# ---- lcd_bus_arbiter ----
===== src/rtl/lcd_bus_arbiter.sv =====
`default_nettype none
// ============================================================================
// Module   : lcd_bus_arbiter
// Function : Runs the ST7920 init sequence, then shares the 8-bit parallel LCD
//            write port between two packet requesters (round-robin per packet).
// Revision : 1.0 - initial release
// ============================================================================
module lcd_bus_arbiter #(
    parameter int EN_CYC   = 16,
    parameter int PWR_WAIT = 64,
    parameter int CLR_WAIT = 256
) (
    input  logic        clk,
    input  logic        rst,
    input  logic [1:0]  req,
    input  logic [1:0]  rs_in,
    input  logic [15:0] dat_in,
    input  logic [1:0]  last_in,
    output logic [1:0]  gnt,
    output logic [1:0]  ack,
    output logic        init_done,
    output logic        lcd_rs,
    output logic        lcd_rw,
    output logic        lcd_en,
    output logic [7:0]  lcd_dat,
    output logic        lcd_psb,
    output logic        lcd_rst
);

    localparam int c_MAX_A = (EN_CYC > PWR_WAIT) ? EN_CYC : PWR_WAIT;
    localparam int c_MAX   = (c_MAX_A > CLR_WAIT) ? c_MAX_A : CLR_WAIT;
    localparam int c_CW    = $clog2(c_MAX + 1);

    localparam logic [c_CW-1:0] c_EN_LD  = c_CW'(EN_CYC - 1);
    localparam logic [c_CW-1:0] c_PWR_LD = c_CW'(PWR_WAIT - 1);
    localparam logic [c_CW-1:0] c_CLR_LD = c_CW'(CLR_WAIT - 1);
    localparam logic [c_CW-1:0] c_ONE    = c_CW'(1);

    typedef enum logic [2:0] {
        S_PWR       = 3'd0,
        S_INIT_LD   = 3'd1,
        S_ARB       = 3'd2,
        S_WAIT_BYTE = 3'd3,
        S_SETUP     = 3'd4,
        S_PULSE     = 3'd5,
        S_HOLD      = 3'd6,
        S_CLR       = 3'd7
    } state_t;

    state_t          r_state;
    logic [c_CW-1:0] r_cnt;
    logic [1:0]      r_init_idx;
    logic            r_init_done;
    logic [1:0]      r_gnt;
    logic            r_prio;
    logic            r_last;
    logic            r_rs;
    logic            r_en;
    logic [7:0]      r_dat;

    logic [7:0]      w_init_byte;
    logic [1:0]      w_ack;
    logic [1:0]      w_pick;
    logic            w_own;
    logic            w_cnt_zero;
    logic            w_is_clr;
    logic            w_byte_done;

    always_comb begin
        w_init_byte = 8'h30;
        case (r_init_idx)
            2'd0:    w_init_byte = 8'h30;
            2'd1:    w_init_byte = 8'h0C;
            2'd2:    w_init_byte = 8'h06;
            default: w_init_byte = 8'h01;
        endcase
    end

    // Gated by rst so an abandoned byte is never acknowledged.
    always_comb begin
        w_ack = 2'b00;
        if (r_state == S_WAIT_BYTE && !rst) begin
            w_ack = r_gnt & req;
        end
    end

    always_comb begin
        w_pick = req;
        if (req == 2'b11) begin
            w_pick = r_prio ? 2'b10 : 2'b01;
        end
    end

    assign w_own       = r_gnt[1];
    assign w_cnt_zero  = (r_cnt == '0);
    assign w_is_clr    = !r_rs && (r_dat == 8'h01);
    assign w_byte_done = w_cnt_zero &&
                         ((r_state == S_HOLD && !w_is_clr) || r_state == S_CLR);

    always_ff @(posedge clk) begin
        if (rst) begin
            r_state     <= S_PWR;
            r_cnt       <= c_PWR_LD;
            r_init_idx  <= 2'd0;
            r_init_done <= 1'b0;
            r_gnt       <= 2'b00;
            r_prio      <= 1'b0;
            r_last      <= 1'b0;
            r_rs        <= 1'b0;
            r_en        <= 1'b0;
            r_dat       <= 8'h00;
        end else begin
            case (r_state)
                S_PWR: begin
                    if (w_cnt_zero) r_state <= S_INIT_LD;
                    else            r_cnt   <= r_cnt - c_ONE;
                end
                S_INIT_LD: begin
                    r_rs    <= 1'b0;
                    r_dat   <= w_init_byte;
                    r_last  <= 1'b0;
                    r_cnt   <= c_EN_LD;
                    r_state <= S_SETUP;
                end
                S_ARB: begin
                    if (r_init_done && req != 2'b00) begin
                        r_gnt   <= w_pick;
                        r_state <= S_WAIT_BYTE;
                    end
                end
                S_WAIT_BYTE: begin
                    if (w_ack != 2'b00) begin
                        r_rs    <= rs_in[w_own];
                        r_dat   <= w_own ? dat_in[15:8] : dat_in[7:0];
                        r_last  <= last_in[w_own];
                        r_cnt   <= c_EN_LD;
                        r_state <= S_SETUP;
                    end
                end
                S_SETUP: begin
                    if (w_cnt_zero) begin
                        r_en    <= 1'b1;
                        r_cnt   <= c_EN_LD;
                        r_state <= S_PULSE;
                    end else begin
                        r_cnt <= r_cnt - c_ONE;
                    end
                end
                S_PULSE: begin
                    if (w_cnt_zero) begin
                        r_en    <= 1'b0;
                        r_cnt   <= c_EN_LD;
                        r_state <= S_HOLD;
                    end else begin
                        r_cnt <= r_cnt - c_ONE;
                    end
                end
                S_HOLD: begin
                    if (!w_cnt_zero) begin
                        r_cnt <= r_cnt - c_ONE;
                    end else if (w_is_clr) begin
                        r_cnt   <= c_CLR_LD;
                        r_state <= S_CLR;
                    end
                end
                S_CLR: begin
                    if (!w_cnt_zero) r_cnt <= r_cnt - c_ONE;
                end
                default: r_state <= S_PWR;
            endcase

            // Common continuation once a byte (and any clear wait) is finished.
            if (w_byte_done) begin
                if (!r_init_done) begin
                    r_init_idx <= r_init_idx + 2'd1;
                    if (r_init_idx == 2'd3) begin
                        r_init_done <= 1'b1;
                        r_state     <= S_ARB;
                    end else begin
                        r_state <= S_INIT_LD;
                    end
                end else if (r_last) begin
                    r_gnt   <= 2'b00;
                    r_prio  <= ~w_own;
                    r_state <= S_ARB;
                end else begin
                    r_state <= S_WAIT_BYTE;
                end
            end
        end
    end

    assign gnt       = r_gnt;
    assign ack       = w_ack;
    assign init_done = r_init_done;
    assign lcd_rs    = r_rs;
    assign lcd_rw    = 1'b0;
    assign lcd_en    = r_en;
    assign lcd_dat   = r_dat;
    assign lcd_psb   = 1'b1;
    assign lcd_rst   = 1'b1;

endmodule
`default_nettype wire


===== config.mk =====
export PLATFORM = sky130hd
export DESIGN_NAME = lcd_bus_arbiter
export DESIGN_NICKNAME = d
export VERILOG_FILES = /design/src/rtl/lcd_bus_arbiter.sv
export SDC_FILE = /design/constraint.sdc
export NUM_CORES = 1
export LEC_CHECK = 0
export ABC_AREA = 0
export CAP_MARGIN = 10
export CORE_MARGIN = 5
export CORE_UTILIZATION = 45
export CTS_BUF_LIST = sky130_fd_sc_hd__clkbuf_8
export DETAILED_ROUTE_END_ITERATION = 10
export HOLD_SLACK_MARGIN = 0.12
export PLACE_DENSITY = 0.72
export SKIP_CTS_REPAIR_TIMING = 1
export SLEW_MARGIN = 20
export SYNTH_ARGS = -nofsm -noshare
export SYNTH_HDL_FRONTEND = slang
export SYNTH_SLANG_ARGS = --single-unit

===== constraint.sdc =====
create_clock -name clk -period 2.72 [get_ports clk]
set_input_delay 0.272 -clock clk [delete_from_list [all_inputs] [get_ports clk]]
set_output_delay 0.272 -clock clk [all_outputs]
set_load 0.02 [all_outputs]

# ---- ddr_burst_arbiter ----
[src/rtl/ddr_burst_arbiter_pkg.sv]
// Shared state encodings, grant identifiers and default widths for the DDR burst arbiter.
package ddr_burst_arbiter_pkg;

    localparam int DEF_DDR_ADDR_WIDTH = 28;
    localparam int DEF_ISA_WIDTH      = 30;
    localparam int DEF_DATA_WIDTH     = 16;
    localparam int DEF_DDR_DATA_WIDTH = 64;
    localparam int DEF_LEN_WIDTH      = 10;

    typedef enum logic [2:0] {
        ST_IDLE   = 3'd0,
        ST_ISA_RD = 3'd1,
        ST_DAT_RD = 3'd2,
        ST_DAT_WR = 3'd3,
        ST_DONE   = 3'd4
    } arb_state_t;

    typedef enum logic {
        GRANT_ISA  = 1'b0,
        GRANT_DATA = 1'b1
    } grant_t;

endpackage

[src/rtl/ddr_burst_arbiter_beat_counter.sv]
// Beat counter reused by every grant: cleared at grant, counts accepted beats and
// flags the beat that completes the latched burst length.
module ddr_burst_arbiter_beat_counter
    import ddr_burst_arbiter_pkg::*;
#(
    parameter int WIDTH = DEF_LEN_WIDTH
) (
    input  logic             clk,
    input  logic             rst,
    input  logic             clear,
    input  logic             en,
    input  logic [WIDTH-1:0] len,
    output logic [WIDTH-1:0] count,
    output logic             last
);

    always_ff @(posedge clk or negedge rst) begin
        if (!rst) begin
            count <= '0;
        end else if (clear) begin
            count <= '0;
        end else if (en) begin
            count <= count + WIDTH'(1);
        end
    end

    assign last = en && (count == len - WIDTH'(1));

endmodule

[src/rtl/ddr_burst_arbiter.sv]
// Round-robin arbiter sharing one DDR burst port between the instruction cache (reads)
// and the data cache (reads and writes); one captured request becomes one DDR burst.
module ddr_burst_arbiter
    import ddr_burst_arbiter_pkg::*;
#(
    parameter int DDR_ADDR_WIDTH = DEF_DDR_ADDR_WIDTH,
    parameter int ISA_WIDTH      = DEF_ISA_WIDTH,
    parameter int DATA_WIDTH     = DEF_DATA_WIDTH,
    parameter int DDR_DATA_WIDTH = DEF_DDR_DATA_WIDTH,
    parameter int LEN_WIDTH      = DEF_LEN_WIDTH
) (
    input  logic                      clk,
    input  logic                      rst,
    input  logic                      isa_rd_req,
    input  logic [DDR_ADDR_WIDTH-1:0] isa_rd_addr,
    input  logic [LEN_WIDTH-1:0]      isa_rd_len,
    output logic [ISA_WIDTH-1:0]      isa_rd_data,
    output logic                      isa_rd_valid,
    output logic [LEN_WIDTH-1:0]      isa_rd_cnt,
    output logic                      isa_done,
    input  logic                      dat_rd_req,
    input  logic                      dat_wr_req,
    input  logic [DDR_ADDR_WIDTH-1:0] dat_addr,
    input  logic [LEN_WIDTH-1:0]      dat_len,
    input  logic [DATA_WIDTH-1:0]     dat_wr_data,
    output logic                      dat_wr_data_req,
    output logic [DATA_WIDTH-1:0]     dat_rd_data,
    output logic                      dat_rd_valid,
    output logic [LEN_WIDTH-1:0]      dat_rd_cnt,
    output logic                      dat_done,
    output logic                      rd_burst_req,
    output logic [DDR_ADDR_WIDTH-1:0] rd_burst_addr,
    output logic [LEN_WIDTH-1:0]      rd_burst_len,
    input  logic [DDR_DATA_WIDTH-1:0] rd_burst_data,
    input  logic                      rd_burst_data_valid,
    input  logic                      rd_burst_finish,
    output logic                      wr_burst_req,
    output logic [DDR_ADDR_WIDTH-1:0] wr_burst_addr,
    output logic [LEN_WIDTH-1:0]      wr_burst_len,
    output logic [DDR_DATA_WIDTH-1:0] wr_burst_data,
    input  logic                      wr_burst_data_req,
    input  logic                      wr_burst_finish,
    output logic [2:0]                grant_state
);

    // Handshake: a requester holds *_req until its one-cycle *_done; DDR side holds
    // *_burst_req until the first beat (data_valid / wr_burst_data_req) is seen.
    arb_state_t state_q, state_d;
    grant_t     last_grant_q, last_grant_d;
    logic       cur_isa_q, cur_isa_d;
    logic       started_q, started_d;
    logic [DDR_ADDR_WIDTH-1:0] addr_q, addr_d;
    logic [LEN_WIDTH-1:0]      len_q, len_d;

    logic                      rd_burst_req_d, wr_burst_req_d;
    logic [DDR_ADDR_WIDTH-1:0] rd_burst_addr_d, wr_burst_addr_d;
    logic [LEN_WIDTH-1:0]      rd_burst_len_d, wr_burst_len_d;
    logic [ISA_WIDTH-1:0]      isa_rd_data_d;
    logic [DATA_WIDTH-1:0]     dat_rd_data_d;
    logic                      isa_rd_valid_d, dat_rd_valid_d, isa_done_d, dat_done_d;
    logic [LEN_WIDTH-1:0]      isa_rd_cnt_d, dat_rd_cnt_d;

    logic                 cnt_clear, cnt_en, cnt_last;
    logic [LEN_WIDTH-1:0] cnt_q;
    logic                 dat_req, grant_isa;
    logic                 unused_rd_bits;

    ddr_burst_arbiter_beat_counter #(.WIDTH(LEN_WIDTH)) u_burst_beat_counter (
        .clk   (clk),
        .rst   (rst),
        .clear (cnt_clear),
        .en    (cnt_en),
        .len   (len_q),
        .count (cnt_q),
        .last  (cnt_last)
    );

    assign dat_req         = dat_rd_req || dat_wr_req;
    assign grant_isa       = isa_rd_req && (!dat_req || (last_grant_q == GRANT_DATA));
    assign dat_wr_data_req = (state_q == ST_DAT_WR) && wr_burst_data_req;
    assign wr_burst_data   = (state_q == ST_DAT_WR) ? DDR_DATA_WIDTH'(dat_wr_data) : '0;
    assign grant_state     = state_q;
    assign unused_rd_bits  = ^rd_burst_data[DDR_DATA_WIDTH-1:ISA_WIDTH];

    always_comb begin
        state_d         = state_q;
        last_grant_d    = last_grant_q;
        cur_isa_d       = cur_isa_q;
        started_d       = started_q;
        addr_d          = addr_q;
        len_d           = len_q;
        cnt_clear       = 1'b0;
        cnt_en          = 1'b0;
        rd_burst_req_d  = 1'b0;
        wr_burst_req_d  = 1'b0;
        rd_burst_addr_d = rd_burst_addr;
        rd_burst_len_d  = rd_burst_len;
        wr_burst_addr_d = wr_burst_addr;
        wr_burst_len_d  = wr_burst_len;
        isa_rd_data_d   = isa_rd_data;
        dat_rd_data_d   = dat_rd_data;
        isa_rd_valid_d  = 1'b0;
        dat_rd_valid_d  = 1'b0;
        isa_rd_cnt_d    = isa_rd_cnt;
        dat_rd_cnt_d    = dat_rd_cnt;
        isa_done_d      = 1'b0;
        dat_done_d      = 1'b0;

        case (state_q)
            ST_IDLE: begin
                if (isa_rd_req || dat_req) begin
                    cnt_clear = 1'b1;
                    started_d = 1'b0;
                    cur_isa_d = grant_isa;
                    if (grant_isa) begin
                        addr_d       = isa_rd_addr;
                        len_d        = isa_rd_len;
                        isa_rd_cnt_d = '0;
                        state_d      = ST_ISA_RD;
                    end else begin
                        addr_d       = dat_addr;
                        len_d        = dat_len;
                        dat_rd_cnt_d = '0;
                        state_d      = dat_wr_req ? ST_DAT_WR : ST_DAT_RD;
                    end
                    // A zero-length request never touches DDR.
                    if (len_d == '0) begin
                        state_d = ST_DONE;
                    end
                end
            end
            ST_ISA_RD, ST_DAT_RD: begin
                rd_burst_addr_d = addr_q;
                rd_burst_len_d  = len_q;
                rd_burst_req_d  = !started_q && !rd_burst_data_valid && !rd_burst_finish;
                if (rd_burst_data_valid) begin
                    started_d = 1'b1;
                    cnt_en    = 1'b1;
                    if (state_q == ST_ISA_RD) begin
                        isa_rd_valid_d = 1'b1;
                        isa_rd_data_d  = rd_burst_data[ISA_WIDTH-1:0];
                        isa_rd_cnt_d   = cnt_q + LEN_WIDTH'(1);
                    end else begin
                        dat_rd_valid_d = 1'b1;
                        dat_rd_data_d  = rd_burst_data[DATA_WIDTH-1:0];
                        dat_rd_cnt_d   = cnt_q + LEN_WIDTH'(1);
                    end
                end
                if (rd_burst_finish || cnt_last) begin
                    state_d = ST_DONE;
                end
            end
            ST_DAT_WR: begin
                wr_burst_addr_d = addr_q;
                wr_burst_len_d  = len_q;
                wr_burst_req_d  = !started_q && !wr_burst_data_req && !wr_burst_finish;
                if (wr_burst_data_req) begin
                    started_d = 1'b1;
                    cnt_en    = 1'b1;
                end
                if (wr_burst_finish || cnt_last) begin
                    state_d = ST_DONE;
                end
            end
            ST_DONE: begin
                if (cur_isa_q) begin
                    isa_done_d   = 1'b1;
                    last_grant_d = GRANT_ISA;
                end else begin
                    dat_done_d   = 1'b1;
                    last_grant_d = GRANT_DATA;
                end
                state_d = ST_IDLE;
            end
            default: state_d = ST_IDLE;
        endcase
    end

    always_ff @(posedge clk or negedge rst) begin
        if (!rst) begin
            state_q       <= ST_IDLE;
            last_grant_q  <= GRANT_DATA;
            cur_isa_q     <= 1'b0;
            started_q     <= 1'b0;
            addr_q        <= '0;
            len_q         <= '0;
            rd_burst_req  <= 1'b0;
            wr_burst_req  <= 1'b0;
            rd_burst_addr <= '0;
            rd_burst_len  <= '0;
            wr_burst_addr <= '0;
            wr_burst_len  <= '0;
            isa_rd_data   <= '0;
            dat_rd_data   <= '0;
            isa_rd_valid  <= 1'b0;
            dat_rd_valid  <= 1'b0;
            isa_rd_cnt    <= '0;
            dat_rd_cnt    <= '0;
            isa_done      <= 1'b0;
            dat_done      <= 1'b0;
        end else begin
            state_q       <= state_d;
            last_grant_q  <= last_grant_d;
            cur_isa_q     <= cur_isa_d;
            started_q     <= started_d;
            addr_q        <= addr_d;
            len_q         <= len_d;
            rd_burst_req  <= rd_burst_req_d;
            wr_burst_req  <= wr_burst_req_d;
            rd_burst_addr <= rd_burst_addr_d;
            rd_burst_len  <= rd_burst_len_d;
            wr_burst_addr <= wr_burst_addr_d;
            wr_burst_len  <= wr_burst_len_d;
            isa_rd_data   <= isa_rd_data_d;
            dat_rd_data   <= dat_rd_data_d;
            isa_rd_valid  <= isa_rd_valid_d;
            dat_rd_valid  <= dat_rd_valid_d;
            isa_rd_cnt    <= isa_rd_cnt_d;
            dat_rd_cnt    <= dat_rd_cnt_d;
            isa_done      <= isa_done_d;
            dat_done      <= dat_done_d;
        end
    end

endmodule

[config.mk]
export PLATFORM = sky130hd
export DESIGN_NAME = ddr_burst_arbiter
export DESIGN_NICKNAME = d
export VERILOG_FILES = /design/src/rtl/ddr_burst_arbiter_pkg.sv /design/src/rtl/ddr_burst_arbiter_beat_counter.sv /design/src/rtl/ddr_burst_arbiter.sv
export SDC_FILE = /design/constraint.sdc
export NUM_CORES = 1
export LEC_CHECK = 0
export CORE_ASPECT_RATIO = 1.1
export CORE_MARGIN = 5
export CORE_UTILIZATION = 43
export CTS_CLUSTER_DIAMETER = 120
export DETAILED_ROUTE_END_ITERATION = 16
export PLACE_DENSITY = 0.81
export SETUP_SLACK_MARGIN = 0.02
export SLEW_MARGIN = 20
export SYNTH_ARGS = -nofsm -noshare
export SYNTH_HDL_FRONTEND = slang
export SYNTH_SLANG_ARGS = --single-unit
export TNS_END_PERCENT = 10
[constraint.sdc]
create_clock -name clk -period 3.31 [get_ports clk]
set_input_delay 0.662 -clock clk [delete_from_list [all_inputs] [get_ports clk]]
set_output_delay 0.662 -clock clk [all_outputs]
set_load 0.01 [all_outputs]
# ---- wfifo_level ----
**config.mk**
```make
export PLATFORM = sky130hd
export DESIGN_NAME = wfifo_level
export DESIGN_NICKNAME = d
export VERILOG_FILES = /design/src/rtl/wfifo_level.sv
export SDC_FILE = /design/constraint.sdc
export NUM_CORES = 1
export LEC_CHECK = 0
export ABC_CLOCK_PERIOD_IN_PS = 2700
export CAP_MARGIN = 20
export CORE_MARGIN = 2
export CORE_UTILIZATION = 45
export CTS_BUF_LIST = sky130_fd_sc_hd__clkbuf_2
export CTS_CLUSTER_SIZE = 8
export DETAILED_ROUTE_END_ITERATION = 16
export GPL_ROUTABILITY_DRIVEN = 0
export PLACE_DENSITY = 0.89
export SETUP_SLACK_MARGIN = 0.3
export SKIP_CTS_REPAIR_TIMING = 1
export SLEW_MARGIN = 40
export SYNTH_ARGS = -nofsm -noshare
export SYNTH_HDL_FRONTEND = slang
export SYNTH_SLANG_ARGS = --single-unit
export TNS_END_PERCENT = 100
```
**constraint.sdc**
```tcl
create_clock -name wclk -period 2.7 [get_ports wclk]
set_clock_uncertainty 0.2 [all_clocks]
set_input_delay 0.405 -clock wclk [delete_from_list [all_inputs] [get_ports wclk]]
set_output_delay 0.405 -clock wclk [all_outputs]
set_load 0.02 [all_outputs]
```
**src/rtl/wfifo_level.sv**
```systemverilog
// wfifo_level: write-side FIFO occupancy with hysteresis throttle flag.
// Optional sticky pointer-integrity error built when WLEVEL_ERR_CHECK_EN is defined.
module wfifo_level #(
   parameter int ADDRSIZE = 4,
   parameter int AFULL_HI = 12,
   parameter int AFULL_LO = 8
) (
   input  logic                wclk,
   input  logic                wrst_n,
   input  logic [ADDRSIZE:0]   rptr,
   input  logic [ADDRSIZE:0]   wptr,
   output logic [ADDRSIZE:0]   wq2_rptr,
   output logic [ADDRSIZE:0]   wlevel,
   output logic                walmost_full,
   output logic                werr
);
   localparam logic [ADDRSIZE:0] HI   = AFULL_HI[ADDRSIZE:0];
   localparam logic [ADDRSIZE:0] LO   = AFULL_LO[ADDRSIZE:0];
   localparam logic [ADDRSIZE:0] FULL = {1'b1, {ADDRSIZE{1'b0}}};
   typedef enum logic {OPEN, THROTTLE} state_t;
   state_t state, state_nx;
   logic [ADDRSIZE:0] wq1, rbin, wbin;
   // Binary bit i is the XOR of all Gray bits at or above i.
   function automatic logic [ADDRSIZE:0] g2b(input logic [ADDRSIZE:0] g);
      for (int i = 0; i <= ADDRSIZE; i++) g2b[i] = ^(g >> i);
   endfunction
   assign rbin = g2b(wq2_rptr);
   assign wbin = g2b(wptr);
   assign walmost_full = (state == THROTTLE);
   always_comb begin
      state_nx = state;
      state_nx = (state == OPEN) ? ((wlevel >= HI) ? THROTTLE : OPEN)
                                 : ((wlevel <= LO) ? OPEN : THROTTLE);
   end
   always_ff @(posedge wclk or negedge wrst_n) begin
      if (!wrst_n) begin
         wq1      <= '0;
         wq2_rptr <= '0;
         wlevel   <= '0;
         state    <= OPEN;
      end else begin
         wq1      <= rptr;
         wq2_rptr <= wq1;
         wlevel   <= wbin - rbin;
         state    <= state_nx;
      end
   end
`ifdef WLEVEL_ERR_CHECK_EN
   localparam logic [ADDRSIZE:0] ONE = {{ADDRSIZE{1'b0}}, 1'b1};
   logic [ADDRSIZE:0] wq2_prev, rdiff;
   // More than one bit set means a non-Gray step crossed the synchroniser.
   assign rdiff = wq2_rptr ^ wq2_prev;
   always_ff @(posedge wclk or negedge wrst_n) begin
      if (!wrst_n) begin
         wq2_prev <= '0;
         werr     <= 1'b0;
      end else begin
         wq2_prev <= wq2_rptr;
         werr     <= werr | (|(rdiff & (rdiff - ONE))) | (wlevel > FULL);
      end
   end
`else
   assign werr = 1'b0;
`endif
endmodule

```
# ---- bcd_serial_adder_ctrl ----
--- src/rtl/bcd_serial_adder_ctrl_pkg.sv ---
// Shared constants, state encoding and digit-validity helper for the serial BCD adder.
package bcd_serial_adder_ctrl_pkg;
  localparam int         DIGIT_W  = 4;
  localparam logic [3:0] BCD_MAX  = 4'd9;
  localparam logic [3:0] BCD_CORR = 4'd6;

  typedef enum logic [1:0] {
    S_IDLE = 2'd0,
    S_ADD  = 2'd1,
    S_DONE = 2'd2
  } state_t;

  function automatic logic bcd_digit_invalid(input logic [DIGIT_W-1:0] d);
    return d > BCD_MAX;
  endfunction
endpackage

--- src/rtl/decimal_adder.sv ---
// Single-digit BCD adder stage: binary add with carry, then +6 decimal correction.
module decimal_adder
  import bcd_serial_adder_ctrl_pkg::*;
(
  input  logic [DIGIT_W-1:0] a,
  input  logic [DIGIT_W-1:0] b,
  input  logic               cin,
  output logic [DIGIT_W-1:0] s,
  output logic               cout
);
  logic [DIGIT_W:0] raw;

  always_comb begin
    raw  = {1'b0, a} + {1'b0, b} + {{DIGIT_W{1'b0}}, cin};
    cout = raw[DIGIT_W] || (raw[DIGIT_W-1:0] > BCD_MAX);
    s    = cout ? raw[DIGIT_W-1:0] + BCD_CORR : raw[DIGIT_W-1:0];
  end
endmodule

--- src/rtl/bcd_serial_adder_ctrl.sv ---
// Digit-serial packed-BCD adder: walks one decimal_adder over DIGITS digits, LSD first,
// rippling the decimal carry through a register.
module bcd_serial_adder_ctrl
  import bcd_serial_adder_ctrl_pkg::*;
#(
  parameter int DIGITS = 4
) (
  input  logic                      clk,
  input  logic                      rst_n,
  input  logic                      start,
  input  logic [DIGIT_W*DIGITS-1:0] a,
  input  logic [DIGIT_W*DIGITS-1:0] b,
  input  logic                      cin,
  output logic                      busy,
  output logic                      done,
  output logic [DIGIT_W*DIGITS-1:0] sum,
  output logic                      cout,
  output logic                      invalid
);
  localparam int W     = DIGIT_W * DIGITS;
  localparam int IDX_W = (DIGITS > 1) ? $clog2(DIGITS) : 1;

  state_t             state, state_nxt;
  logic [W-1:0]       a_sr, b_sr, sum_r;
  logic [IDX_W-1:0]   idx;
  logic               carry, cout_r, inv_r;
  logic [DIGIT_W-1:0] dig_s;
  logic               dig_c, last, any_bad;

  decimal_adder u_dig (
    .a    (a_sr[DIGIT_W-1:0]),
    .b    (b_sr[DIGIT_W-1:0]),
    .cin  (carry),
    .s    (dig_s),
    .cout (dig_c)
  );

  assign last = (idx == IDX_W'(DIGITS - 1));

  always_comb begin
    any_bad = 1'b0;
    for (int i = 0; i < DIGITS; i++)
      any_bad = any_bad | bcd_digit_invalid(a[i*DIGIT_W +: DIGIT_W])
                        | bcd_digit_invalid(b[i*DIGIT_W +: DIGIT_W]);
  end

  always_ff @(posedge clk or negedge rst_n) begin
    if (!rst_n) state <= S_IDLE;
    else        state <= state_nxt;
  end

  always_comb begin
    state_nxt = state;
    case (state)
      S_IDLE:  if (start) state_nxt = S_ADD;
      S_ADD:   if (last)  state_nxt = S_DONE;
      S_DONE:  state_nxt = S_IDLE;
      default: state_nxt = S_IDLE;
    endcase
  end

  // Result digits enter from the top so that after DIGITS shifts digit 0 sits in [3:0].
  always_ff @(posedge clk or negedge rst_n) begin
    if (!rst_n) begin
      a_sr   <= '0;
      b_sr   <= '0;
      sum_r  <= '0;
      idx    <= '0;
      carry  <= 1'b0;
      cout_r <= 1'b0;
      inv_r  <= 1'b0;
    end else if (state == S_IDLE && start) begin
      a_sr  <= a;
      b_sr  <= b;
      sum_r <= '0;
      idx   <= '0;
      carry <= cin;
      inv_r <= any_bad;
    end else if (state == S_ADD) begin
      a_sr  <= a_sr >> DIGIT_W;
      b_sr  <= b_sr >> DIGIT_W;
      sum_r <= (sum_r >> DIGIT_W) | (W'(dig_s) << (W - DIGIT_W));
      carry <= dig_c;
      idx   <= idx + IDX_W'(1);
      if (last) cout_r <= dig_c;
    end
  end

  assign busy    = (state == S_ADD);
  assign done    = (state == S_DONE);
  assign sum     = sum_r;
  assign cout    = cout_r;
  assign invalid = inv_r;
endmodule

--- config.mk ---
export PLATFORM = sky130hd
export DESIGN_NAME = bcd_serial_adder_ctrl
export DESIGN_NICKNAME = d
export VERILOG_FILES = /design/src/rtl/bcd_serial_adder_ctrl_pkg.sv /design/src/rtl/decimal_adder.sv /design/src/rtl/bcd_serial_adder_ctrl.sv
export SDC_FILE = /design/constraint.sdc
export NUM_CORES = 1
export LEC_CHECK = 0
export CORE_MARGIN = 8
export CORE_UTILIZATION = 36
export DETAILED_ROUTE_END_ITERATION = 8
export SLEW_MARGIN = 30
export SYNTH_ARGS = -nofsm -noshare
export SYNTH_HDL_FRONTEND = slang
export SYNTH_SLANG_ARGS = --single-unit
export TNS_END_PERCENT = 20
--- constraint.sdc ---
create_clock -name clk -period 6.3 [get_ports clk]
set_input_delay 1.26 -clock clk [delete_from_list [all_inputs] [get_ports clk]]
set_output_delay 1.26 -clock clk [all_outputs]
set_load 0.02 [all_outputs]
==> ddr_burst_arbiter/layers.png <==
Bar = 50 um. Two of the layers only.
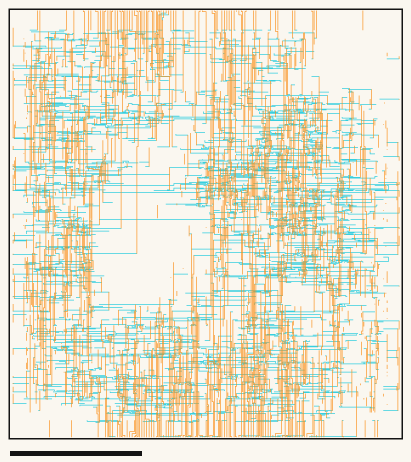
Key: cyan = M1 [wire length 10,100 um]; orange = M2 [wire length 13,600 um]
number of vias in the routed layout: 7,259
final wirelength: 26.6 mm

==> impl_results.html, ddr_burst_arbiter <==
<h2>Synthesis and place &amp; route</h2>
<table>
<tr><th>Metric</th><th>Value</th></tr>
<tr><th colspan="2">Status</th></tr>
<tr><td>Run status</td><td>finished, final reports clean</td></tr>
<tr><th colspan="2">Setup path</th></tr>
<tr><td>CP Max Fanout</td><td>26</td></tr>
<tr><td>Depth of the critical timing path with buffers and inverters included</td><td>5</td></tr>
<tr><td>Cell family contributing the most delay on the critical path</td><td>buffers and inverters</td></tr>
<tr><td>Kind of critical path</td><td>reg -&gt; out</td></tr>
<tr><th colspan="2">Routing</th></tr>
<tr><td>Detail Route Antenna Nets</td><td>0</td></tr>
<tr><td>Per-cell via count in the routed design</td><td>5.01</td></tr>
<tr><th colspan="2">Flow run</th></tr>
<tr><td>Max-capacitance violation count</td><td>0</td></tr>
<tr><th colspan="2">Synthesis</th></tr>
<tr><td>Post-synthesis simple-gate area fraction</td><td>17.1%</td></tr>
<tr><td>Biggest area consumer among synthesized cells</td><td>dfrtp_1</td></tr>
<tr><td>Top cell type's share of synthesized area</td><td>55.6%</td></tr>
<tr><td>Most frequent cell after synthesis</td><td>nand2_1</td></tr>
<tr><th colspan="2">Layout</th></tr>
<tr><td>Layout sequential cell count</td><td>202</td></tr>
<tr><td>Layout cell share with drive strength beyond 1</td><td>11.5%</td></tr>
<tr><td>Total of fill cells in the finished design</td><td>1,698</td></tr>
<tr><th colspan="2">Floorplan</th></tr>
<tr><td>Io pins</td><td>381</td></tr>
<tr><td>Die X</td><td>148 um</td></tr>
<tr><td>Chip Footprint</td><td>24,000 um^2</td></tr>
<tr><th colspan="2">Timing</th></tr>
<tr><td>Aggregate negative setup slack</td><td>0 ns</td></tr>
<tr><td>Setup Skew</td><td>0.0109 ns</td></tr>
<tr><td>Clock period minus worst slack</td><td>3.08 ns</td></tr>
<tr><th colspan="2">Global route</th></tr>
<tr><td>Vias in the first global route</td><td>7,530</td></tr>
<tr><td>Pin count of the biggest net entering global routing</td><td>87</td></tr>
<tr><th colspan="2">Placed design</th></tr>
<tr><td>Worst slack, placed</td><td>0.496 ns</td></tr>
</table>
## ddr_burst_arbiter: routing by layer
layer / share of wire, % / global-route usage [%] / wire, um / vias to the layer above
met5: 0.15 / 0 / 41 / -
met4: 2.3 / 6.43 / 603 / 6
met3: 8.4 / 6.14 / 2240 / 47
met2: 51 / 38.0 / 13600 / 304
met1: 38 / 25.2 / 10100 / 3492
li1: - / - / - / 3410
## ddr_burst_arbiter: power by group
part / internal, mW / switching [mW]
Combinational: 2.46 / 2.50
Clock: 1.40 / 0.990
Sequential: 3.48 / 0.724
==> wfifo_level/clock_nets.png <==
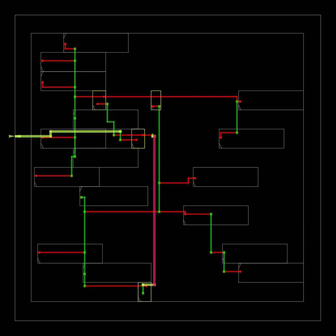
clk sink count: 16
worst skew pair latency: 0.30 ns

==> impl_results.html, wfifo_level <==
<h2>Synthesis and place &amp; route</h2>
<table>
<tr><th>Metric</th><th>Value</th></tr>
<tr><th colspan="2">Global route</th></tr>
<tr><td>Met3 track demand over resource</td><td>3.75%</td></tr>
<tr><td>Vias in the first global route</td><td>460</td></tr>
<tr><th colspan="2">Flow run</th></tr>
<tr><td>Number of warnings in the stage logs</td><td>27</td></tr>
<tr><th colspan="2">Setup path</th></tr>
<tr><td>Depth of the critical timing path with buffers and inverters included</td><td>10</td></tr>
<tr><td>Biggest cell delay along the critical path</td><td>0.49 ns</td></tr>
<tr><td>Reg-to-reg endpoint</td><td>wlevel[4]</td></tr>
<tr><th colspan="2">Layout</th></tr>
<tr><td>Leading cell types in the layout, fill and taps excluded</td><td>20 x clkdlybuf4s50_1, 14 x dfrtp_1, 7 x buf_4, 6 x inv_1, 5 x xnor2_1</td></tr>
<tr><td>Total non-filler cell area in the finished layout</td><td>1030 um^2</td></tr>
<tr><td>End-of-flow core utilization</td><td>70.0%</td></tr>
<tr><td>Post-layout net count</td><td>98</td></tr>
<tr><th colspan="2">Synthesis</th></tr>
<tr><td>Number of distinct library cells after synthesis</td><td>15</td></tr>
<tr><td>Mux cell area share</td><td>0%</td></tr>
<tr><td>Most frequent cell after synthesis</td><td>dfrtp_1</td></tr>
<tr><td>Top cells by area, synth</td><td>dfrtp_1 57%, xor2_2 9.3%, ha_1 7.2%</td></tr>
<tr><th colspan="2">Pwr</th></tr>
<tr><td>Sequential group share of total power</td><td>40.3%</td></tr>
<tr><td>Power per standard cell area</td><td>760 nW/um^2</td></tr>
<tr><th colspan="2">Routing</th></tr>
<tr><td>Number of vias in the routed layout</td><td>429</td></tr>
<tr><th colspan="2">Placed design</th></tr>
<tr><td>Number of buffers added on ports</td><td>22</td></tr>
<tr><td>Post-place instance area</td><td>973 um^2</td></tr>
<tr><th colspan="2">Timing</th></tr>
<tr><td>Clock period minus worst slack</td><td>2.48 ns</td></tr>
<tr><td>Setup repair after global routing missed its margin</td><td>yes</td></tr>
<tr><th colspan="2">Status</th></tr>
<tr><td>Run status</td><td>finished, final reports clean</td></tr>
<tr><th colspan="2">Worst hold path</th></tr>
<tr><td>Worst-case hold path end point</td><td>wq2_rptr[0]</td></tr>
<tr><th colspan="2">Floorplan</th></tr>
<tr><td>Chip Footprint</td><td>1880 um^2</td></tr>
</table>
wfifo_level: state kept, by name (all words and copies together), names as in the netlist:
signal        cells
wq1               5
walmost_full      1
wq2_rptr          5
wlevel            5
wfifo_level: power by group through the flow:
stage / logic (mW) / registers (mW) / clock network [mW]
2_1_floorplan: 0.129 / 0.380 / 0
3_3_place_gp: 0.335 / 0.319 / 0
3_5_place_dp: 0.346 / 0.322 / 0
4_1_cts: 0.348 / 0.317 / 0.115
5_1_grt: 0.386 / 0.324 / 0.125
6_report: 0.356 / 0.316 / 0.110
==> lcd_bus_arbiter/layers.png <==
Bar = 20 um. Two of the layers only.
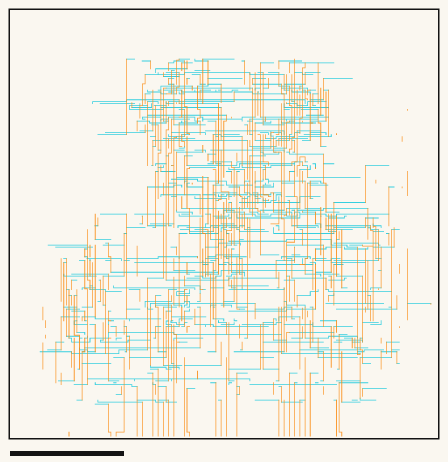
Key: cyan = M1 [wire length 2,030 um]; orange = M2 [wire length 2,220 um]
final routed wire length divided by cell count: 14.8 um
overall fraction of global-route tracks in use: 16.9%
number of vias in the routed layout: 1,838
final wirelength: 4.67 mm

==> impl_results.html, lcd_bus_arbiter <==
<h2>Synthesis and place &amp; route</h2>
<table>
<tr><th>Metric</th><th>Value</th></tr>
<tr><th colspan="2">Status</th></tr>
<tr><td>Run status</td><td>finished, final reports clean</td></tr>
<tr><th colspan="2">Synthesis</th></tr>
<tr><td>Most frequent cell after synthesis</td><td>dfxtp_1</td></tr>
<tr><td>Total cells reported by yosys after synthesis</td><td>229</td></tr>
<tr><td>Area fraction in full adders, half adders and majority gates</td><td>3.94%</td></tr>
<tr><td>Number of distinct library cells after synthesis</td><td>61</td></tr>
<tr><td>Top cells by area, synth</td><td>dfxtp_1 30%, mux2i_1 8.9%, nand2_1 4.5%</td></tr>
<tr><th colspan="2">Timing</th></tr>
<tr><td>Achievable Freq</td><td>0.454 GHz</td></tr>
<tr><th colspan="2">Floorplan</th></tr>
<tr><td>Core Util at FP</td><td>47.0%</td></tr>
<tr><td>Tap cells</td><td>50</td></tr>
<tr><th colspan="2">Worst hold path</th></tr>
<tr><td>Worst-case hold path end point</td><td>r_last</td></tr>
<tr><th colspan="2">Setup path</th></tr>
<tr><td>Kind of end point of the critical path</td><td>output port</td></tr>
<tr><td>Worst reg2reg startpoint</td><td>r_cnt[0]</td></tr>
<tr><th colspan="2">Global route</th></tr>
<tr><td>Antenna violations before repair</td><td>0</td></tr>
<tr><td>Global routing met1 resource utilization</td><td>21.4%</td></tr>
<tr><th colspan="2">Pwr</th></tr>
<tr><td>Post-layout total power</td><td>1.09 mW</td></tr>
<tr><th colspan="2">Routing</th></tr>
<tr><td>Per-cell via count in the routed design</td><td>5.83</td></tr>
<tr><th colspan="2">Layout</th></tr>
<tr><td>Fraction of area in registers</td><td>24.1%</td></tr>
</table>
-- lcd_bus_arbiter: worst max-delay path: stages, from the launching register on --
cell and delay, ns:
dfxtp_1 0.60, nand3b_1 0.21, nor3_1 0.20, clkdlybuf4s50_1 0.63
-- lcd_bus_arbiter: stage by stage --
step                setup WS (ns)  cells
CTS                         0.518    315
finish                      0.519    315
floorplan                   0.806    230
detailed placement          0.565    308
global route                0.328    315
global placement            0.567    308
==> bcd_serial_adder_ctrl/m3.png <==
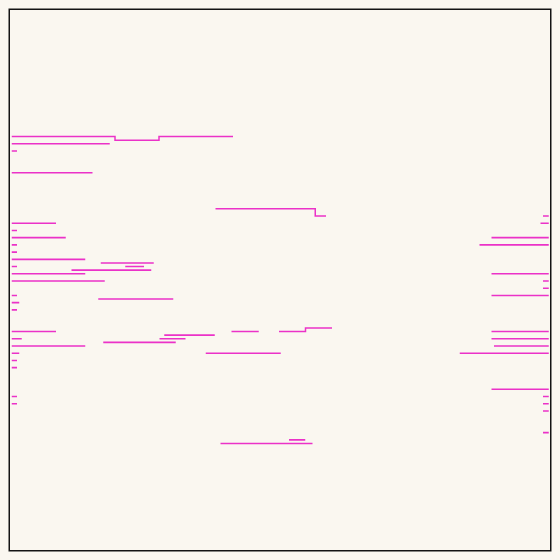
50 nets have wire on it. The layer holds 6.5% of the routed length. The longest straight run is 19.3 um. The layer carries 419 um of wire. The wires run mostly horizontal.
final wirelength: 6.44 mm
number of vias in the routed layout: 2,123
met3 track demand over resource: 3.02%

==> impl_results.html, bcd_serial_adder_ctrl <==
<h2>Synthesis and place &amp; route</h2>
<table>
<tr><th>Metric</th><th>Value</th></tr>
<tr><th colspan="2">Status</th></tr>
<tr><td>Run status</td><td>finished, final reports clean</td></tr>
<tr><th colspan="2">Clock network</th></tr>
<tr><td>Max Root-Sink Buffers</td><td>2</td></tr>
<tr><td>Clk sink count</td><td>55</td></tr>
<tr><td>CTS buffer count</td><td>5</td></tr>
<tr><td>Worst skew pair latency</td><td>0.31 ns</td></tr>
<tr><td>Clock input transition at the sequential cells of the worst setup and hold paths</td><td>0.09 ns</td></tr>
<tr><th colspan="2">Synthesis</th></tr>
<tr><td>Syn nets</td><td>298</td></tr>
<tr><td>Mux cell area share</td><td>0%</td></tr>
<tr><td>Synthesized area per cell</td><td>10.4 um^2</td></tr>
<tr><td>Proportion of synthesized flip-flops having asynchronous set or reset</td><td>100%</td></tr>
<tr><td>XOR-XNOR Cells, Area Fraction</td><td>0.947%</td></tr>
<tr><th colspan="2">Worst hold path</th></tr>
<tr><td>Source of the worst hold timing path</td><td>idx[0]</td></tr>
<tr><th colspan="2">Layout</th></tr>
<tr><td>End-of-flow core utilization</td><td>47.4%</td></tr>
<tr><td>Total of fill cells in the finished design</td><td>679</td></tr>
<tr><th colspan="2">Setup path</th></tr>
<tr><td>Cell count of the worst reg-to-reg path</td><td>7</td></tr>
<tr><th colspan="2">Timing</th></tr>
<tr><td>Clock period minus worst slack</td><td>3.65 ns</td></tr>
<tr><th colspan="2">Pwr</th></tr>
<tr><td>Power of the sequential group</td><td>0.581 mW</td></tr>
<tr><td>Switching power total</td><td>0.656 mW</td></tr>
<tr><td>Leakage</td><td>1.44 nW</td></tr>
<tr><td>Power per standard cell area</td><td>485 nW/um^2</td></tr>
<tr><th colspan="2">Routing</th></tr>
<tr><td>Met2 wire length</td><td>2.88 mm</td></tr>
<tr><th colspan="2">Floorplan</th></tr>
<tr><td>Die X</td><td>102 um</td></tr>
</table>
## bcd_serial_adder_ctrl: area by class of cell
| class | instances | area, um^2 | area share [%] |
|---|---|---|---|
| flip-flops and latches | 55 | 1380 | 40.5 |
| multi-input cells | 176 | 1160 | 34.1 |
| repair buffers | 60 | 583 | 17.2 |
| well taps | 99 | 124 | 3.65 |
| clock buffers | 6 | 72.6 | 2.14 |
| clock inverters | 2 | 60.1 | 1.77 |
| inverters | 6 | 22.5 | 0.663 |

==> notes/layouts.md <==
Pictures saved along the way, in no particular order.

Supply network.
(a)
Bar = 20 um. Pins as bars on the die edge.
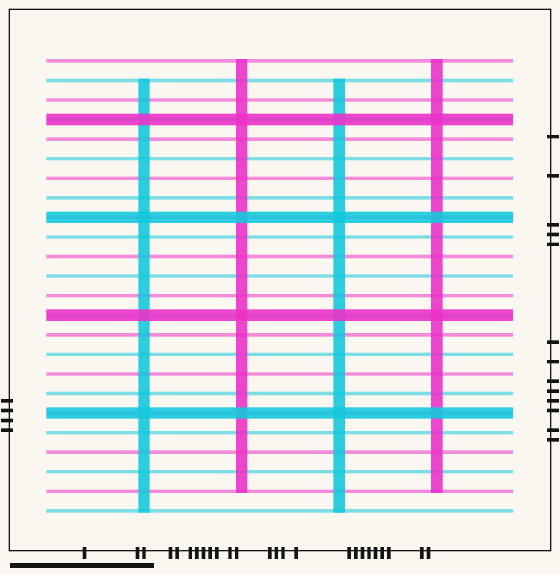
(b)
Bar = 50 um. Pins as bars on the die edge.
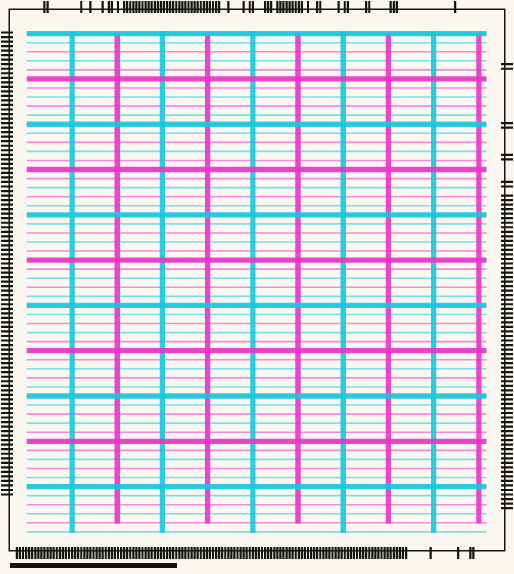
(c)
Bar = 10 um. Pins as bars on the die edge.
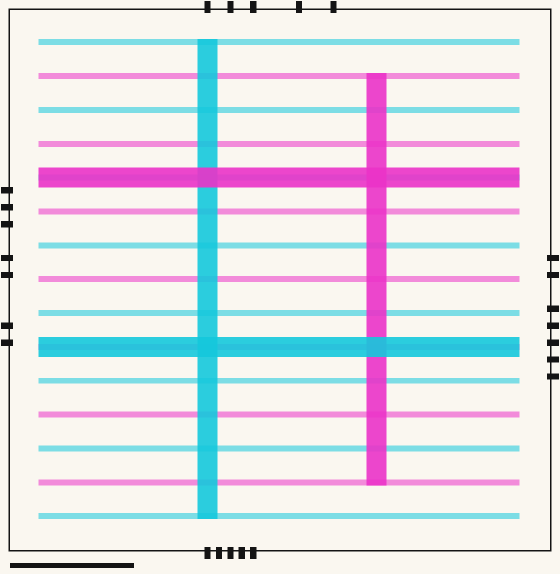
(d)
Bar = 20 um. Pins as bars on the die edge.
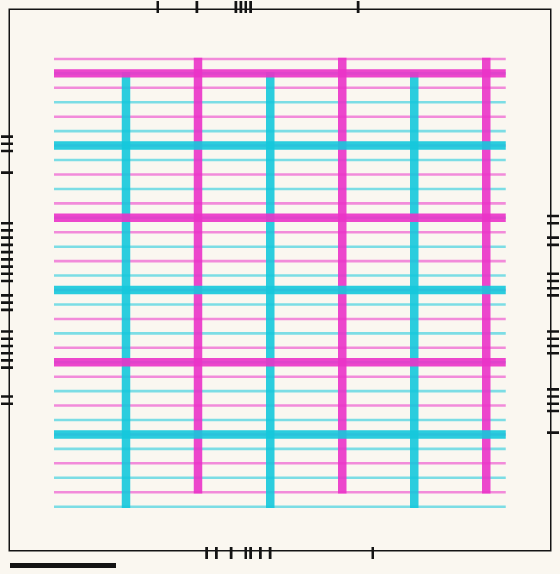
For ddr_burst_arbiter, see (b).
For lcd_bus_arbiter, see (a).
For wfifo_level, see (c).
For bcd_serial_adder_ctrl, see (d).

Key to (a):
Key: cyan = VSS; magenta = VDD
The core has 23 rows. 24 met1 rails follow the rows. 4 straps on met4.


# ---- cp0_exc_ctrl ----
--- config.mk ---
export PLATFORM = sky130hd
export DESIGN_NAME = cp0_exc_ctrl
export DESIGN_NICKNAME = d
export VERILOG_FILES = /design/src/rtl/cp0_exc_ctrl.sv
export SDC_FILE = /design/constraint.sdc
export NUM_CORES = 1
export LEC_CHECK = 0
export ABC_CLOCK_PERIOD_IN_PS = 5600
export CAP_MARGIN = 40
export CORE_UTILIZATION = 45
export DETAILED_ROUTE_END_ITERATION = 8
export PLACE_DENSITY = 0.82
export RECOVER_POWER = 25
export SETUP_SLACK_MARGIN = 0.4
export SLEW_MARGIN = 15
export SYNTH_ARGS = -nofsm -noshare
export SYNTH_HDL_FRONTEND = slang
export SYNTH_SLANG_ARGS = --single-unit
--- constraint.sdc ---
create_clock -name clk -period 5.6 [get_ports clk]
set_clock_uncertainty 0.1 [all_clocks]
set_input_delay 1.68 -clock clk [delete_from_list [all_inputs] [get_ports clk]]
set_output_delay 1.68 -clock clk [all_outputs]
set_load 0.01 [all_outputs]
--- src/rtl/cp0_exc_ctrl.sv ---
// -----------------------------------------------------------------------------
// cp0_exc_ctrl
// System-control coprocessor register file (Status, Cause, EPC and, when the
// timer is built in, Count/Compare) plus the exception / interrupt / ERET
// sequencer that produces a one-cycle PC redirect pulse.
//
// Build option:
//   CP0_TIMER_EN  when defined, Count (reg 9) and Compare (reg 11) exist,
//                 Count increments every cycle and a Count==Compare match sets
//                 Cause.IP[7] (sticky, cleared by writing Compare).
//                 When undefined, regs 9/11 read 0, writes are dropped and
//                 IP[7] is 0.
//
// Ports:
//   clk, rst_n      clock (posedge) and asynchronous active-low reset
//   cp0_wr          mtc0 write strobe, w_reg index, w_data value
//   r_reg / r_data  mfc0 index and combinational read of registered state
//   exc_req         synchronous exception request with exc_code, exc_pc,
//                   exc_bd (faulting instruction sits in a delay slot)
//   eret            ERET executing
//   irq             level-sensitive hardware interrupt lines
//   redirect        one-cycle PC override pulse, target on redirect_pc
//                   (redirect_pc is 0 whenever redirect is 0)
//   exl             Status.EXL mirror
//
// Register map: 12 Status{IM[15:8],EXL[1],IE[0]}
//               13 Cause{BD[31],IP[15:8],ExcCode[6:2]}
//               14 EPC, 9 Count, 11 Compare. Anything else reads 0.
// -----------------------------------------------------------------------------
module cp0_exc_ctrl #(
    parameter int                 DATA_W       = 32,
    parameter int                 NUM_IRQ      = 5,
    parameter logic [DATA_W-1:0]  EXC_VECTOR   = 32'h0000_0040,
    parameter logic [DATA_W-1:0]  RESET_STATUS = 32'h0000_0000
) (
    input  logic                clk,
    input  logic                rst_n,
    input  logic                cp0_wr,
    input  logic [4:0]          w_reg,
    input  logic [DATA_W-1:0]   w_data,
    input  logic [4:0]          r_reg,
    output logic [DATA_W-1:0]   r_data,
    input  logic                exc_req,
    input  logic [4:0]          exc_code,
    input  logic [DATA_W-1:0]   exc_pc,
    input  logic                exc_bd,
    input  logic                eret,
    input  logic [NUM_IRQ-1:0]  irq,
    output logic                redirect,
    output logic [DATA_W-1:0]   redirect_pc,
    output logic                exl
);

    // The read word is assembled at least 32 bits wide so that Cause.BD keeps
    // its architectural position; narrower builds simply lose the top bits.
    localparam int RW = (DATA_W > 32) ? DATA_W : 32;

    typedef enum logic [1:0] {
        ST_IDLE   = 2'd0,
        ST_ENTER  = 2'd1,
        ST_RETURN = 2'd2
    } state_t;

    // ------------------------------------------------------------------
    // State
    // ------------------------------------------------------------------
    state_t               state_r;
    logic                 redirect_r;
    logic [DATA_W-1:0]    redirect_pc_r;

    logic [7:0]           im_r;
    logic                 exl_r;
    logic                 ie_r;

    logic                 bd_r;
    logic [1:0]           ip_sw_r;
    logic [NUM_IRQ-1:0]   ip_hw_r;
    logic [4:0]           exc_code_r;

    logic [DATA_W-1:0]    epc_r;

    // Timer view used by the read mux and the interrupt logic
    logic [DATA_W-1:0]    count_val_s;
    logic [DATA_W-1:0]    compare_val_s;
    logic                 ip_timer_s;

    // ------------------------------------------------------------------
    // Decode / next-state signals
    // ------------------------------------------------------------------
    logic                 wr_status_s;
    logic                 wr_cause_s;
    logic                 wr_epc_s;
    logic                 wr_count_s;
    logic                 wr_compare_s;
    logic                 idle_s;
    logic [7:0]           ip_s;
    logic                 int_take_s;
    logic                 take_exc_s;
    logic                 take_int_s;
    logic                 take_eret_s;
    logic                 entry_s;
    logic [DATA_W-1:0]    epc_nxt_s;
    logic [RW-1:0]        r_word_s;

    // Write-port decode
    always_comb begin
        wr_status_s  = cp0_wr & (w_reg == 5'd12);
        wr_cause_s   = cp0_wr & (w_reg == 5'd13);
        wr_epc_s     = cp0_wr & (w_reg == 5'd14);
        wr_count_s   = cp0_wr & (w_reg == 5'd9);
        wr_compare_s = cp0_wr & (w_reg == 5'd11);
    end

    // Pending-interrupt vector as seen in Cause.IP
    always_comb begin
        ip_s                = 8'h00;
        ip_s[1:0]           = ip_sw_r;
        ip_s[NUM_IRQ+1:2]   = ip_hw_r;
        ip_s[7]             = ip_timer_s;
    end

    // Event arbitration: only the IDLE state accepts events, exception first
    always_comb begin
        idle_s      = (state_r == ST_IDLE);
        int_take_s  = ie_r & ~exl_r & (|(ip_s & im_r)) & idle_s;
        take_exc_s  = idle_s & exc_req;
        take_int_s  = ~take_exc_s & int_take_s;
        take_eret_s = idle_s & ~exc_req & ~int_take_s & eret;
        entry_s     = take_exc_s | take_int_s;
    end

    // EPC next value; hardware capture beats a same-cycle mtc0. A nested
    // exception (EXL already set) must keep the original return address.
    always_comb begin
        epc_nxt_s = epc_r;
        if (entry_s && !exl_r) begin
            epc_nxt_s = exc_pc;
        end else if (wr_epc_s) begin
            epc_nxt_s = w_data;
        end else begin
            epc_nxt_s = epc_r;
        end
    end

    // ------------------------------------------------------------------
    // Sequencer with registered redirect outputs
    // ------------------------------------------------------------------
    // FSM: IDLE accepts one event, ENTER/RETURN each drive redirect for one cycle
    always_ff @(posedge clk or negedge rst_n) begin
        if (!rst_n) begin
            state_r       <= ST_IDLE;
            redirect_r    <= 1'b0;
            redirect_pc_r <= '0;
        end else begin
            case (state_r)
                ST_IDLE: begin
                    if (entry_s) begin
                        state_r       <= ST_ENTER;
                        redirect_r    <= 1'b1;
                        redirect_pc_r <= EXC_VECTOR;
                    end else if (take_eret_s) begin
                        state_r       <= ST_RETURN;
                        redirect_r    <= 1'b1;
                        redirect_pc_r <= epc_nxt_s;
                    end else begin
                        state_r       <= ST_IDLE;
                        redirect_r    <= 1'b0;
                        redirect_pc_r <= '0;
                    end
                end
                ST_ENTER, ST_RETURN: begin
                    state_r       <= ST_IDLE;
                    redirect_r    <= 1'b0;
                    redirect_pc_r <= '0;
                end
                default: begin
                    state_r       <= ST_IDLE;
                    redirect_r    <= 1'b0;
                    redirect_pc_r <= '0;
                end
            endcase
        end
    end

    // ------------------------------------------------------------------
    // Status
    // ------------------------------------------------------------------
    // Status: IM/IE from software, EXL owned by hardware when both touch it
    always_ff @(posedge clk or negedge rst_n) begin
        if (!rst_n) begin
            im_r  <= RESET_STATUS[15:8];
            exl_r <= RESET_STATUS[1];
            ie_r  <= RESET_STATUS[0];
        end else begin
            if (wr_status_s) begin
                im_r <= w_data[15:8];
                ie_r <= w_data[0];
            end else begin
                im_r <= im_r;
                ie_r <= ie_r;
            end
            if (entry_s) begin
                exl_r <= 1'b1;
            end else if (take_eret_s) begin
                exl_r <= 1'b0;
            end else if (wr_status_s) begin
                exl_r <= w_data[1];
            end else begin
                exl_r <= exl_r;
            end
        end
    end

    // ------------------------------------------------------------------
    // Cause and EPC
    // ------------------------------------------------------------------
    // Cause: BD/ExcCode captured on entry, IP[1:0] software, IP[hw] sampled
    always_ff @(posedge clk or negedge rst_n) begin
        if (!rst_n) begin
            bd_r       <= 1'b0;
            ip_sw_r    <= 2'b00;
            ip_hw_r    <= '0;
            exc_code_r <= 5'd0;
        end else begin
            ip_hw_r <= irq;
            if (wr_cause_s) begin
                ip_sw_r <= w_data[9:8];
            end else begin
                ip_sw_r <= ip_sw_r;
            end
            if (entry_s && !exl_r) begin
                bd_r <= exc_bd;
            end else begin
                bd_r <= bd_r;
            end
            if (take_exc_s) begin
                exc_code_r <= exc_code;
            end else if (take_int_s) begin
                exc_code_r <= 5'd0;
            end else begin
                exc_code_r <= exc_code_r;
            end
        end
    end

    // EPC register
    always_ff @(posedge clk or negedge rst_n) begin
        if (!rst_n) begin
            epc_r <= '0;
        end else begin
            epc_r <= epc_nxt_s;
        end
    end

    // ------------------------------------------------------------------
    // Optional timer
    // ------------------------------------------------------------------
`ifdef CP0_TIMER_EN
    logic [DATA_W-1:0] count_r;
    logic [DATA_W-1:0] compare_r;
    logic              ip_timer_r;

    // Count/Compare and the sticky timer interrupt; a match beats a clear
    always_ff @(posedge clk or negedge rst_n) begin
        if (!rst_n) begin
            count_r    <= '0;
            compare_r  <= '0;
            ip_timer_r <= 1'b0;
        end else begin
            if (wr_count_s) begin
                count_r <= w_data;
            end else begin
                count_r <= count_r + {{(DATA_W-1){1'b0}}, 1'b1};
            end
            if (wr_compare_s) begin
                compare_r <= w_data;
            end else begin
                compare_r <= compare_r;
            end
            if (count_r == compare_r) begin
                ip_timer_r <= 1'b1;
            end else if (wr_compare_s) begin
                ip_timer_r <= 1'b0;
            end else begin
                ip_timer_r <= ip_timer_r;
            end
        end
    end

    // Timer view for the read path
    always_comb begin
        count_val_s   = count_r;
        compare_val_s = compare_r;
        ip_timer_s    = ip_timer_r;
    end
`else
    // No timer: regs 9/11 read as zero and writes to them are dropped
    always_comb begin
        count_val_s   = '0;
        compare_val_s = '0;
        ip_timer_s    = 1'b0 & wr_count_s & wr_compare_s;
    end
`endif

    // ------------------------------------------------------------------
    // Read port
    // ------------------------------------------------------------------
    // mfc0 read mux over registered state (no write bypass)
    always_comb begin
        r_word_s = '0;
        case (r_reg)
            5'd12: begin
                r_word_s[15:8] = im_r;
                r_word_s[1]    = exl_r;
                r_word_s[0]    = ie_r;
            end
            5'd13: begin
                r_word_s[31]   = bd_r;
                r_word_s[15:8] = ip_s;
                r_word_s[6:2]  = exc_code_r;
            end
            5'd14:   r_word_s[DATA_W-1:0] = epc_r;
            5'd9:    r_word_s[DATA_W-1:0] = count_val_s;
            5'd11:   r_word_s[DATA_W-1:0] = compare_val_s;
            default: r_word_s = '0;
        endcase
    end

    assign r_data      = r_word_s[DATA_W-1:0];
    assign redirect    = redirect_r;
    assign redirect_pc = redirect_pc_r;
    assign exl         = exl_r;

endmodule

# ---- wb_regfile ----
**src/rtl/wb_regfile.sv**
```systemverilog
// ---------------------------------------------------------------------------
// wb_regfile
//   Write-back stage and architectural register file of the 5-stage MIPS
//   pipeline. Selects load data or the ALU result from MEM/WB, commits it to
//   the register file, and serves the two ID-stage read ports with a
//   write-through bypass. A forwarding tap exposes the write-back value to the
//   EX-stage forwarding unit, and a free-running counter tracks commits.
//
// Ports
//   clk, rst        rising-edge clock, synchronous active-high reset
//   WB[1:0]         {RegWrite, MemtoReg} from MEM/WB
//   readData        load data from MEM/WB
//   ALUResult       ALU result from MEM/WB
//   writeRegister   destination register index
//   readReg1/2      ID-stage source indices (rs / rt)
//   readData1/2     combinational, bypassed read values
//   fwdWrite        WB stage commits this cycle
//   fwdRegister     destination index being committed
//   fwdData         selected write-back data
//   commitCount     number of committed register writes (wraps)
// ---------------------------------------------------------------------------
module wb_regfile #(
  parameter int DATA_W = 32,
  parameter int ADDR_W = 5
) (
  input  logic              clk,
  input  logic              rst,
  input  logic [1:0]        WB,
  input  logic [DATA_W-1:0] readData,
  input  logic [DATA_W-1:0] ALUResult,
  input  logic [ADDR_W-1:0] writeRegister,
  input  logic [ADDR_W-1:0] readReg1,
  input  logic [ADDR_W-1:0] readReg2,
  output logic [DATA_W-1:0] readData1,
  output logic [DATA_W-1:0] readData2,
  output logic              fwdWrite,
  output logic [ADDR_W-1:0] fwdRegister,
  output logic [DATA_W-1:0] fwdData,
  output logic [31:0]       commitCount
);

  localparam int NREGS = 2 ** ADDR_W;

  logic [DATA_W-1:0] regs [NREGS];
  logic [DATA_W-1:0] wb_data;
  logic              commit;
  logic [31:0]       commit_cnt;

  // Register 0 is hardwired to zero; bypass only applies to a live commit.
  function automatic logic [DATA_W-1:0] read_port(
    input logic [ADDR_W-1:0] idx,
    input logic [DATA_W-1:0] stored,
    input logic              hit,
    input logic [DATA_W-1:0] bypass
  );
    if (idx == '0)
      return '0;
    else if (hit)
      return bypass;
    else
      return stored;
  endfunction

  // Write-back select and commit qualification
  always_comb begin
    wb_data = WB[0] ? readData : ALUResult;
    commit  = WB[1] && (writeRegister != '0) && !rst;
  end

  // Read ports with write-through bypass
  always_comb begin
    readData1 = read_port(readReg1, regs[readReg1],
                          commit && (writeRegister == readReg1), wb_data);
    readData2 = read_port(readReg2, regs[readReg2],
                          commit && (writeRegister == readReg2), wb_data);
  end

  always_comb begin
    fwdWrite    = commit;
    fwdRegister = writeRegister;
    fwdData     = wb_data;
    commitCount = commit_cnt;
  end

  // Register file update; reset clears every entry and drops the pending write
  always_ff @(posedge clk) begin
    if (rst) begin
      for (int i = 0; i < NREGS; i++)
        regs[i] <= '0;
    end else if (commit) begin
      regs[writeRegister] <= wb_data;
    end
  end

  // Commit counter, wraps naturally at 2**32
  always_ff @(posedge clk) begin
    if (rst)
      commit_cnt <= '0;
    else if (commit)
      commit_cnt <= commit_cnt + 32'd1;
  end

endmodule
```
**config.mk**
```make
export PLATFORM = sky130hd
export DESIGN_NAME = wb_regfile
export DESIGN_NICKNAME = d
export VERILOG_FILES = /design/src/rtl/wb_regfile.sv
export SDC_FILE = /design/constraint.sdc
export NUM_CORES = 2
export LEC_CHECK = 0
export ABC_AREA = 1
export CORE_ASPECT_RATIO = 0.7
export CORE_MARGIN = 2
export CORE_UTILIZATION = 55
export DETAILED_ROUTE_END_ITERATION = 12
export PLACE_DENSITY_LB_ADDON = 0.05
export RECOVER_POWER = 50
export SLEW_MARGIN = 20
export SYNTH_ARGS = -nofsm -noshare
export SYNTH_HDL_FRONTEND = slang
export SYNTH_SLANG_ARGS = --single-unit
```
**constraint.sdc**
```tcl
create_clock -name clk -period 5.7 [get_ports clk]
set_input_delay 1.425 -clock clk [delete_from_list [all_inputs] [get_ports clk]]
set_output_delay 1.425 -clock clk [all_outputs]
set_load 0.01 [all_outputs]
```
# ---- iport_buffer ----
### config.mk
export PLATFORM = sky130hd
export DESIGN_NAME = iport_buffer
export DESIGN_NICKNAME = d
export VERILOG_FILES = /design/src/rtl/iport_buffer_pkg.sv /design/src/rtl/iport_buffer_fifo_mem.sv /design/src/rtl/iport_buffer.sv
export SDC_FILE = /design/constraint.sdc
export NUM_CORES = 1
export LEC_CHECK = 0
export ABC_AREA = 1
export CORE_MARGIN = 2
export CORE_UTILIZATION = 57
export DETAILED_ROUTE_END_ITERATION = 7
export HOLD_SLACK_MARGIN = 0.15
export PLACE_DENSITY = 0.84
export SETUP_SLACK_MARGIN = 0.2
export SYNTH_ARGS = -nofsm -noshare
export SYNTH_HDL_FRONTEND = slang
export SYNTH_SLANG_ARGS = --single-unit
### constraint.sdc
create_clock -name clk -period 3.9 [get_ports clk]
set_clock_uncertainty 0.1 [all_clocks]
set_input_delay 0.585 -clock clk [delete_from_list [all_inputs] [get_ports clk]]
set_output_delay 0.585 -clock clk [all_outputs]
set_load 0.05 [all_outputs]
### src/rtl/iport_buffer_pkg.sv
// Shared constants for the input-port buffer.
// Status bit positions prepare a future CPU status-register read.
package iport_buffer_pkg;

  localparam int DATA_W      = 8;
  localparam int IPORT_DEPTH = 4;

  localparam int ST_EMPTY     = 0;
  localparam int ST_FULL      = 1;
  localparam int ST_UNDERFLOW = 2;
  localparam int ST_OVERFLOW  = 3;
  localparam int ST_W         = 4;

  function automatic logic [ST_W-1:0] pack_status(
    input logic ovf,
    input logic udf,
    input logic ful,
    input logic emp
  );
    logic [ST_W-1:0] s;
    s               = '0;
    s[ST_OVERFLOW]  = ovf;
    s[ST_UNDERFLOW] = udf;
    s[ST_FULL]      = ful;
    s[ST_EMPTY]     = emp;
    return s;
  endfunction

endpackage

### src/rtl/iport_buffer_fifo_mem.sv
// Register array for the input-port FIFO.
// One write port, asynchronous read port; contents are never reset.
module fifo_mem
  import iport_buffer_pkg::*;
#(
  parameter int DEPTH = IPORT_DEPTH,
  parameter int WIDTH = DATA_W,
  parameter int AW    = $clog2(DEPTH)
) (
  input  logic             clk,
  input  logic             we,
  input  logic [AW-1:0]    waddr,
  input  logic [WIDTH-1:0] wdata,
  input  logic [AW-1:0]    raddr,
  output logic [WIDTH-1:0] rdata
);

  logic [WIDTH-1:0] mem [DEPTH];

  always_ff @(posedge clk) begin
    if (we) mem[waddr] <= wdata;
  end

  assign rdata = mem[raddr];

endmodule

### src/rtl/iport_buffer.sv
// Input-side peripheral: buffers producer bytes for CPU input reads.
// Pointers, occupancy and sticky error flags live here.
module iport_buffer
  import iport_buffer_pkg::*;
#(
  parameter int DEPTH = IPORT_DEPTH,
  parameter int WIDTH = DATA_W
) (
  input  logic                     clk,
  input  logic                     reset,
  input  logic [WIDTH-1:0]         in_data,
  input  logic                     in_valid,
  output logic                     in_ready,
  input  logic                     rd_en,
  output logic [WIDTH-1:0]         rd_data,
  output logic                     empty,
  output logic                     full,
  output logic [$clog2(DEPTH):0]   count,
  output logic                     underflow,
  output logic                     overflow,
  input  logic                     clr_flags
);

  localparam int AW = $clog2(DEPTH);
  localparam int CW = AW + 1;

  logic [AW-1:0]    wr_ptr;
  logic [AW-1:0]    rd_ptr;
  logic [WIDTH-1:0] head;
  logic             push;
  logic             pop;

  assign full     = (count == CW'(DEPTH));
  assign empty    = (count == '0);
  assign in_ready = !full;
  assign push     = in_valid && in_ready;
  assign pop      = rd_en && !empty;
  assign rd_data  = empty ? '0 : head;

  fifo_mem #(
    .DEPTH(DEPTH),
    .WIDTH(WIDTH),
    .AW   (AW)
  ) u_mem (
    .clk  (clk),
    .we   (push),
    .waddr(wr_ptr),
    .wdata(in_data),
    .raddr(rd_ptr),
    .rdata(head)
  );

  always_ff @(posedge clk) begin
    if (!reset) begin
      wr_ptr    <= '0;
      rd_ptr    <= '0;
      count     <= '0;
      underflow <= 1'b0;
      overflow  <= 1'b0;
    end else begin
      if (push) wr_ptr <= wr_ptr + AW'(1);
      if (pop)  rd_ptr <= rd_ptr + AW'(1);
      unique case ({push, pop})
        2'b10:   count <= count + CW'(1);
        2'b01:   count <= count - CW'(1);
        default: count <= count;
      endcase
      // A new error event beats a clear in the same cycle.
      if (in_valid && full)  overflow <= 1'b1;
      else if (clr_flags)    overflow <= 1'b0;
      if (rd_en && empty)    underflow <= 1'b1;
      else if (clr_flags)    underflow <= 1'b0;
    end
  end

endmodule
==> wb_regfile/m2.png <==
Bar = 100 um.
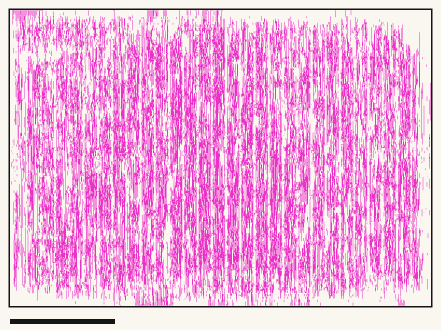
The layer holds 41% of the routed length. The longest straight run is 84.0 um. 5,751 nets have wire on it.
final wirelength: 238 mm
Global Route met2 Usage: 57.5%
number of vias in the routed layout: 57.7k

==> wb_regfile/clock_nets.png <==
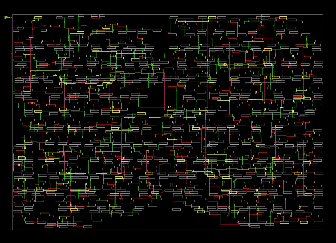
CTS buffer count: 107
Setup Skew: 0.0189 ns

==> impl_results.html, wb_regfile <==
<h2>Synthesis and place &amp; route</h2>
<table>
<tr><th>Metric</th><th>Value</th></tr>
<tr><th colspan="2">Status</th></tr>
<tr><td>Run status</td><td>finished, violations left</td></tr>
<tr><td>Violated checks</td><td>capacitance limit, slew limit</td></tr>
<tr><th colspan="2">Clock network</th></tr>
<tr><td>Clock tree root buffer cell</td><td>clkbuf_16</td></tr>
<tr><th colspan="2">Pwr</th></tr>
<tr><td>Switching power total</td><td>5.62 mW</td></tr>
<tr><td>Fraction of power consumed by the clock network</td><td>37.1%</td></tr>
<tr><th colspan="2">Floorplan</th></tr>
<tr><td>Tap cells</td><td>1,442</td></tr>
<tr><td>Die X</td><td>401 um</td></tr>
<tr><td>Placeable Area</td><td>109,000 um^2</td></tr>
<tr><th colspan="2">Worst hold path</th></tr>
<tr><td>Hold Crit Class</td><td>reg -&gt; reg</td></tr>
<tr><th colspan="2">Flow run</th></tr>
<tr><td>Max-capacitance violation count</td><td>30</td></tr>
<tr><th colspan="2">Routing</th></tr>
<tr><td>Met3 wire length</td><td>40.3 mm</td></tr>
<tr><th colspan="2">Global route</th></tr>
<tr><td>Antenna violations before repair</td><td>13</td></tr>
<tr><th colspan="2">Placed design</th></tr>
<tr><td>Worst slack, placed</td><td>0.0977 ns</td></tr>
<tr><td>Final HPWL DP</td><td>148 mm</td></tr>
<tr><th colspan="2">Setup path</th></tr>
<tr><td>Reg-to-reg endpoint</td><td>commitCount[18]</td></tr>
<tr><td>CP Max Fanout</td><td>18</td></tr>
<tr><th colspan="2">Layout</th></tr>
<tr><td>Layout cell share with drive strength beyond 1</td><td>6.21%</td></tr>
<tr><td>Most numerous logic cell after layout</td><td>nand2_1</td></tr>
<tr><td>Area used by multi-input combinational logic</td><td>23,600 um^2</td></tr>
<tr><td>Buffer share of cell area</td><td>7.25%</td></tr>
<tr><td>Leading cell types in the layout, fill and taps excluded</td><td>1,523 x nand2_1, 1,281 x nor2_1, 1,024 x edfxtp_1, 943 x nand3_1, 866 x inv_1</td></tr>
<tr><td>Total non-filler cell area in the finished layout</td><td>68,500 um^2</td></tr>
<tr><th colspan="2">Synthesis</th></tr>
<tr><td>Count of synthesis-stage warnings from yosys</td><td>0</td></tr>
<tr><th colspan="2">Timing</th></tr>
<tr><td>Pins over their slew limit</td><td>983</td></tr>
</table>
==> wb_regfile: power groups by stage <==
| stage | clock, mW | combinational, mW | sequential (mW) |
|---|---|---|---|
| detailed placement | 0 | 3.02 | 9.23 |
| global route | 7.49 | 3.32 | 9.12 |
| CTS | 7.19 | 3.03 | 9.07 |
| global placement | 0 | 2.99 | 9.22 |
| finish | 7.21 | 3.15 | 9.08 |
| floorplan | 0 | 1.67 | 9.20 |
==> wb_regfile: sequential cells by signal, indices dropped and copies added, names as in the netlist <==
signal,count
commitCount,32
regs,1024
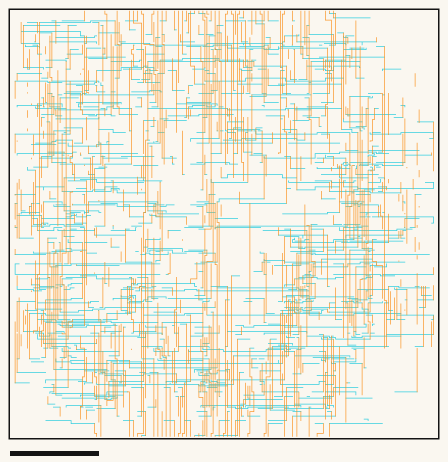
(cp0_exc_ctrl/layers.png)
Bar = 20 um. Two of the layers only.
Key: cyan = M1 [wire length 4,080 um]; orange = M2 [wire length 5,080 um]
number of vias in the routed layout: 3,064
overall fraction of global-route tracks in use: 22.5%

==> cp0_exc_ctrl/clock_nets.png <==
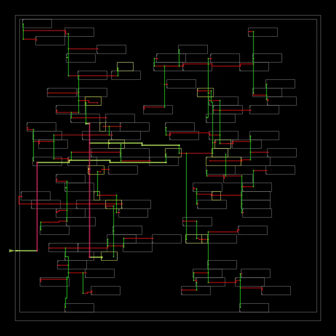
clk sink count: 90
worst skew pair latency: 0.34 ns

==> impl_results.html, cp0_exc_ctrl <==
<h2>Synthesis and place &amp; route</h2>
<table>
<tr><th>Metric</th><th>Value</th></tr>
<tr><th colspan="2">Setup path</th></tr>
<tr><td>Reg-to-reg endpoint</td><td>bd_r</td></tr>
<tr><td>Cell count of the worst reg-to-reg path</td><td>5</td></tr>
<tr><th colspan="2">Flow run</th></tr>
<tr><td>Max-capacitance violation count</td><td>1</td></tr>
<tr><th colspan="2">Synthesis</th></tr>
<tr><td>Top post-synthesis cells by count</td><td>90 x dfrtp_1, 74 x mux2i_1, 36 x inv_1</td></tr>
<tr><td>Most frequent cell after synthesis</td><td>dfrtp_1</td></tr>
<tr><td>Post-synthesis simple-gate area fraction</td><td>5.39%</td></tr>
<tr><th colspan="2">Routing</th></tr>
<tr><td>Final wirelength</td><td>10.0 mm</td></tr>
<tr><td>Per-cell via count in the routed design</td><td>5.13</td></tr>
<tr><th colspan="2">Clock network</th></tr>
<tr><td>H-tree level count</td><td>3</td></tr>
<tr><td>CTS tree</td><td>yes</td></tr>
<tr><th colspan="2">Global route</th></tr>
<tr><td>Grt total ovfl</td><td>0</td></tr>
<tr><th colspan="2">Status</th></tr>
<tr><td>Violated checks</td><td>capacitance limit, slew limit</td></tr>
<tr><td>Run status</td><td>finished, violations left</td></tr>
<tr><th colspan="2">Timing</th></tr>
<tr><td>Setup repair after global routing missed its margin</td><td>yes</td></tr>
<tr><td>Pins over their slew limit</td><td>46</td></tr>
<tr><th colspan="2">Floorplan</th></tr>
<tr><td>Chip Footprint</td><td>9300 um^2</td></tr>
</table>
## cp0_exc_ctrl: worst register-to-register path: cells and delay by family, from the launching register on
family                 cells  cell delay (ns)
AOI/OAI and AO/OA          3             1.00
buffers and inverters      1             0.43
DFF                        1             0.39
muxes                      1             0.39
## cp0_exc_ctrl: final cells by class
class | instances | share of cell area, %
inverters | 36 | 2.31
clock buffers | 11 | 2.59
clock inverters | 5 | 0.900
well taps | 108 | 2.31
repair buffers | 164 | 27.9
multi-input cells | 183 | 25.4
flip-flops and latches | 90 | 38.6
==> iport_buffer/clock_nets.png <==
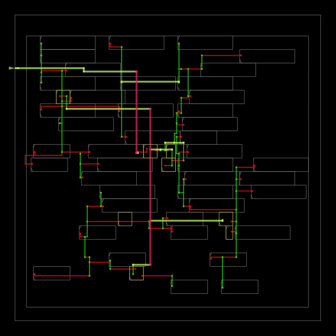
CTS buffer count: 5
layout sequential cell count: 43
worst skew pair latency: 0.35 ns
clock group total power: 0.210 mW
count of clock buffers in the final design: 6

==> impl_results.html, iport_buffer <==
<h2>Synthesis and place &amp; route</h2>
<table>
<tr><th>Metric</th><th>Value</th></tr>
<tr><th colspan="2">Pwr</th></tr>
<tr><td>Combinational-cell power consumption</td><td>0.771 mW</td></tr>
<tr><td>Leakage</td><td>0.879 nW</td></tr>
<tr><td>Combinational share of power</td><td>48.7%</td></tr>
<tr><th colspan="2">Worst hold path</th></tr>
<tr><td>Hold path depth</td><td>2</td></tr>
<tr><td>Source of the worst hold timing path</td><td>overflow</td></tr>
<tr><th colspan="2">Timing</th></tr>
<tr><td>Setup Viol. Count Final</td><td>0</td></tr>
<tr><td>Worst hold slack after final layout</td><td>0.373 ns</td></tr>
<tr><th colspan="2">Floorplan</th></tr>
<tr><td>Placeable Area</td><td>3080 um^2</td></tr>
<tr><th colspan="2">Placed design</th></tr>
<tr><td>Worst slack, placed</td><td>1.11 ns</td></tr>
<tr><td>Number of buffers added on ports</td><td>28</td></tr>
<tr><th colspan="2">Layout</th></tr>
<tr><td>Leading cell types in the layout, fill and taps excluded</td><td>47 x nand2_1, 32 x edfxtp_1, 28 x clkdlybuf4s50_1, 25 x nor2_1</td></tr>
<tr><td>Max FFs per register</td><td>32</td></tr>
<tr><td>Total area of sequential cells</td><td>1180 um^2</td></tr>
<tr><th colspan="2">Synthesis</th></tr>
<tr><td>Top post-synthesis cells by count</td><td>47 x nand2_1, 32 x edfxtp_1, 25 x nor2_1</td></tr>
<tr><td>Instance tally after logic synthesis</td><td>182</td></tr>
<tr><td>Synth Flop Type</td><td>edfxtp_1</td></tr>
<tr><td>Synthesis area per yosys</td><td>1870 um^2</td></tr>
<tr><td>Syn nets</td><td>201</td></tr>
<tr><td>Biggest area consumer among synthesized cells</td><td>edfxtp_1</td></tr>
<tr><th colspan="2">Setup path</th></tr>
<tr><td>Worst reg2reg startpoint</td><td>count[1]</td></tr>
<tr><th colspan="2">Clock network</th></tr>
<tr><td>Clock tree root buffer cell</td><td>clkbuf_4</td></tr>
<tr><td>Buffers inserted during post-CTS setup optimization</td><td>0</td></tr>
<tr><th colspan="2">Global route</th></tr>
<tr><td>Global Route met2 Usage</td><td>34.8%</td></tr>
<tr><td>Global routing met1 resource utilization</td><td>24.1%</td></tr>
<tr><th colspan="2">Routing</th></tr>
<tr><td>Detail Route Antenna Nets</td><td>0</td></tr>
<tr><th colspan="2">Status</th></tr>
<tr><td>Run status</td><td>finished, final reports clean</td></tr>
</table>
-- iport_buffer: logic make-up after synthesis --
| logic type | Yosys count |
|---|---|
| and+or+nand+nor | 81 |
| AOI/OAI and AO/OA | 26 |
| buffers and inverters | 26 |
| adders and majority gates | 6 |
| DFF | 43 |
-- iport_buffer: cell type report --
type / count / share of cell area [%]
clock inverters: 2 / 0.569
flip-flops and latches: 43 / 53.7
well taps: 44 / 2.50
repair buffers: 28 / 12.7
inverters: 21 / 3.92
clock buffers: 6 / 1.88
multi-input cells: 113 / 24.7

==> screenshots <==
Supply network.
picture 1
Bar = 20 um. Pins as bars on the die edge.
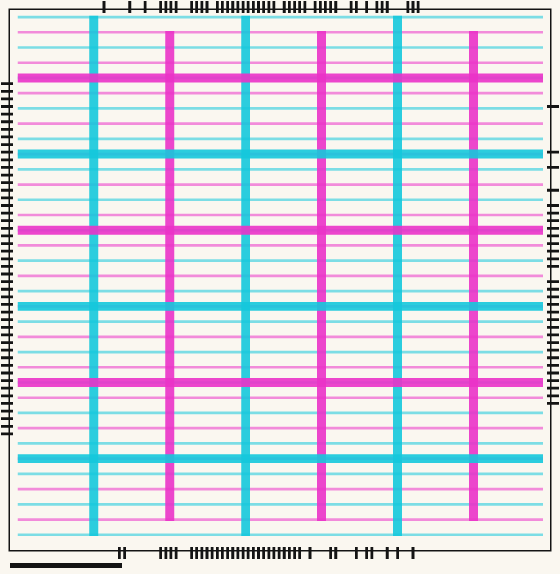
picture 2
Bar = 100 um. Pins as bars on the die edge.
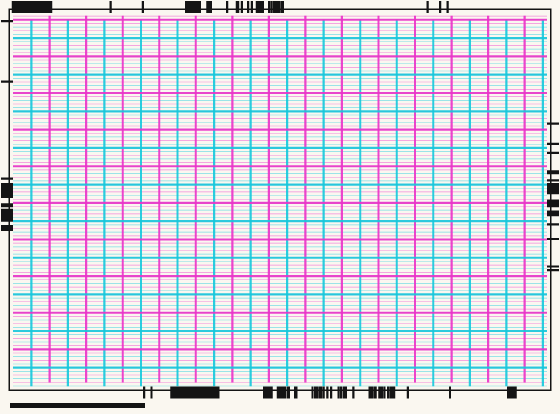
picture 3
Bar = 20 um. Pins as bars on the die edge.
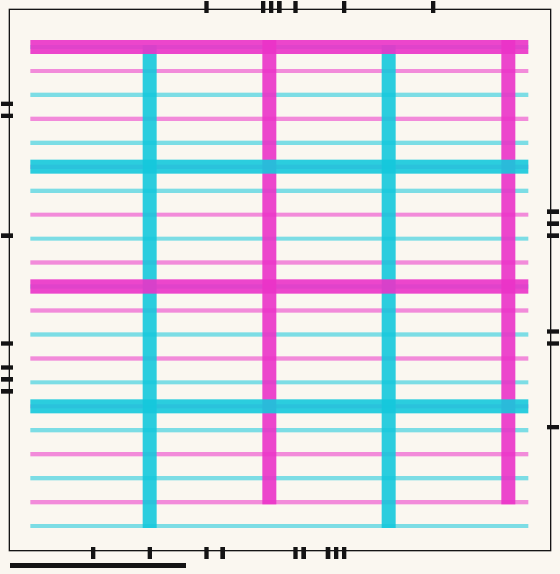
Of these, smallest die: picture 3
Of these, largest die: picture 2
| picture | from |
|---|---|
| picture 1 | cp0_exc_ctrl |
| picture 2 | wb_regfile |
| picture 3 | iport_buffer |


# ---- pc_sequencer ----
==> pc_sequencer/clock_nets.png <==
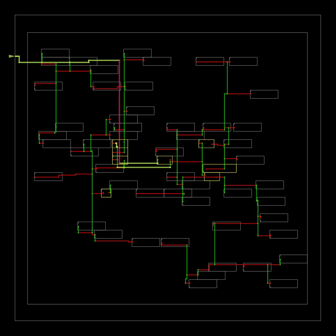

### config.mk
export PLATFORM = sky130hd
export DESIGN_NAME = pc_sequencer
export DESIGN_NICKNAME = d
export VERILOG_FILES = /design/src/rtl/pc_sequencer.sv
export SDC_FILE = /design/constraint.sdc
export NUM_CORES = 1
export LEC_CHECK = 0
export ABC_AREA = 0
export CAP_MARGIN = 20
export CORE_MARGIN = 4
export CORE_UTILIZATION = 35
export CTS_CLUSTER_SIZE = 12
export DETAILED_ROUTE_END_ITERATION = 6
export PLACE_DENSITY_LB_ADDON = 0.3
export SETUP_SLACK_MARGIN = 0.2
export SLEW_MARGIN = 20
export SYNTH_ARGS = -nofsm -noshare
export SYNTH_HDL_FRONTEND = slang
export SYNTH_SLANG_ARGS = --single-unit
### constraint.sdc
create_clock -name clk -period 3.55 [get_ports clk]
set_clock_uncertainty 0.15 [all_clocks]
set_input_delay 0.71 -clock clk [delete_from_list [all_inputs] [get_ports clk]]
set_output_delay 0.71 -clock clk [all_outputs]
set_load 0.01 [all_outputs]
### src/rtl/pc_sequencer.sv
// pc_sequencer: small instruction sequencer.
//
// Fetches 16-bit instructions from an instruction memory over a simple
// req/ack handshake, decodes the opcode, and either hands the instruction
// to an external execute unit (valid/ready) or resolves a PC-relative
// jump or branch-if-zero locally. Each completed instruction advances the
// PC in a one-cycle UPDATE state and bumps the saturating retired counter.
// A halt opcode parks the sequencer in HALTED; a fetch that waits TIMEOUT
// cycles without an ack parks it in ERROR. start restarts from either
// parked state (and from IDLE).
//
// Ports:
//   clk, rst         clock (rising edge), asynchronous active-high reset
//   start            one-cycle pulse, begins execution at start_addr
//   start_addr[7:0]  initial PC
//   imem_req         fetch request (FETCH state only)
//   imem_addr[7:0]   fetch address, always equal to pc
//   imem_ack         fetch data valid this cycle
//   imem_rdata[15:0] instruction: [15:12] opcode, [7:0] signed offset
//   zero_flag        datapath zero condition, sampled in DECODE
//   exec_valid       ir is presented to the execute unit (EXEC only)
//   exec_ready       execute unit accepts ir
//   pc[7:0]          program counter
//   ir[15:0]         instruction register
//   done             sequencer is in HALTED
//   busy             sequencer is in FETCH, DECODE, EXEC or UPDATE
//   err              sequencer is in ERROR (fetch timeout)
//   retired[15:0]    count of retired instructions, saturating
module pc_sequencer #(
  parameter logic [3:0] HALT_OP = 4'hF,
  parameter logic [3:0] BRZ_OP  = 4'hE,
  parameter logic [3:0] JMP_OP  = 4'hD,
  parameter int         TIMEOUT = 15
) (
  input  logic        clk,
  input  logic        rst,
  input  logic        start,
  input  logic [7:0]  start_addr,
  output logic        imem_req,
  output logic [7:0]  imem_addr,
  input  logic        imem_ack,
  input  logic [15:0] imem_rdata,
  input  logic        zero_flag,
  output logic        exec_valid,
  input  logic        exec_ready,
  output logic [7:0]  pc,
  output logic [15:0] ir,
  output logic        done,
  output logic        busy,
  output logic        err,
  output logic [15:0] retired
);

  localparam logic [2:0] IDLE   = 3'd0;
  localparam logic [2:0] FETCH  = 3'd1;
  localparam logic [2:0] DECODE = 3'd2;
  localparam logic [2:0] EXEC   = 3'd3;
  localparam logic [2:0] UPDATE = 3'd4;
  localparam logic [2:0] HALTED = 3'd5;
  localparam logic [2:0] ERROR  = 3'd6;

  // The wait counter starts at 0 on FETCH entry, so the last permitted
  // ack-less cycle is the one where it holds TIMEOUT-1.
  localparam logic [7:0] TMO_LAST = 8'(TIMEOUT - 1);

  logic [2:0]  state_q, state_d;
  logic [7:0]  pc_q, pc_d;
  logic [15:0] ir_q, ir_d;
  logic [15:0] retired_q, retired_d;
  logic [7:0]  tmo_q, tmo_d;
  logic        taken_q, taken_d;

  logic [3:0]  op;

  assign op = ir_q[15:12];

  // Next-state and datapath logic for the whole sequencer.
  always_comb begin
    state_d   = state_q;
    pc_d      = pc_q;
    ir_d      = ir_q;
    retired_d = retired_q;
    tmo_d     = tmo_q;
    taken_d   = taken_q;

    case (state_q)
      IDLE, HALTED, ERROR: begin
        if (start) begin
          pc_d      = start_addr;
          retired_d = 16'd0;
          tmo_d     = 8'd0;
          state_d   = FETCH;
        end
      end

      FETCH: begin
        // An ack on the final permitted cycle still wins over the timeout.
        if (imem_ack) begin
          ir_d    = imem_rdata;
          state_d = DECODE;
        end else if (tmo_q == TMO_LAST) begin
          state_d = ERROR;
        end else begin
          tmo_d = tmo_q + 8'd1;
        end
      end

      DECODE: begin
        taken_d = (op == JMP_OP) || ((op == BRZ_OP) && zero_flag);
        if (op == HALT_OP) begin
          state_d = HALTED;
        end else if ((op == BRZ_OP) || (op == JMP_OP)) begin
          state_d = UPDATE;
        end else begin
          state_d = EXEC;
        end
      end

      EXEC: begin
        if (exec_ready) begin
          state_d = UPDATE;
        end
      end

      UPDATE: begin
        // An 8-bit add of the raw offset is the sign-extended add modulo 256.
        pc_d      = taken_q ? (pc_q + ir_q[7:0]) : (pc_q + 8'd1);
        retired_d = (retired_q == 16'hFFFF) ? retired_q : (retired_q + 16'd1);
        tmo_d     = 8'd0;
        state_d   = FETCH;
      end

      default: begin
        state_d = IDLE;
      end
    endcase
  end

  // State registers; reset is asynchronous so outputs clear without a clock.
  always_ff @(posedge clk or posedge rst) begin
    if (rst) begin
      state_q   <= IDLE;
      pc_q      <= 8'd0;
      ir_q      <= 16'd0;
      retired_q <= 16'd0;
      tmo_q     <= 8'd0;
      taken_q   <= 1'b0;
    end else begin
      state_q   <= state_d;
      pc_q      <= pc_d;
      ir_q      <= ir_d;
      retired_q <= retired_d;
      tmo_q     <= tmo_d;
      taken_q   <= taken_d;
    end
  end

  // Status and handshake outputs decode straight from the state register.
  assign imem_req   = (state_q == FETCH);
  assign imem_addr  = pc_q;
  assign exec_valid = (state_q == EXEC);
  assign done       = (state_q == HALTED);
  assign err        = (state_q == ERROR);
  assign busy       = (state_q == FETCH) || (state_q == DECODE) ||
                      (state_q == EXEC)  || (state_q == UPDATE);
  assign pc         = pc_q;
  assign ir         = ir_q;
  assign retired    = retired_q;

endmodule

# ---- dds_sweep_ctrl ----
===== src/rtl/dds_sweep_ctrl.sv =====
`default_nettype none
// +--------------------------------------------------------------------------+
// | Module      : dds_sweep_ctrl                                             |
// | Description : Linear frequency-sweep sequencer feeding the dds freq_in.  |
// |               Optional up/down sweep when SWEEP_BIDIR_EN is defined.     |
// | Revision    : 1.0 - initial release                                      |
// +--------------------------------------------------------------------------+
module dds_sweep_ctrl #(
  parameter int N       = 8,
  parameter int DWELL_W = 16
) (
  input  logic               clock,
  input  logic               reset,
  input  logic               start,
  input  logic               abort,
  input  logic [N:0]         f_start,
  input  logic [N:0]         f_stop,
  input  logic [N:0]         f_step,
  input  logic [DWELL_W-1:0] dwell,
  output logic [N:0]         freq_out,
  output logic               busy,
  output logic               step_strobe,
  output logic               done
);

  typedef enum logic [1:0] {
    ST_IDLE = 2'd0,
`ifdef SWEEP_BIDIR_EN
    ST_DOWN = 2'd2,
`endif
    ST_HOLD = 2'd1
  } state_t;

  state_t             r_state;
  logic [N:0]         r_f_start;
  logic [N:0]         r_f_stop;
  logic [N:0]         r_f_step;
  logic [DWELL_W-1:0] r_dwell;
  logic [DWELL_W-1:0] r_cnt;

  // Distances are taken one bit wider so the clamp decision can never wrap.
  logic [N+1:0] w_up_gap;
  logic         w_up_clamp;
  logic [N:0]   w_up_next;
  logic         w_single;
  logic         w_at_stop;

  assign w_up_gap   = {1'b0, r_f_stop} - {1'b0, freq_out};
  assign w_up_clamp = (w_up_gap <= {1'b0, r_f_step});
  assign w_up_next  = freq_out + r_f_step;
  assign w_single   = (r_f_step == '0) || (r_f_start >= r_f_stop);
  assign w_at_stop  = (freq_out == r_f_stop);

`ifdef SWEEP_BIDIR_EN
  logic [N+1:0] w_dn_gap;
  logic         w_dn_clamp;
  logic [N:0]   w_dn_next;
  logic         w_at_start;

  assign w_dn_gap   = {1'b0, freq_out} - {1'b0, r_f_start};
  assign w_dn_clamp = (w_dn_gap <= {1'b0, r_f_step});
  assign w_dn_next  = freq_out - r_f_step;
  assign w_at_start = (freq_out == r_f_start);
`endif

  always_ff @(posedge clock or posedge reset) begin
    if (reset) begin
      r_state     <= ST_IDLE;
      r_f_start   <= '0;
      r_f_stop    <= '0;
      r_f_step    <= '0;
      r_dwell     <= '0;
      r_cnt       <= '0;
      freq_out    <= '0;
      busy        <= 1'b0;
      step_strobe <= 1'b0;
      done        <= 1'b0;
    end else begin
      step_strobe <= 1'b0;
      done        <= 1'b0;
      if (abort) begin
        r_state <= ST_IDLE;
        busy    <= 1'b0;
      end else begin
        case (r_state)
          ST_IDLE: begin
            if (start) begin
              r_f_start   <= f_start;
              r_f_stop    <= f_stop;
              r_f_step    <= f_step;
              r_dwell     <= dwell;
              r_cnt       <= dwell;
              freq_out    <= f_start;
              step_strobe <= 1'b1;
              busy        <= 1'b1;
              r_state     <= ST_HOLD;
            end
          end
          ST_HOLD: begin
            if (r_cnt != '0) begin
              r_cnt <= r_cnt - DWELL_W'(1);
            end else if (w_at_stop || w_single) begin
`ifdef SWEEP_BIDIR_EN
              if (!w_single) begin
                // Turn-around: f_stop is not repeated, first down point follows.
                freq_out    <= w_dn_clamp ? r_f_start : w_dn_next;
                step_strobe <= 1'b1;
                r_cnt       <= r_dwell;
                r_state     <= ST_DOWN;
              end else
`endif
              begin
                busy    <= 1'b0;
                done    <= 1'b1;
                r_state <= ST_IDLE;
              end
            end else begin
              freq_out    <= w_up_clamp ? r_f_stop : w_up_next;
              step_strobe <= 1'b1;
              r_cnt       <= r_dwell;
            end
          end
`ifdef SWEEP_BIDIR_EN
          ST_DOWN: begin
            if (r_cnt != '0) begin
              r_cnt <= r_cnt - DWELL_W'(1);
            end else if (w_at_start) begin
              busy    <= 1'b0;
              done    <= 1'b1;
              r_state <= ST_IDLE;
            end else begin
              freq_out    <= w_dn_clamp ? r_f_start : w_dn_next;
              step_strobe <= 1'b1;
              r_cnt       <= r_dwell;
            end
          end
`endif
          default: begin
            busy    <= 1'b0;
            r_state <= ST_IDLE;
          end
        endcase
      end
    end
  end

endmodule
`default_nettype wire


===== config.mk =====
export PLATFORM = sky130hd
export DESIGN_NAME = dds_sweep_ctrl
export DESIGN_NICKNAME = d
export VERILOG_FILES = /design/src/rtl/dds_sweep_ctrl.sv
export SDC_FILE = /design/constraint.sdc
export NUM_CORES = 1
export LEC_CHECK = 0
export ABC_CLOCK_PERIOD_IN_PS = 3850
export CORE_ASPECT_RATIO = 2
export CORE_MARGIN = 8
export CORE_UTILIZATION = 45
export DETAILED_ROUTE_END_ITERATION = 6
export PLACE_DENSITY = 0.7
export SLEW_MARGIN = 20
export SYNTH_ARGS = -nofsm -noshare
export SYNTH_HDL_FRONTEND = slang
export SYNTH_SLANG_ARGS = --single-unit

===== constraint.sdc =====
create_clock -name clock -period 3.85 [get_ports clock]
set_clock_uncertainty 0.1 [all_clocks]
set_input_delay 1.155 -clock clock [delete_from_list [all_inputs] [get_ports clock]]
set_output_delay 1.155 -clock clock [all_outputs]
set_load 0.01 [all_outputs]

# ---- hazard_stall_ctrl ----
`config.mk`:
```
export PLATFORM = sky130hd
export DESIGN_NAME = hazard_stall_ctrl
export DESIGN_NICKNAME = d
export VERILOG_FILES = /design/src/rtl/pipe_ctrl_pkg.sv /design/src/rtl/md_busy_timer.sv /design/src/rtl/hazard_stall_ctrl.sv
export SDC_FILE = /design/constraint.sdc
export NUM_CORES = 1
export LEC_CHECK = 0
export CAP_MARGIN = 20
export CORE_MARGIN = 2
export CORE_UTILIZATION = 39
export CTS_BUF_LIST = sky130_fd_sc_hd__clkbuf_2
export CTS_CLUSTER_DIAMETER = 40
export CTS_CLUSTER_SIZE = 24
export DETAILED_ROUTE_END_ITERATION = 8
export GPL_ROUTABILITY_DRIVEN = 0
export HOLD_SLACK_MARGIN = 0.1
export PLACE_DENSITY_LB_ADDON = 0.12
export SLEW_MARGIN = 20
export SYNTH_ARGS = -nofsm -noshare
export SYNTH_HDL_FRONTEND = slang
export SYNTH_SLANG_ARGS = --single-unit
export TNS_END_PERCENT = 20
```
`constraint.sdc`:
```
create_clock -name Clk -period 2.1 [get_ports Clk]
set_clock_uncertainty 0.1 [all_clocks]
set_input_delay 0.42 -clock Clk [delete_from_list [all_inputs] [get_ports Clk]]
set_output_delay 0.42 -clock Clk [all_outputs]
set_load 0.02 [all_outputs]
```
`src/rtl/pipe_ctrl_pkg.sv`:
```
// Shared types and constants for the pipeline stall/flush controller.
// Imported by md_busy_timer and hazard_stall_ctrl.
package pipe_ctrl_pkg;

    typedef logic [1:0] t_time_t;

    localparam t_time_t TUSE_NONE       = 2'd3;
    localparam int      MULT_CYCLES_DEF = 5;
    localparam int      DIV_CYCLES_DEF  = 10;

    typedef enum logic {
        IDLE = 1'b0,
        BUSY = 1'b1
    } md_state_t;

endpackage

```
`src/rtl/md_busy_timer.sv`:
```
// Occupancy timer for the multiply/divide unit: loads a down-counter on start and
// raises MD_Busy for exactly MULT_CYCLES / DIV_CYCLES cycles after the start cycle.
//   state | meaning
//   IDLE  | unit free, waiting for E_MDStart
//   BUSY  | operation in flight, cnt = busy cycles remaining including this one
import pipe_ctrl_pkg::*;

module md_busy_timer #(
    parameter int MULT_CYCLES = MULT_CYCLES_DEF,
    parameter int DIV_CYCLES  = DIV_CYCLES_DEF
) (
    input  logic Clk,
    input  logic Reset,
    input  logic E_MDStart,
    input  logic E_MDIsDiv,
    output logic MD_Busy,
    output logic MD_Done
);

    localparam int CW = $clog2(DIV_CYCLES + 1);

    md_state_t     state_q, state_d;
    logic [CW-1:0] cnt_q, cnt_d;

    always_ff @(posedge Clk or posedge Reset) begin
        if (Reset) begin
            state_q <= IDLE;
            cnt_q   <= '0;
        end else begin
            state_q <= state_d;
            cnt_q   <= cnt_d;
        end
    end

    // A start seen while BUSY is ignored; the counter is never reloaded mid-operation.
    always_comb begin
        state_d = state_q;
        cnt_d   = cnt_q;
        case (state_q)
            IDLE: begin
                if (E_MDStart) begin
                    state_d = BUSY;
                    cnt_d   = E_MDIsDiv ? CW'(DIV_CYCLES) : CW'(MULT_CYCLES);
                end
            end
            BUSY: begin
                cnt_d = cnt_q - CW'(1);
                if (cnt_q == CW'(1)) begin
                    state_d = IDLE;
                end
            end
        endcase
    end

    assign MD_Busy = (state_q == BUSY);
    assign MD_Done = (state_q == BUSY) && (cnt_q == CW'(1));

endmodule

```
`src/rtl/hazard_stall_ctrl.sv`:
```
// Pipeline stall/flush controller: Tuse/Tnew data-hazard compare plus mult/div occupancy.
// Optional STALL_STATS_EN adds saturating stall counters StallCnt / MDStallCnt.
import pipe_ctrl_pkg::*;

module hazard_stall_ctrl #(
    parameter int MULT_CYCLES = MULT_CYCLES_DEF,
    parameter int DIV_CYCLES  = DIV_CYCLES_DEF
) (
    input  logic        Clk,
    input  logic        Reset,
    input  logic [4:0]  D_Rs,
    input  logic [4:0]  D_Rt,
    input  t_time_t     D_TuseRs,
    input  t_time_t     D_TuseRt,
    input  logic        D_IsMD,
    input  logic        E_RegWrite,
    input  logic [4:0]  E_RegDst,
    input  t_time_t     E_Tnew,
    input  logic        M_RegWrite,
    input  logic [4:0]  M_RegDst,
    input  t_time_t     M_Tnew,
    input  logic        E_MDStart,
    input  logic        E_MDIsDiv,
    output logic        PC_En,
    output logic        FD_En,
    output logic        DE_Flush,
    output logic        MD_Busy,
    output logic        MD_Done
`ifdef STALL_STATS_EN
    ,
    output logic [31:0] StallCnt,
    output logic [31:0] MDStallCnt
`endif
);

    logic stall_rs, stall_rt, stall_md, stall;
    logic md_busy;

    md_busy_timer #(
        .MULT_CYCLES (MULT_CYCLES),
        .DIV_CYCLES  (DIV_CYCLES)
    ) u_md_timer (
        .Clk       (Clk),
        .Reset     (Reset),
        .E_MDStart (E_MDStart),
        .E_MDIsDiv (E_MDIsDiv),
        .MD_Busy   (md_busy),
        .MD_Done   (MD_Done)
    );

    // $0 is hardwired zero and an unused operand (Tuse 3) can never be earlier than Tnew.
    always_comb begin
        stall_rs = (D_Rs != 5'd0) && (D_TuseRs != TUSE_NONE) &&
                   ((E_RegWrite && (E_RegDst == D_Rs) && (D_TuseRs < E_Tnew)) ||
                    (M_RegWrite && (M_RegDst == D_Rs) && (D_TuseRs < M_Tnew)));
        stall_rt = (D_Rt != 5'd0) && (D_TuseRt != TUSE_NONE) &&
                   ((E_RegWrite && (E_RegDst == D_Rt) && (D_TuseRt < E_Tnew)) ||
                    (M_RegWrite && (M_RegDst == D_Rt) && (D_TuseRt < M_Tnew)));
        stall_md = D_IsMD && (E_MDStart || md_busy);
        stall    = stall_rs || stall_rt || stall_md;
    end

    assign PC_En    = ~stall;
    assign FD_En    = ~stall;
    assign DE_Flush = stall;
    assign MD_Busy  = md_busy;

`ifdef STALL_STATS_EN
    logic [31:0] stall_cnt_q, stall_cnt_d;
    logic [31:0] md_stall_cnt_q, md_stall_cnt_d;

    always_comb begin
        stall_cnt_d    = stall_cnt_q;
        md_stall_cnt_d = md_stall_cnt_q;
        if (stall && (stall_cnt_q != 32'hFFFF_FFFF)) begin
            stall_cnt_d = stall_cnt_q + 32'd1;
        end
        if (stall_md && (md_stall_cnt_q != 32'hFFFF_FFFF)) begin
            md_stall_cnt_d = md_stall_cnt_q + 32'd1;
        end
    end

    always_ff @(posedge Clk or posedge Reset) begin
        if (Reset) begin
            stall_cnt_q    <= '0;
            md_stall_cnt_q <= '0;
        end else begin
            stall_cnt_q    <= stall_cnt_d;
            md_stall_cnt_q <= md_stall_cnt_d;
        end
    end

    assign StallCnt   = stall_cnt_q;
    assign MDStallCnt = md_stall_cnt_q;
`endif

endmodule
```
# ---- bcd_display_driver_flat ----
File: src/rtl/bcd_display_driver_if.sv
// Interface bundling the binary count input with the converted BCD value
// and the multiplexed 7-segment display pins.
interface bcd_display_driver_if #(
  parameter int N = 14
);
  logic [N-1:0] count;
  logic [15:0]  bcd;
  logic         valid;
  logic [3:0]   an;
  logic [6:0]   seg;

  // Counter / board side: drives the count, observes the converted value and pins
  modport master (
    output count,
    input  bcd,
    input  valid,
    input  an,
    input  seg
  );

  // Display driver side
  modport slave (
    input  count,
    output bcd,
    output valid,
    output an,
    output seg
  );
endinterface

File: src/rtl/bcd_display_driver.sv
// Binary-to-BCD conversion (sequential double-dabble, clamped to 9999) and
// 4-digit common-anode 7-segment multiplexing with leading-zero blanking.
module bcd_display_driver #(
  parameter int N           = 14,
  parameter int REFRESH_DIV = 50000
) (
  input  logic                 clk,
  input  logic                 rst,
  bcd_display_driver_if.slave  bus
);

  localparam logic [1:0] ST_LOAD  = 2'd0;
  localparam logic [1:0] ST_SHIFT = 2'd1;
  localparam logic [1:0] ST_LATCH = 2'd2;

  localparam int IW = $clog2(N + 1);
  localparam int RW = $clog2(REFRESH_DIV);

  localparam logic [N-1:0]  MAX_BIN  = N'(32'd9999);
  localparam logic [IW-1:0] LAST_IT  = IW'(N - 1);
  localparam logic [RW-1:0] LAST_REF = RW'(REFRESH_DIV - 1);
  localparam logic [6:0]    SEG_BLANK = 7'b1111111;

  logic [1:0]    state_r;
  logic [N-1:0]  bin_r;
  logic [15:0]   scratch_r;
  logic [IW-1:0] iter_r;
  logic [15:0]   bcd_r;
  logic          valid_r;
  logic [RW-1:0] refresh_r;
  logic [1:0]    digit_r;
  logic [3:0]    an_r;
  logic [6:0]    seg_r;

  logic [3:0]    nib_s;
  logic          blank_s;
  logic [3:0]    an_s;
  logic [6:0]    seg_s;

  // Add 3 to every BCD nibble that is 5 or more, ahead of the shift
  function automatic logic [15:0] add3(input logic [15:0] s);
    logic [15:0] r;
    logic [3:0]  nib;
    r = s;
    for (int i = 0; i < 4; i++) begin
      nib = s[4*i +: 4];
      if (nib >= 4'd5) begin
        r[4*i +: 4] = nib + 4'd3;
      end else begin
        r[4*i +: 4] = nib;
      end
    end
    return r;
  endfunction

  // Active-low segment pattern {g,f,e,d,c,b,a}; non-decimal nibbles blank
  function automatic logic [6:0] seg7(input logic [3:0] d);
    logic [6:0] p;
    case (d)
      4'd0:    p = 7'b1000000;
      4'd1:    p = 7'b1111001;
      4'd2:    p = 7'b0100100;
      4'd3:    p = 7'b0110000;
      4'd4:    p = 7'b0011001;
      4'd5:    p = 7'b0010010;
      4'd6:    p = 7'b0000010;
      4'd7:    p = 7'b1111000;
      4'd8:    p = 7'b0000000;
      4'd9:    p = 7'b0010000;
      default: p = 7'b1111111;
    endcase
    return p;
  endfunction

  // Conversion FSM: LOAD samples and clamps, SHIFT runs N double-dabble steps, LATCH publishes
  always_ff @(posedge clk or posedge rst) begin
    if (rst) begin
      state_r   <= ST_LOAD;
      bin_r     <= '0;
      scratch_r <= 16'h0000;
      iter_r    <= '0;
      bcd_r     <= 16'h0000;
      valid_r   <= 1'b0;
    end else begin
      valid_r <= 1'b0;
      case (state_r)
        ST_LOAD: begin
          bin_r     <= (bus.count > MAX_BIN) ? MAX_BIN : bus.count;
          scratch_r <= 16'h0000;
          iter_r    <= '0;
          state_r   <= ST_SHIFT;
        end
        ST_SHIFT: begin
          {scratch_r, bin_r} <= {add3(scratch_r), bin_r} << 1;
          iter_r <= iter_r + IW'(1);
          if (iter_r == LAST_IT) begin
            state_r <= ST_LATCH;
          end
        end
        ST_LATCH: begin
          bcd_r   <= scratch_r;
          valid_r <= 1'b1;
          state_r <= ST_LOAD;
        end
        default: begin
          state_r <= ST_LOAD;
        end
      endcase
    end
  end

  // Refresh divider and digit index: each digit stays selected REFRESH_DIV cycles
  always_ff @(posedge clk or posedge rst) begin
    if (rst) begin
      refresh_r <= '0;
      digit_r   <= 2'd0;
    end else if (refresh_r == LAST_REF) begin
      refresh_r <= '0;
      digit_r   <= digit_r + 2'd1;
    end else begin
      refresh_r <= refresh_r + RW'(1);
    end
  end

  // Select the current digit, apply leading-zero blanking and decode it
  always_comb begin
    nib_s   = 4'd0;
    blank_s = 1'b0;
    an_s    = 4'b1110;
    case (digit_r)
      2'd0: begin
        nib_s   = bcd_r[3:0];
        blank_s = 1'b0;
        an_s    = 4'b1110;
      end
      2'd1: begin
        nib_s   = bcd_r[7:4];
        blank_s = (bcd_r[15:4] == 12'h000);
        an_s    = 4'b1101;
      end
      2'd2: begin
        nib_s   = bcd_r[11:8];
        blank_s = (bcd_r[15:8] == 8'h00);
        an_s    = 4'b1011;
      end
      2'd3: begin
        nib_s   = bcd_r[15:12];
        blank_s = (bcd_r[15:12] == 4'h0);
        an_s    = 4'b0111;
      end
      default: begin
        nib_s   = 4'd0;
        blank_s = 1'b1;
        an_s    = 4'b1111;
      end
    endcase
    if (blank_s) begin
      seg_s = SEG_BLANK;
    end else begin
      seg_s = seg7(nib_s);
    end
  end

  // Register digit enable and segments together so the pins change on one edge
  always_ff @(posedge clk or posedge rst) begin
    if (rst) begin
      an_r  <= 4'b1110;
      seg_r <= 7'b1000000;
    end else begin
      an_r  <= an_s;
      seg_r <= seg_s;
    end
  end

  assign bus.bcd   = bcd_r;
  assign bus.valid = valid_r;
  assign bus.an    = an_r;
  assign bus.seg   = seg_r;

endmodule
File: src/flat_wrapper.sv
// flat-port wrapper written by rule: the top's interface ports become plain ports
module bcd_display_driver_flat 
#(
  parameter int N           = 14,
  parameter int REFRESH_DIV = 50000
)
  (clk, rst, bus_count, bus_bcd, bus_valid, bus_an, bus_seg);
  bcd_display_driver_if #(.N(N)) bus_i ();
  input  logic clk;
  input  logic rst;
  input wire logic [$bits(bus_i.count)-1:0] bus_count;
  output wire logic [$bits(bus_i.bcd)-1:0] bus_bcd;
  output wire logic [$bits(bus_i.valid)-1:0] bus_valid;
  output wire logic [$bits(bus_i.an)-1:0] bus_an;
  output wire logic [$bits(bus_i.seg)-1:0] bus_seg;
  assign bus_i.count = bus_count;
  assign bus_bcd = bus_i.bcd;
  assign bus_valid = bus_i.valid;
  assign bus_an = bus_i.an;
  assign bus_seg = bus_i.seg;
  bcd_display_driver #(.N(N), .REFRESH_DIV(REFRESH_DIV)) u_core (.clk(clk), .rst(rst), .bus(bus_i));
endmodule
File: config.mk
export PLATFORM = sky130hd
export DESIGN_NAME = bcd_display_driver_flat
export DESIGN_NICKNAME = d
export VERILOG_FILES = /design/src/rtl/bcd_display_driver_if.sv /design/src/rtl/bcd_display_driver.sv /design/src/flat_wrapper.sv
export SDC_FILE = /design/constraint.sdc
export NUM_CORES = 1
export LEC_CHECK = 0
export CAP_MARGIN = 20
export CORE_AREA = 2 2 91 93
export CTS_BUF_LIST = sky130_fd_sc_hd__clkbuf_4
export DETAILED_ROUTE_END_ITERATION = 10
export DIE_AREA = 0 0 93 95
export GPL_TIMING_DRIVEN = 1
export PLACE_DENSITY_LB_ADDON = 0.15
export SYNTH_ARGS = -nofsm -noshare
export SYNTH_HDL_FRONTEND = slang
export SYNTH_SLANG_ARGS = --single-unit
File: constraint.sdc
create_clock -name clk -period 2.7 [get_ports clk]
set_input_delay 0.54 -clock clk [delete_from_list [all_inputs] [get_ports clk]]
set_output_delay 0.54 -clock clk [all_outputs]
set_load 0.005 [all_outputs]

==> gallery <==
Met3 routing.
image #1
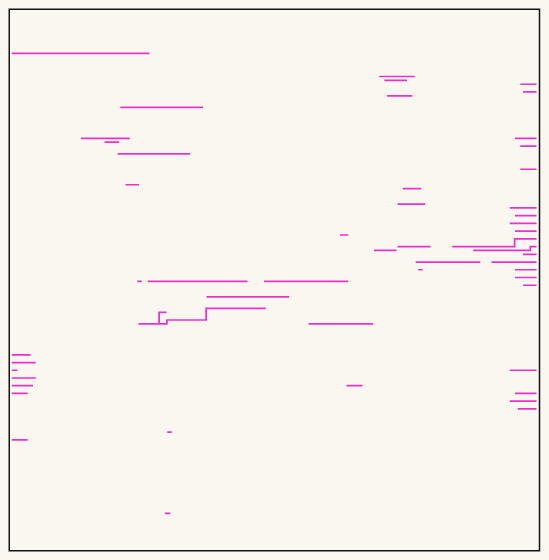
image #2
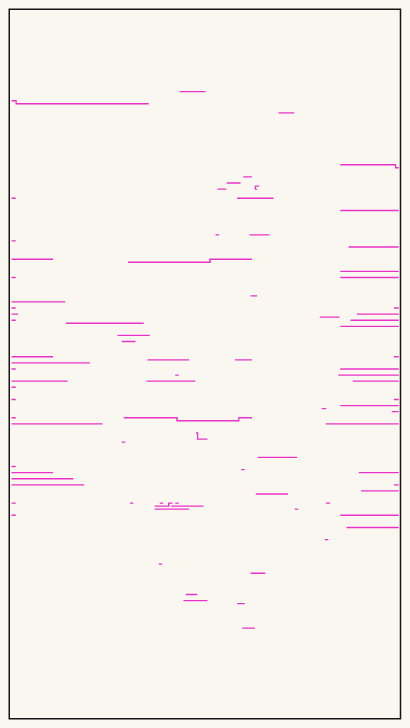
image #3
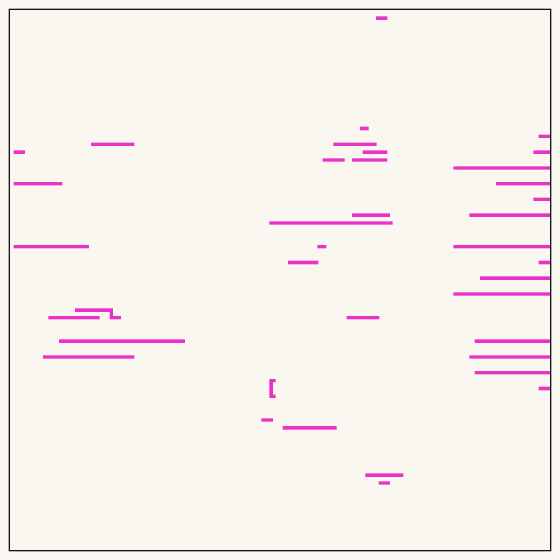
image #4
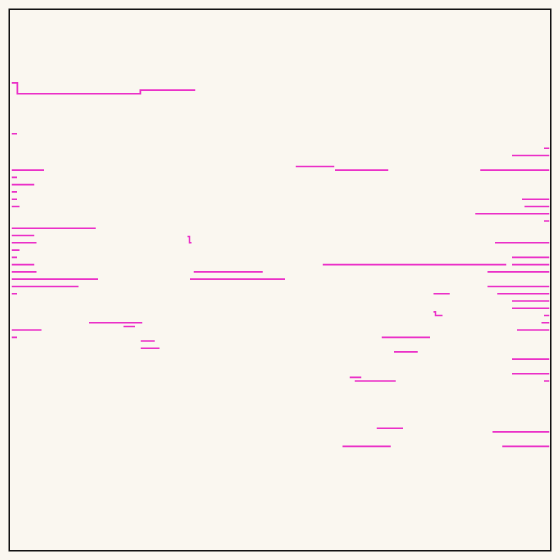
Image #2 is dds_sweep_ctrl.
Image #4 is pc_sequencer.
Image #3 is hazard_stall_ctrl.
Image #1 is bcd_display_driver_flat.

==> dds_sweep_ctrl/m2.png <==
Bar = 20 um.
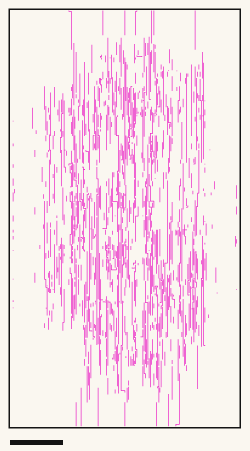
527 nets have wire on it. The layer holds 46% of the routed length. The layer carries 5,260 um of wire.
final wirelength: 11.5 mm
number of vias in the routed layout: 3,917
Global Route met2 Usage: 27.9%

==> dds_sweep_ctrl/clock_nets.png <==
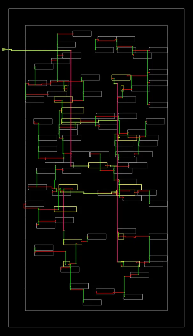
CTS buffer count: 9
count of clock buffers in the final design: 11

==> impl_results.html, dds_sweep_ctrl <==
<h2>Synthesis and place &amp; route</h2>
<table>
<tr><th>Metric</th><th>Value</th></tr>
<tr><th colspan="2">Worst hold path</th></tr>
<tr><td>Hold Crit Class</td><td>reg -&gt; reg</td></tr>
<tr><th colspan="2">Routing</th></tr>
<tr><td>Top layer used by detailed routing</td><td>met4</td></tr>
<tr><td>Pre-Repair DR Iteration Count</td><td>5</td></tr>
<tr><th colspan="2">Global route</th></tr>
<tr><td>Global routing met1 resource utilization</td><td>24.0%</td></tr>
<tr><td>Pin count of the biggest net entering global routing</td><td>72</td></tr>
<tr><th colspan="2">Placed design</th></tr>
<tr><td>Worst slack, placed</td><td>0.331 ns</td></tr>
<tr><th colspan="2">Clock network</th></tr>
<tr><td>H-tree level count</td><td>3</td></tr>
<tr><td>Clk sink count</td><td>71</td></tr>
<tr><th colspan="2">Floorplan</th></tr>
<tr><td>Placeable Area</td><td>9950 um^2</td></tr>
<tr><th colspan="2">Status</th></tr>
<tr><td>Run status</td><td>finished, final reports clean</td></tr>
<tr><th colspan="2">Synthesis</th></tr>
<tr><td>Number of distinct library cells after synthesis</td><td>58</td></tr>
<tr><td>Synthesized area per cell</td><td>8.39 um^2</td></tr>
<tr><td>Biggest area consumer among synthesized cells</td><td>dfrtp_1</td></tr>
<tr><th colspan="2">Layout</th></tr>
<tr><td>Leading cell types in the layout, fill and taps excluded</td><td>130 x nand2_1, 71 x dfrtp_1, 58 x clkdlybuf4s50_1, 45 x a21oi_1, 41 x o21ai_0</td></tr>
<tr><td>Most area-hungry cell class in the final design</td><td>combinational gates</td></tr>
<tr><td>Non-clock buffer total of the final layout</td><td>67</td></tr>
<tr><td>Total non-filler cell area in the finished layout</td><td>5640 um^2</td></tr>
<tr><th colspan="2">Setup path</th></tr>
<tr><td>Cell with the largest stage delay on the worst path</td><td>dfrtp_1</td></tr>
<tr><td>Biggest cell delay along the critical path</td><td>0.43 ns</td></tr>
<tr><th colspan="2">Timing</th></tr>
<tr><td>Pins over their slew limit</td><td>0</td></tr>
</table>
## dds_sweep_ctrl: kinds of logic after synthesis
kind of cell               count (synthesis)  synth area share, %
muxes                                      6                 1.35
adders and majority gates                 40                 11.4
DFF                                       71                 39.2
and+or+nand+nor                          214                 21.4
xor gates and xnor gates                  23                 4.44
buffers and inverters                     54                 4.66
AOI/OAI and AO/OA                        132                 17.6
## dds_sweep_ctrl: where the power goes
part	internal, mW	switching, mW
clock network	0.634	0.322
registers	0.871	0.128
logic	0.516	0.600
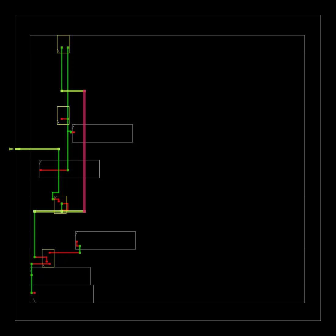
(hazard_stall_ctrl/clock_nets.png)
CTS buffer count: 3
clk sink count: 5
clock group total power: 0.0967 mW

==> impl_results.html, hazard_stall_ctrl <==
<h2>Synthesis and place &amp; route</h2>
<table>
<tr><th>Metric</th><th>Value</th></tr>
<tr><th colspan="2">Pwr</th></tr>
<tr><td>Switch share</td><td>42.2%</td></tr>
<tr><td>Largest vdd supply drop</td><td>0.597 mV</td></tr>
<tr><td>Fraction of power consumed by the clock network</td><td>11.9%</td></tr>
<tr><th colspan="2">Global route</th></tr>
<tr><td>Vias in the first global route</td><td>882</td></tr>
<tr><th colspan="2">Timing</th></tr>
<tr><td>Setup Viol. Count Final</td><td>3</td></tr>
<tr><td>Setup slack of the critical path after layout</td><td>-0.108 ns</td></tr>
<tr><td>Setup repair after global routing missed its margin</td><td>yes</td></tr>
<tr><th colspan="2">Synthesis</th></tr>
<tr><td>Part of the Yosys area used for sequential elements</td><td>17.7%</td></tr>
<tr><td>Area fraction in full adders, half adders and majority gates</td><td>10.6%</td></tr>
<tr><th colspan="2">Floorplan</th></tr>
<tr><td>Die X</td><td>46.6 um</td></tr>
<tr><td>Placeable Area</td><td>1710 um^2</td></tr>
<tr><th colspan="2">Status</th></tr>
<tr><td>Run status</td><td>finished, violations left</td></tr>
<tr><td>Violated checks</td><td>setup timing</td></tr>
<tr><th colspan="2">Layout</th></tr>
<tr><td>Register ranked first by flip-flop count</td><td>u_md_timer.cnt_q</td></tr>
<tr><th colspan="2">Setup path</th></tr>
<tr><td>Cell-by-cell listing of the critical path</td><td>clkdlybuf4s15_1, xor2_2, nor4_4, a22oi_2, o221a_2, buf_6</td></tr>
<tr><td>Kind of end point of the critical path</td><td>output port</td></tr>
<tr><td>Depth of the critical timing path with buffers and inverters included</td><td>6</td></tr>
<tr><th colspan="2">Clock network</th></tr>
<tr><td>Max Root-Sink Buffers</td><td>2</td></tr>
<tr><td>Worst skew pair latency</td><td>0.24 ns</td></tr>
<tr><th colspan="2">Routing</th></tr>
<tr><td>Final routed wire length divided by cell count</td><td>16.9 um</td></tr>
<tr><td>Number of vias in the routed layout</td><td>894</td></tr>
<tr><th colspan="2">Placed design</th></tr>
<tr><td>Post-place instance area</td><td>1220 um^2</td></tr>
</table>
==> hazard_stall_ctrl: cell families (layout without fill, tap and decap cells) <==
kind of cell	count (synthesis)	in the layout
AOI/OAI and AO/OA	18	18
xor gates and xnor gates	21	21
adders and majority gates	6	6
buffers and inverters	9	63
DFF	5	5
muxes	1	1
and+or+nand+nor	25	25
==> hazard_stall_ctrl: area by class of cell <==
type / instances / area share (%)
Sequential cell: 5 / 8.67
Timing Repair Buffer: 52 / 30.3
Inverter: 7 / 1.82
Tap cell: 25 / 2.17
Multi-Input combinational cell: 71 / 55.6
Clock buffer: 4 / 1.39
==> pc_sequencer/m2.png <==
Bar = 20 um.
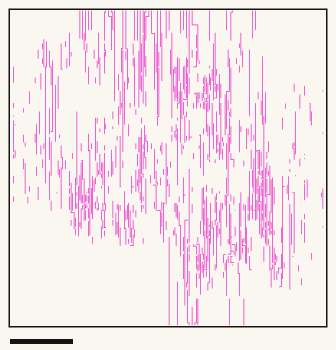
368 nets have wire on it. The wires run mostly vertical. The layer carries 3,620 um of wire. The layer holds 48% of the routed length.
final wirelength: 7.47 mm
number of vias in the routed layout: 2,627
Global Route met2 Usage: 23.8%

Notes on pc_sequencer/clock_nets.png above:
clk sink count: 52
clock group total power: 0.435 mW
layout sequential cell count: 52

==> impl_results.html, pc_sequencer <==
<h2>Synthesis and place &amp; route</h2>
<table>
<tr><th>Metric</th><th>Value</th></tr>
<tr><th colspan="2">Synthesis</th></tr>
<tr><td>Post-synth regs</td><td>52</td></tr>
<tr><td>Comb area leader</td><td>simple AND/OR/NAND/NOR gates</td></tr>
<tr><td>Number of distinct library cells after synthesis</td><td>48</td></tr>
<tr><th colspan="2">Timing</th></tr>
<tr><td>Endpoints failing hold</td><td>0</td></tr>
<tr><td>Pins over their slew limit</td><td>0</td></tr>
<tr><th colspan="2">Pwr</th></tr>
<tr><td>Power per standard cell area</td><td>774 nW/um^2</td></tr>
<tr><td>Internal power summed over all cells</td><td>1.88 mW</td></tr>
<tr><td>Fraction of power consumed by the clock network</td><td>14.1%</td></tr>
<tr><td>Leakage</td><td>1.63 nW</td></tr>
<tr><td>Heaviest power group</td><td>combinational cells</td></tr>
<tr><th colspan="2">Routing</th></tr>
<tr><td>Final routed wire length divided by cell count</td><td>15.0 um</td></tr>
<tr><td>Residual DRC</td><td>0</td></tr>
<tr><th colspan="2">Placed design</th></tr>
<tr><td>Final HPWL DP</td><td>5.70 mm</td></tr>
<tr><td>Number of buffers added on ports</td><td>82</td></tr>
<tr><th colspan="2">Flow run</th></tr>
<tr><td>Number of warnings in the stage logs</td><td>27</td></tr>
<tr><th colspan="2">Setup path</th></tr>
<tr><td>Reg-to-reg endpoint</td><td>imem_addr[7]</td></tr>
<tr><td>Critical path buffers and inverters</td><td>2</td></tr>
<tr><td>CP Launch Point</td><td>state_q[2]</td></tr>
<tr><th colspan="2">Worst hold path</th></tr>
<tr><td>Source of the worst hold timing path</td><td>ir[9]</td></tr>
<tr><td>Hold path depth</td><td>1</td></tr>
<tr><th colspan="2">Status</th></tr>
<tr><td>Run status</td><td>finished, final reports clean</td></tr>
</table>
-- pc_sequencer: registers in the layout (all words and copies together) (netlist names) --
| name | cells |
|---|---|
| tmo_q | 8 |
| taken_q | 1 |
| retired | 16 |
| imem_addr | 8 |
| ir | 16 |
| state_q | 3 |
-- pc_sequencer: final cells by class --
cell class                 instances  area, um^2
clock buffer                       6        82.6
clock inverter                     2        38.8
fill                             816        4320
inverter                          11        41.3
multi-input combinational        237        1550
sequential                        52        1300
tap                              105         131
timing repair buffer              84         836
==> bcd_display_driver_flat/floorplan.png <==
Bar = 20 um. Pins as bars on the die edge.
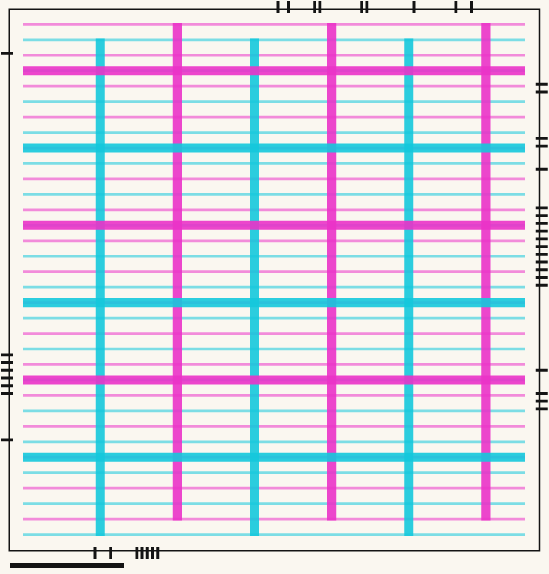
Key: cyan = VSS; magenta = VDD
6 straps on met5. 34 met1 rails follow the rows.
Die X: 93 um
largest vdd supply drop: 0.408 mV
height of the chip: 95 um
Placeable Area: 7930 um^2

==> impl_results.html, bcd_display_driver_flat <==
<h2>Synthesis and place &amp; route</h2>
<table>
<tr><th>Metric</th><th>Value</th></tr>
<tr><th colspan="2">Global route</th></tr>
<tr><td>Global routing met1 resource utilization</td><td>26.2%</td></tr>
<tr><th colspan="2">Placed design</th></tr>
<tr><td>Worst slack, placed</td><td>0.129 ns</td></tr>
<tr><th colspan="2">Timing</th></tr>
<tr><td>Slew headroom</td><td>61.4%</td></tr>
<tr><td>Endpoints failing hold</td><td>0</td></tr>
<tr><td>Achievable Freq</td><td>0.458 GHz</td></tr>
<tr><th colspan="2">Clock network</th></tr>
<tr><td>Clk sink count</td><td>82</td></tr>
<tr><th colspan="2">Synthesis</th></tr>
<tr><td>Part of the Yosys area used for sequential elements</td><td>50.5%</td></tr>
<tr><td>Most frequent cell after synthesis</td><td>dfrtp_1</td></tr>
<tr><td>Comb area leader</td><td>simple AND/OR/NAND/NOR gates</td></tr>
<tr><td>Cell Area, Synth</td><td>4080 um^2</td></tr>
<tr><th colspan="2">Setup path</th></tr>
<tr><td>Depth of the critical timing path with buffers and inverters included</td><td>8</td></tr>
<tr><td>Critical path buffers and inverters</td><td>2</td></tr>
<tr><td>Capture point of the critical path</td><td>u_core.bus.seg[3]</td></tr>
<tr><th colspan="2">Worst hold path</th></tr>
<tr><td>Hold Crit Class</td><td>in -&gt; async</td></tr>
<tr><th colspan="2">Floorplan</th></tr>
<tr><td>Core Util at FP</td><td>51.4%</td></tr>
<tr><th colspan="2">Status</th></tr>
<tr><td>Run status</td><td>finished, final reports clean</td></tr>
<tr><th colspan="2">Layout</th></tr>
<tr><td>Buffer share of cell area</td><td>10.4%</td></tr>
<tr><td>Diode insertion count for antenna repair</td><td>0</td></tr>
<tr><td>Clock network share of area</td><td>3.44%</td></tr>
<tr><th colspan="2">Flow run</th></tr>
<tr><td>Number of warnings in the stage logs</td><td>36</td></tr>
</table>
[bcd_display_driver_flat: worst register-to-register path, stage by stage, from the launching register on]
cell	delay, ns
dfrtp_1	0.43
inv_1	0.13
ha_1	0.26
a222oi_1	0.14
a21oi_1	0.39
inv_1	0.13
ha_1	0.32
o21ai_0	0.16
nand4_1	0.12
[bcd_display_driver_flat: power breakdown]
group	internal, mW	leakage (nW)	total [mW]	switching [mW]
sequential	1.38	1.05	1.49	0.110
clock	0.390	0.0870	0.821	0.431
combinational	0.415	0.961	0.692	0.277
total	2.19	2.09	3.01	0.818


==> screenshots <==
Supply network.
panel A
Bar = 20 um. Pins as bars on the die edge.
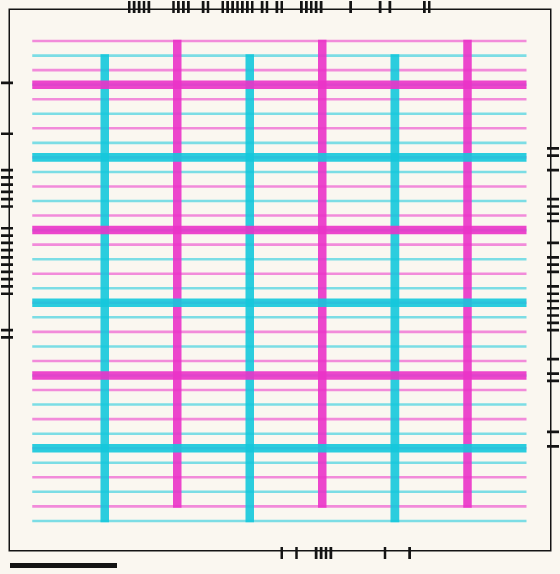
panel B
Bar = 10 um. Pins as bars on the die edge.
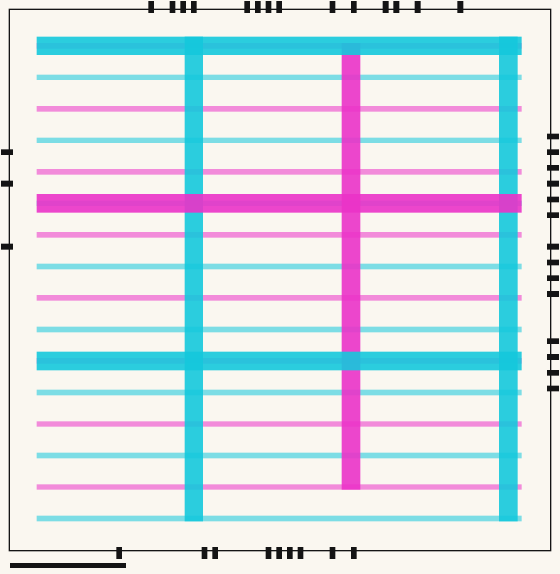
panel C
Bar = 20 um. Pins as bars on the die edge.
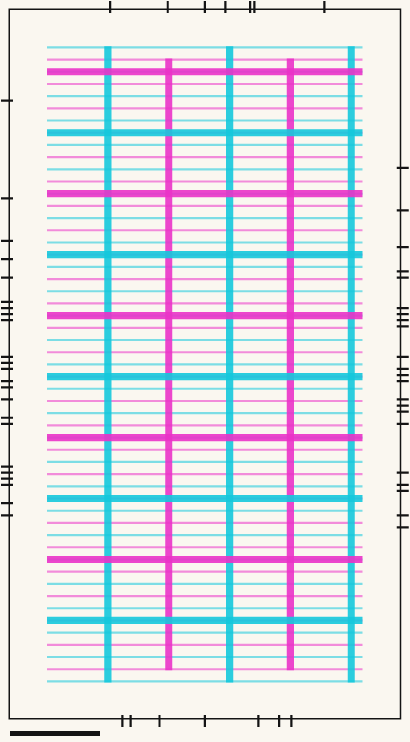
- hazard_stall_ctrl = panel B
- dds_sweep_ctrl = panel C
- pc_sequencer = panel A
Of these, largest die: panel C
Of these, smallest die: panel B


==> notes/layouts.md <==
Pictures saved along the way, in no particular order.

Metal layers overlaid.
shot_01.png
Bar = 20 um. Two of the layers only.
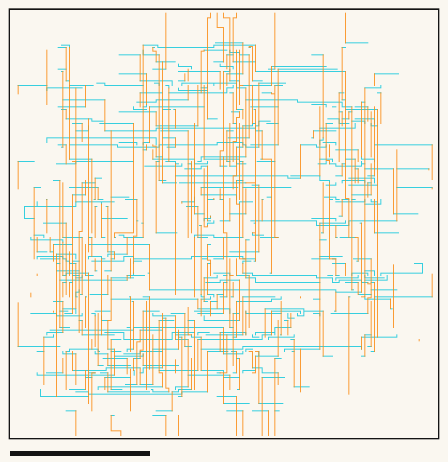
shot_02.png
Bar = 10 um. Two of the layers only.
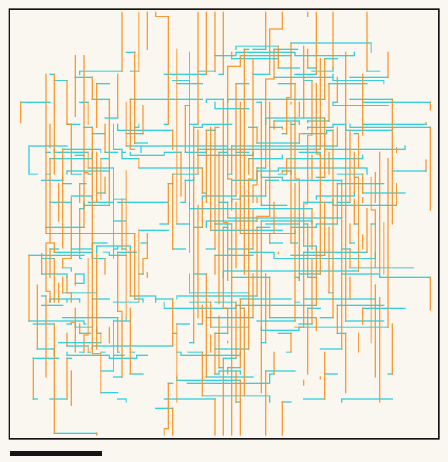
shot_03.png
Bar = 100 um. Two of the layers only.
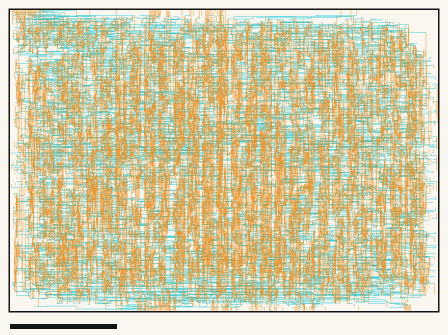
shot_04.png
Bar = 20 um. Two of the layers only.
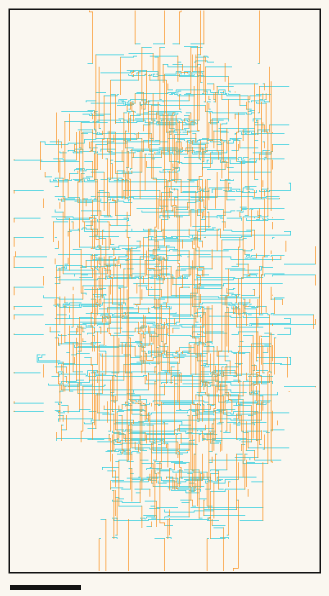
shot_05.png
Bar = 20 um. Two of the layers only.
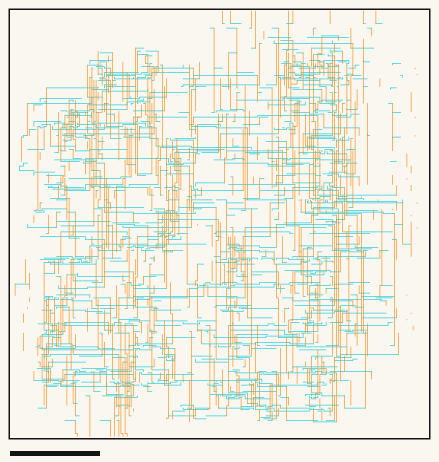
shot_06.png
Bar = 20 um. Two of the layers only.
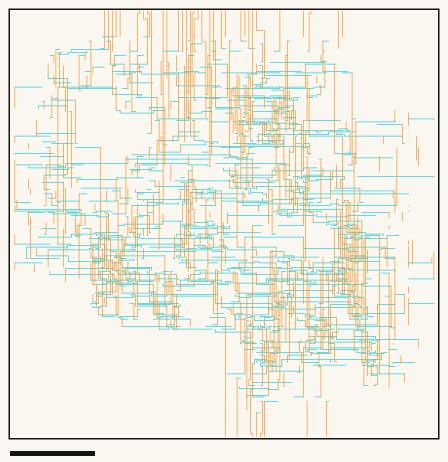
shot_04.png -> dds_sweep_ctrl
shot_06.png -> pc_sequencer
shot_05.png -> bcd_display_driver_flat
shot_03.png -> wb_regfile
shot_02.png -> hazard_stall_ctrl
shot_01.png -> iport_buffer
- largest die: shot_03.png

Key to shot_06.png:
Key: cyan = M1 [wire length 3,410 um]; orange = M2 [wire length 3,620 um]

Power is estimated from default activity; no workload was simulated.
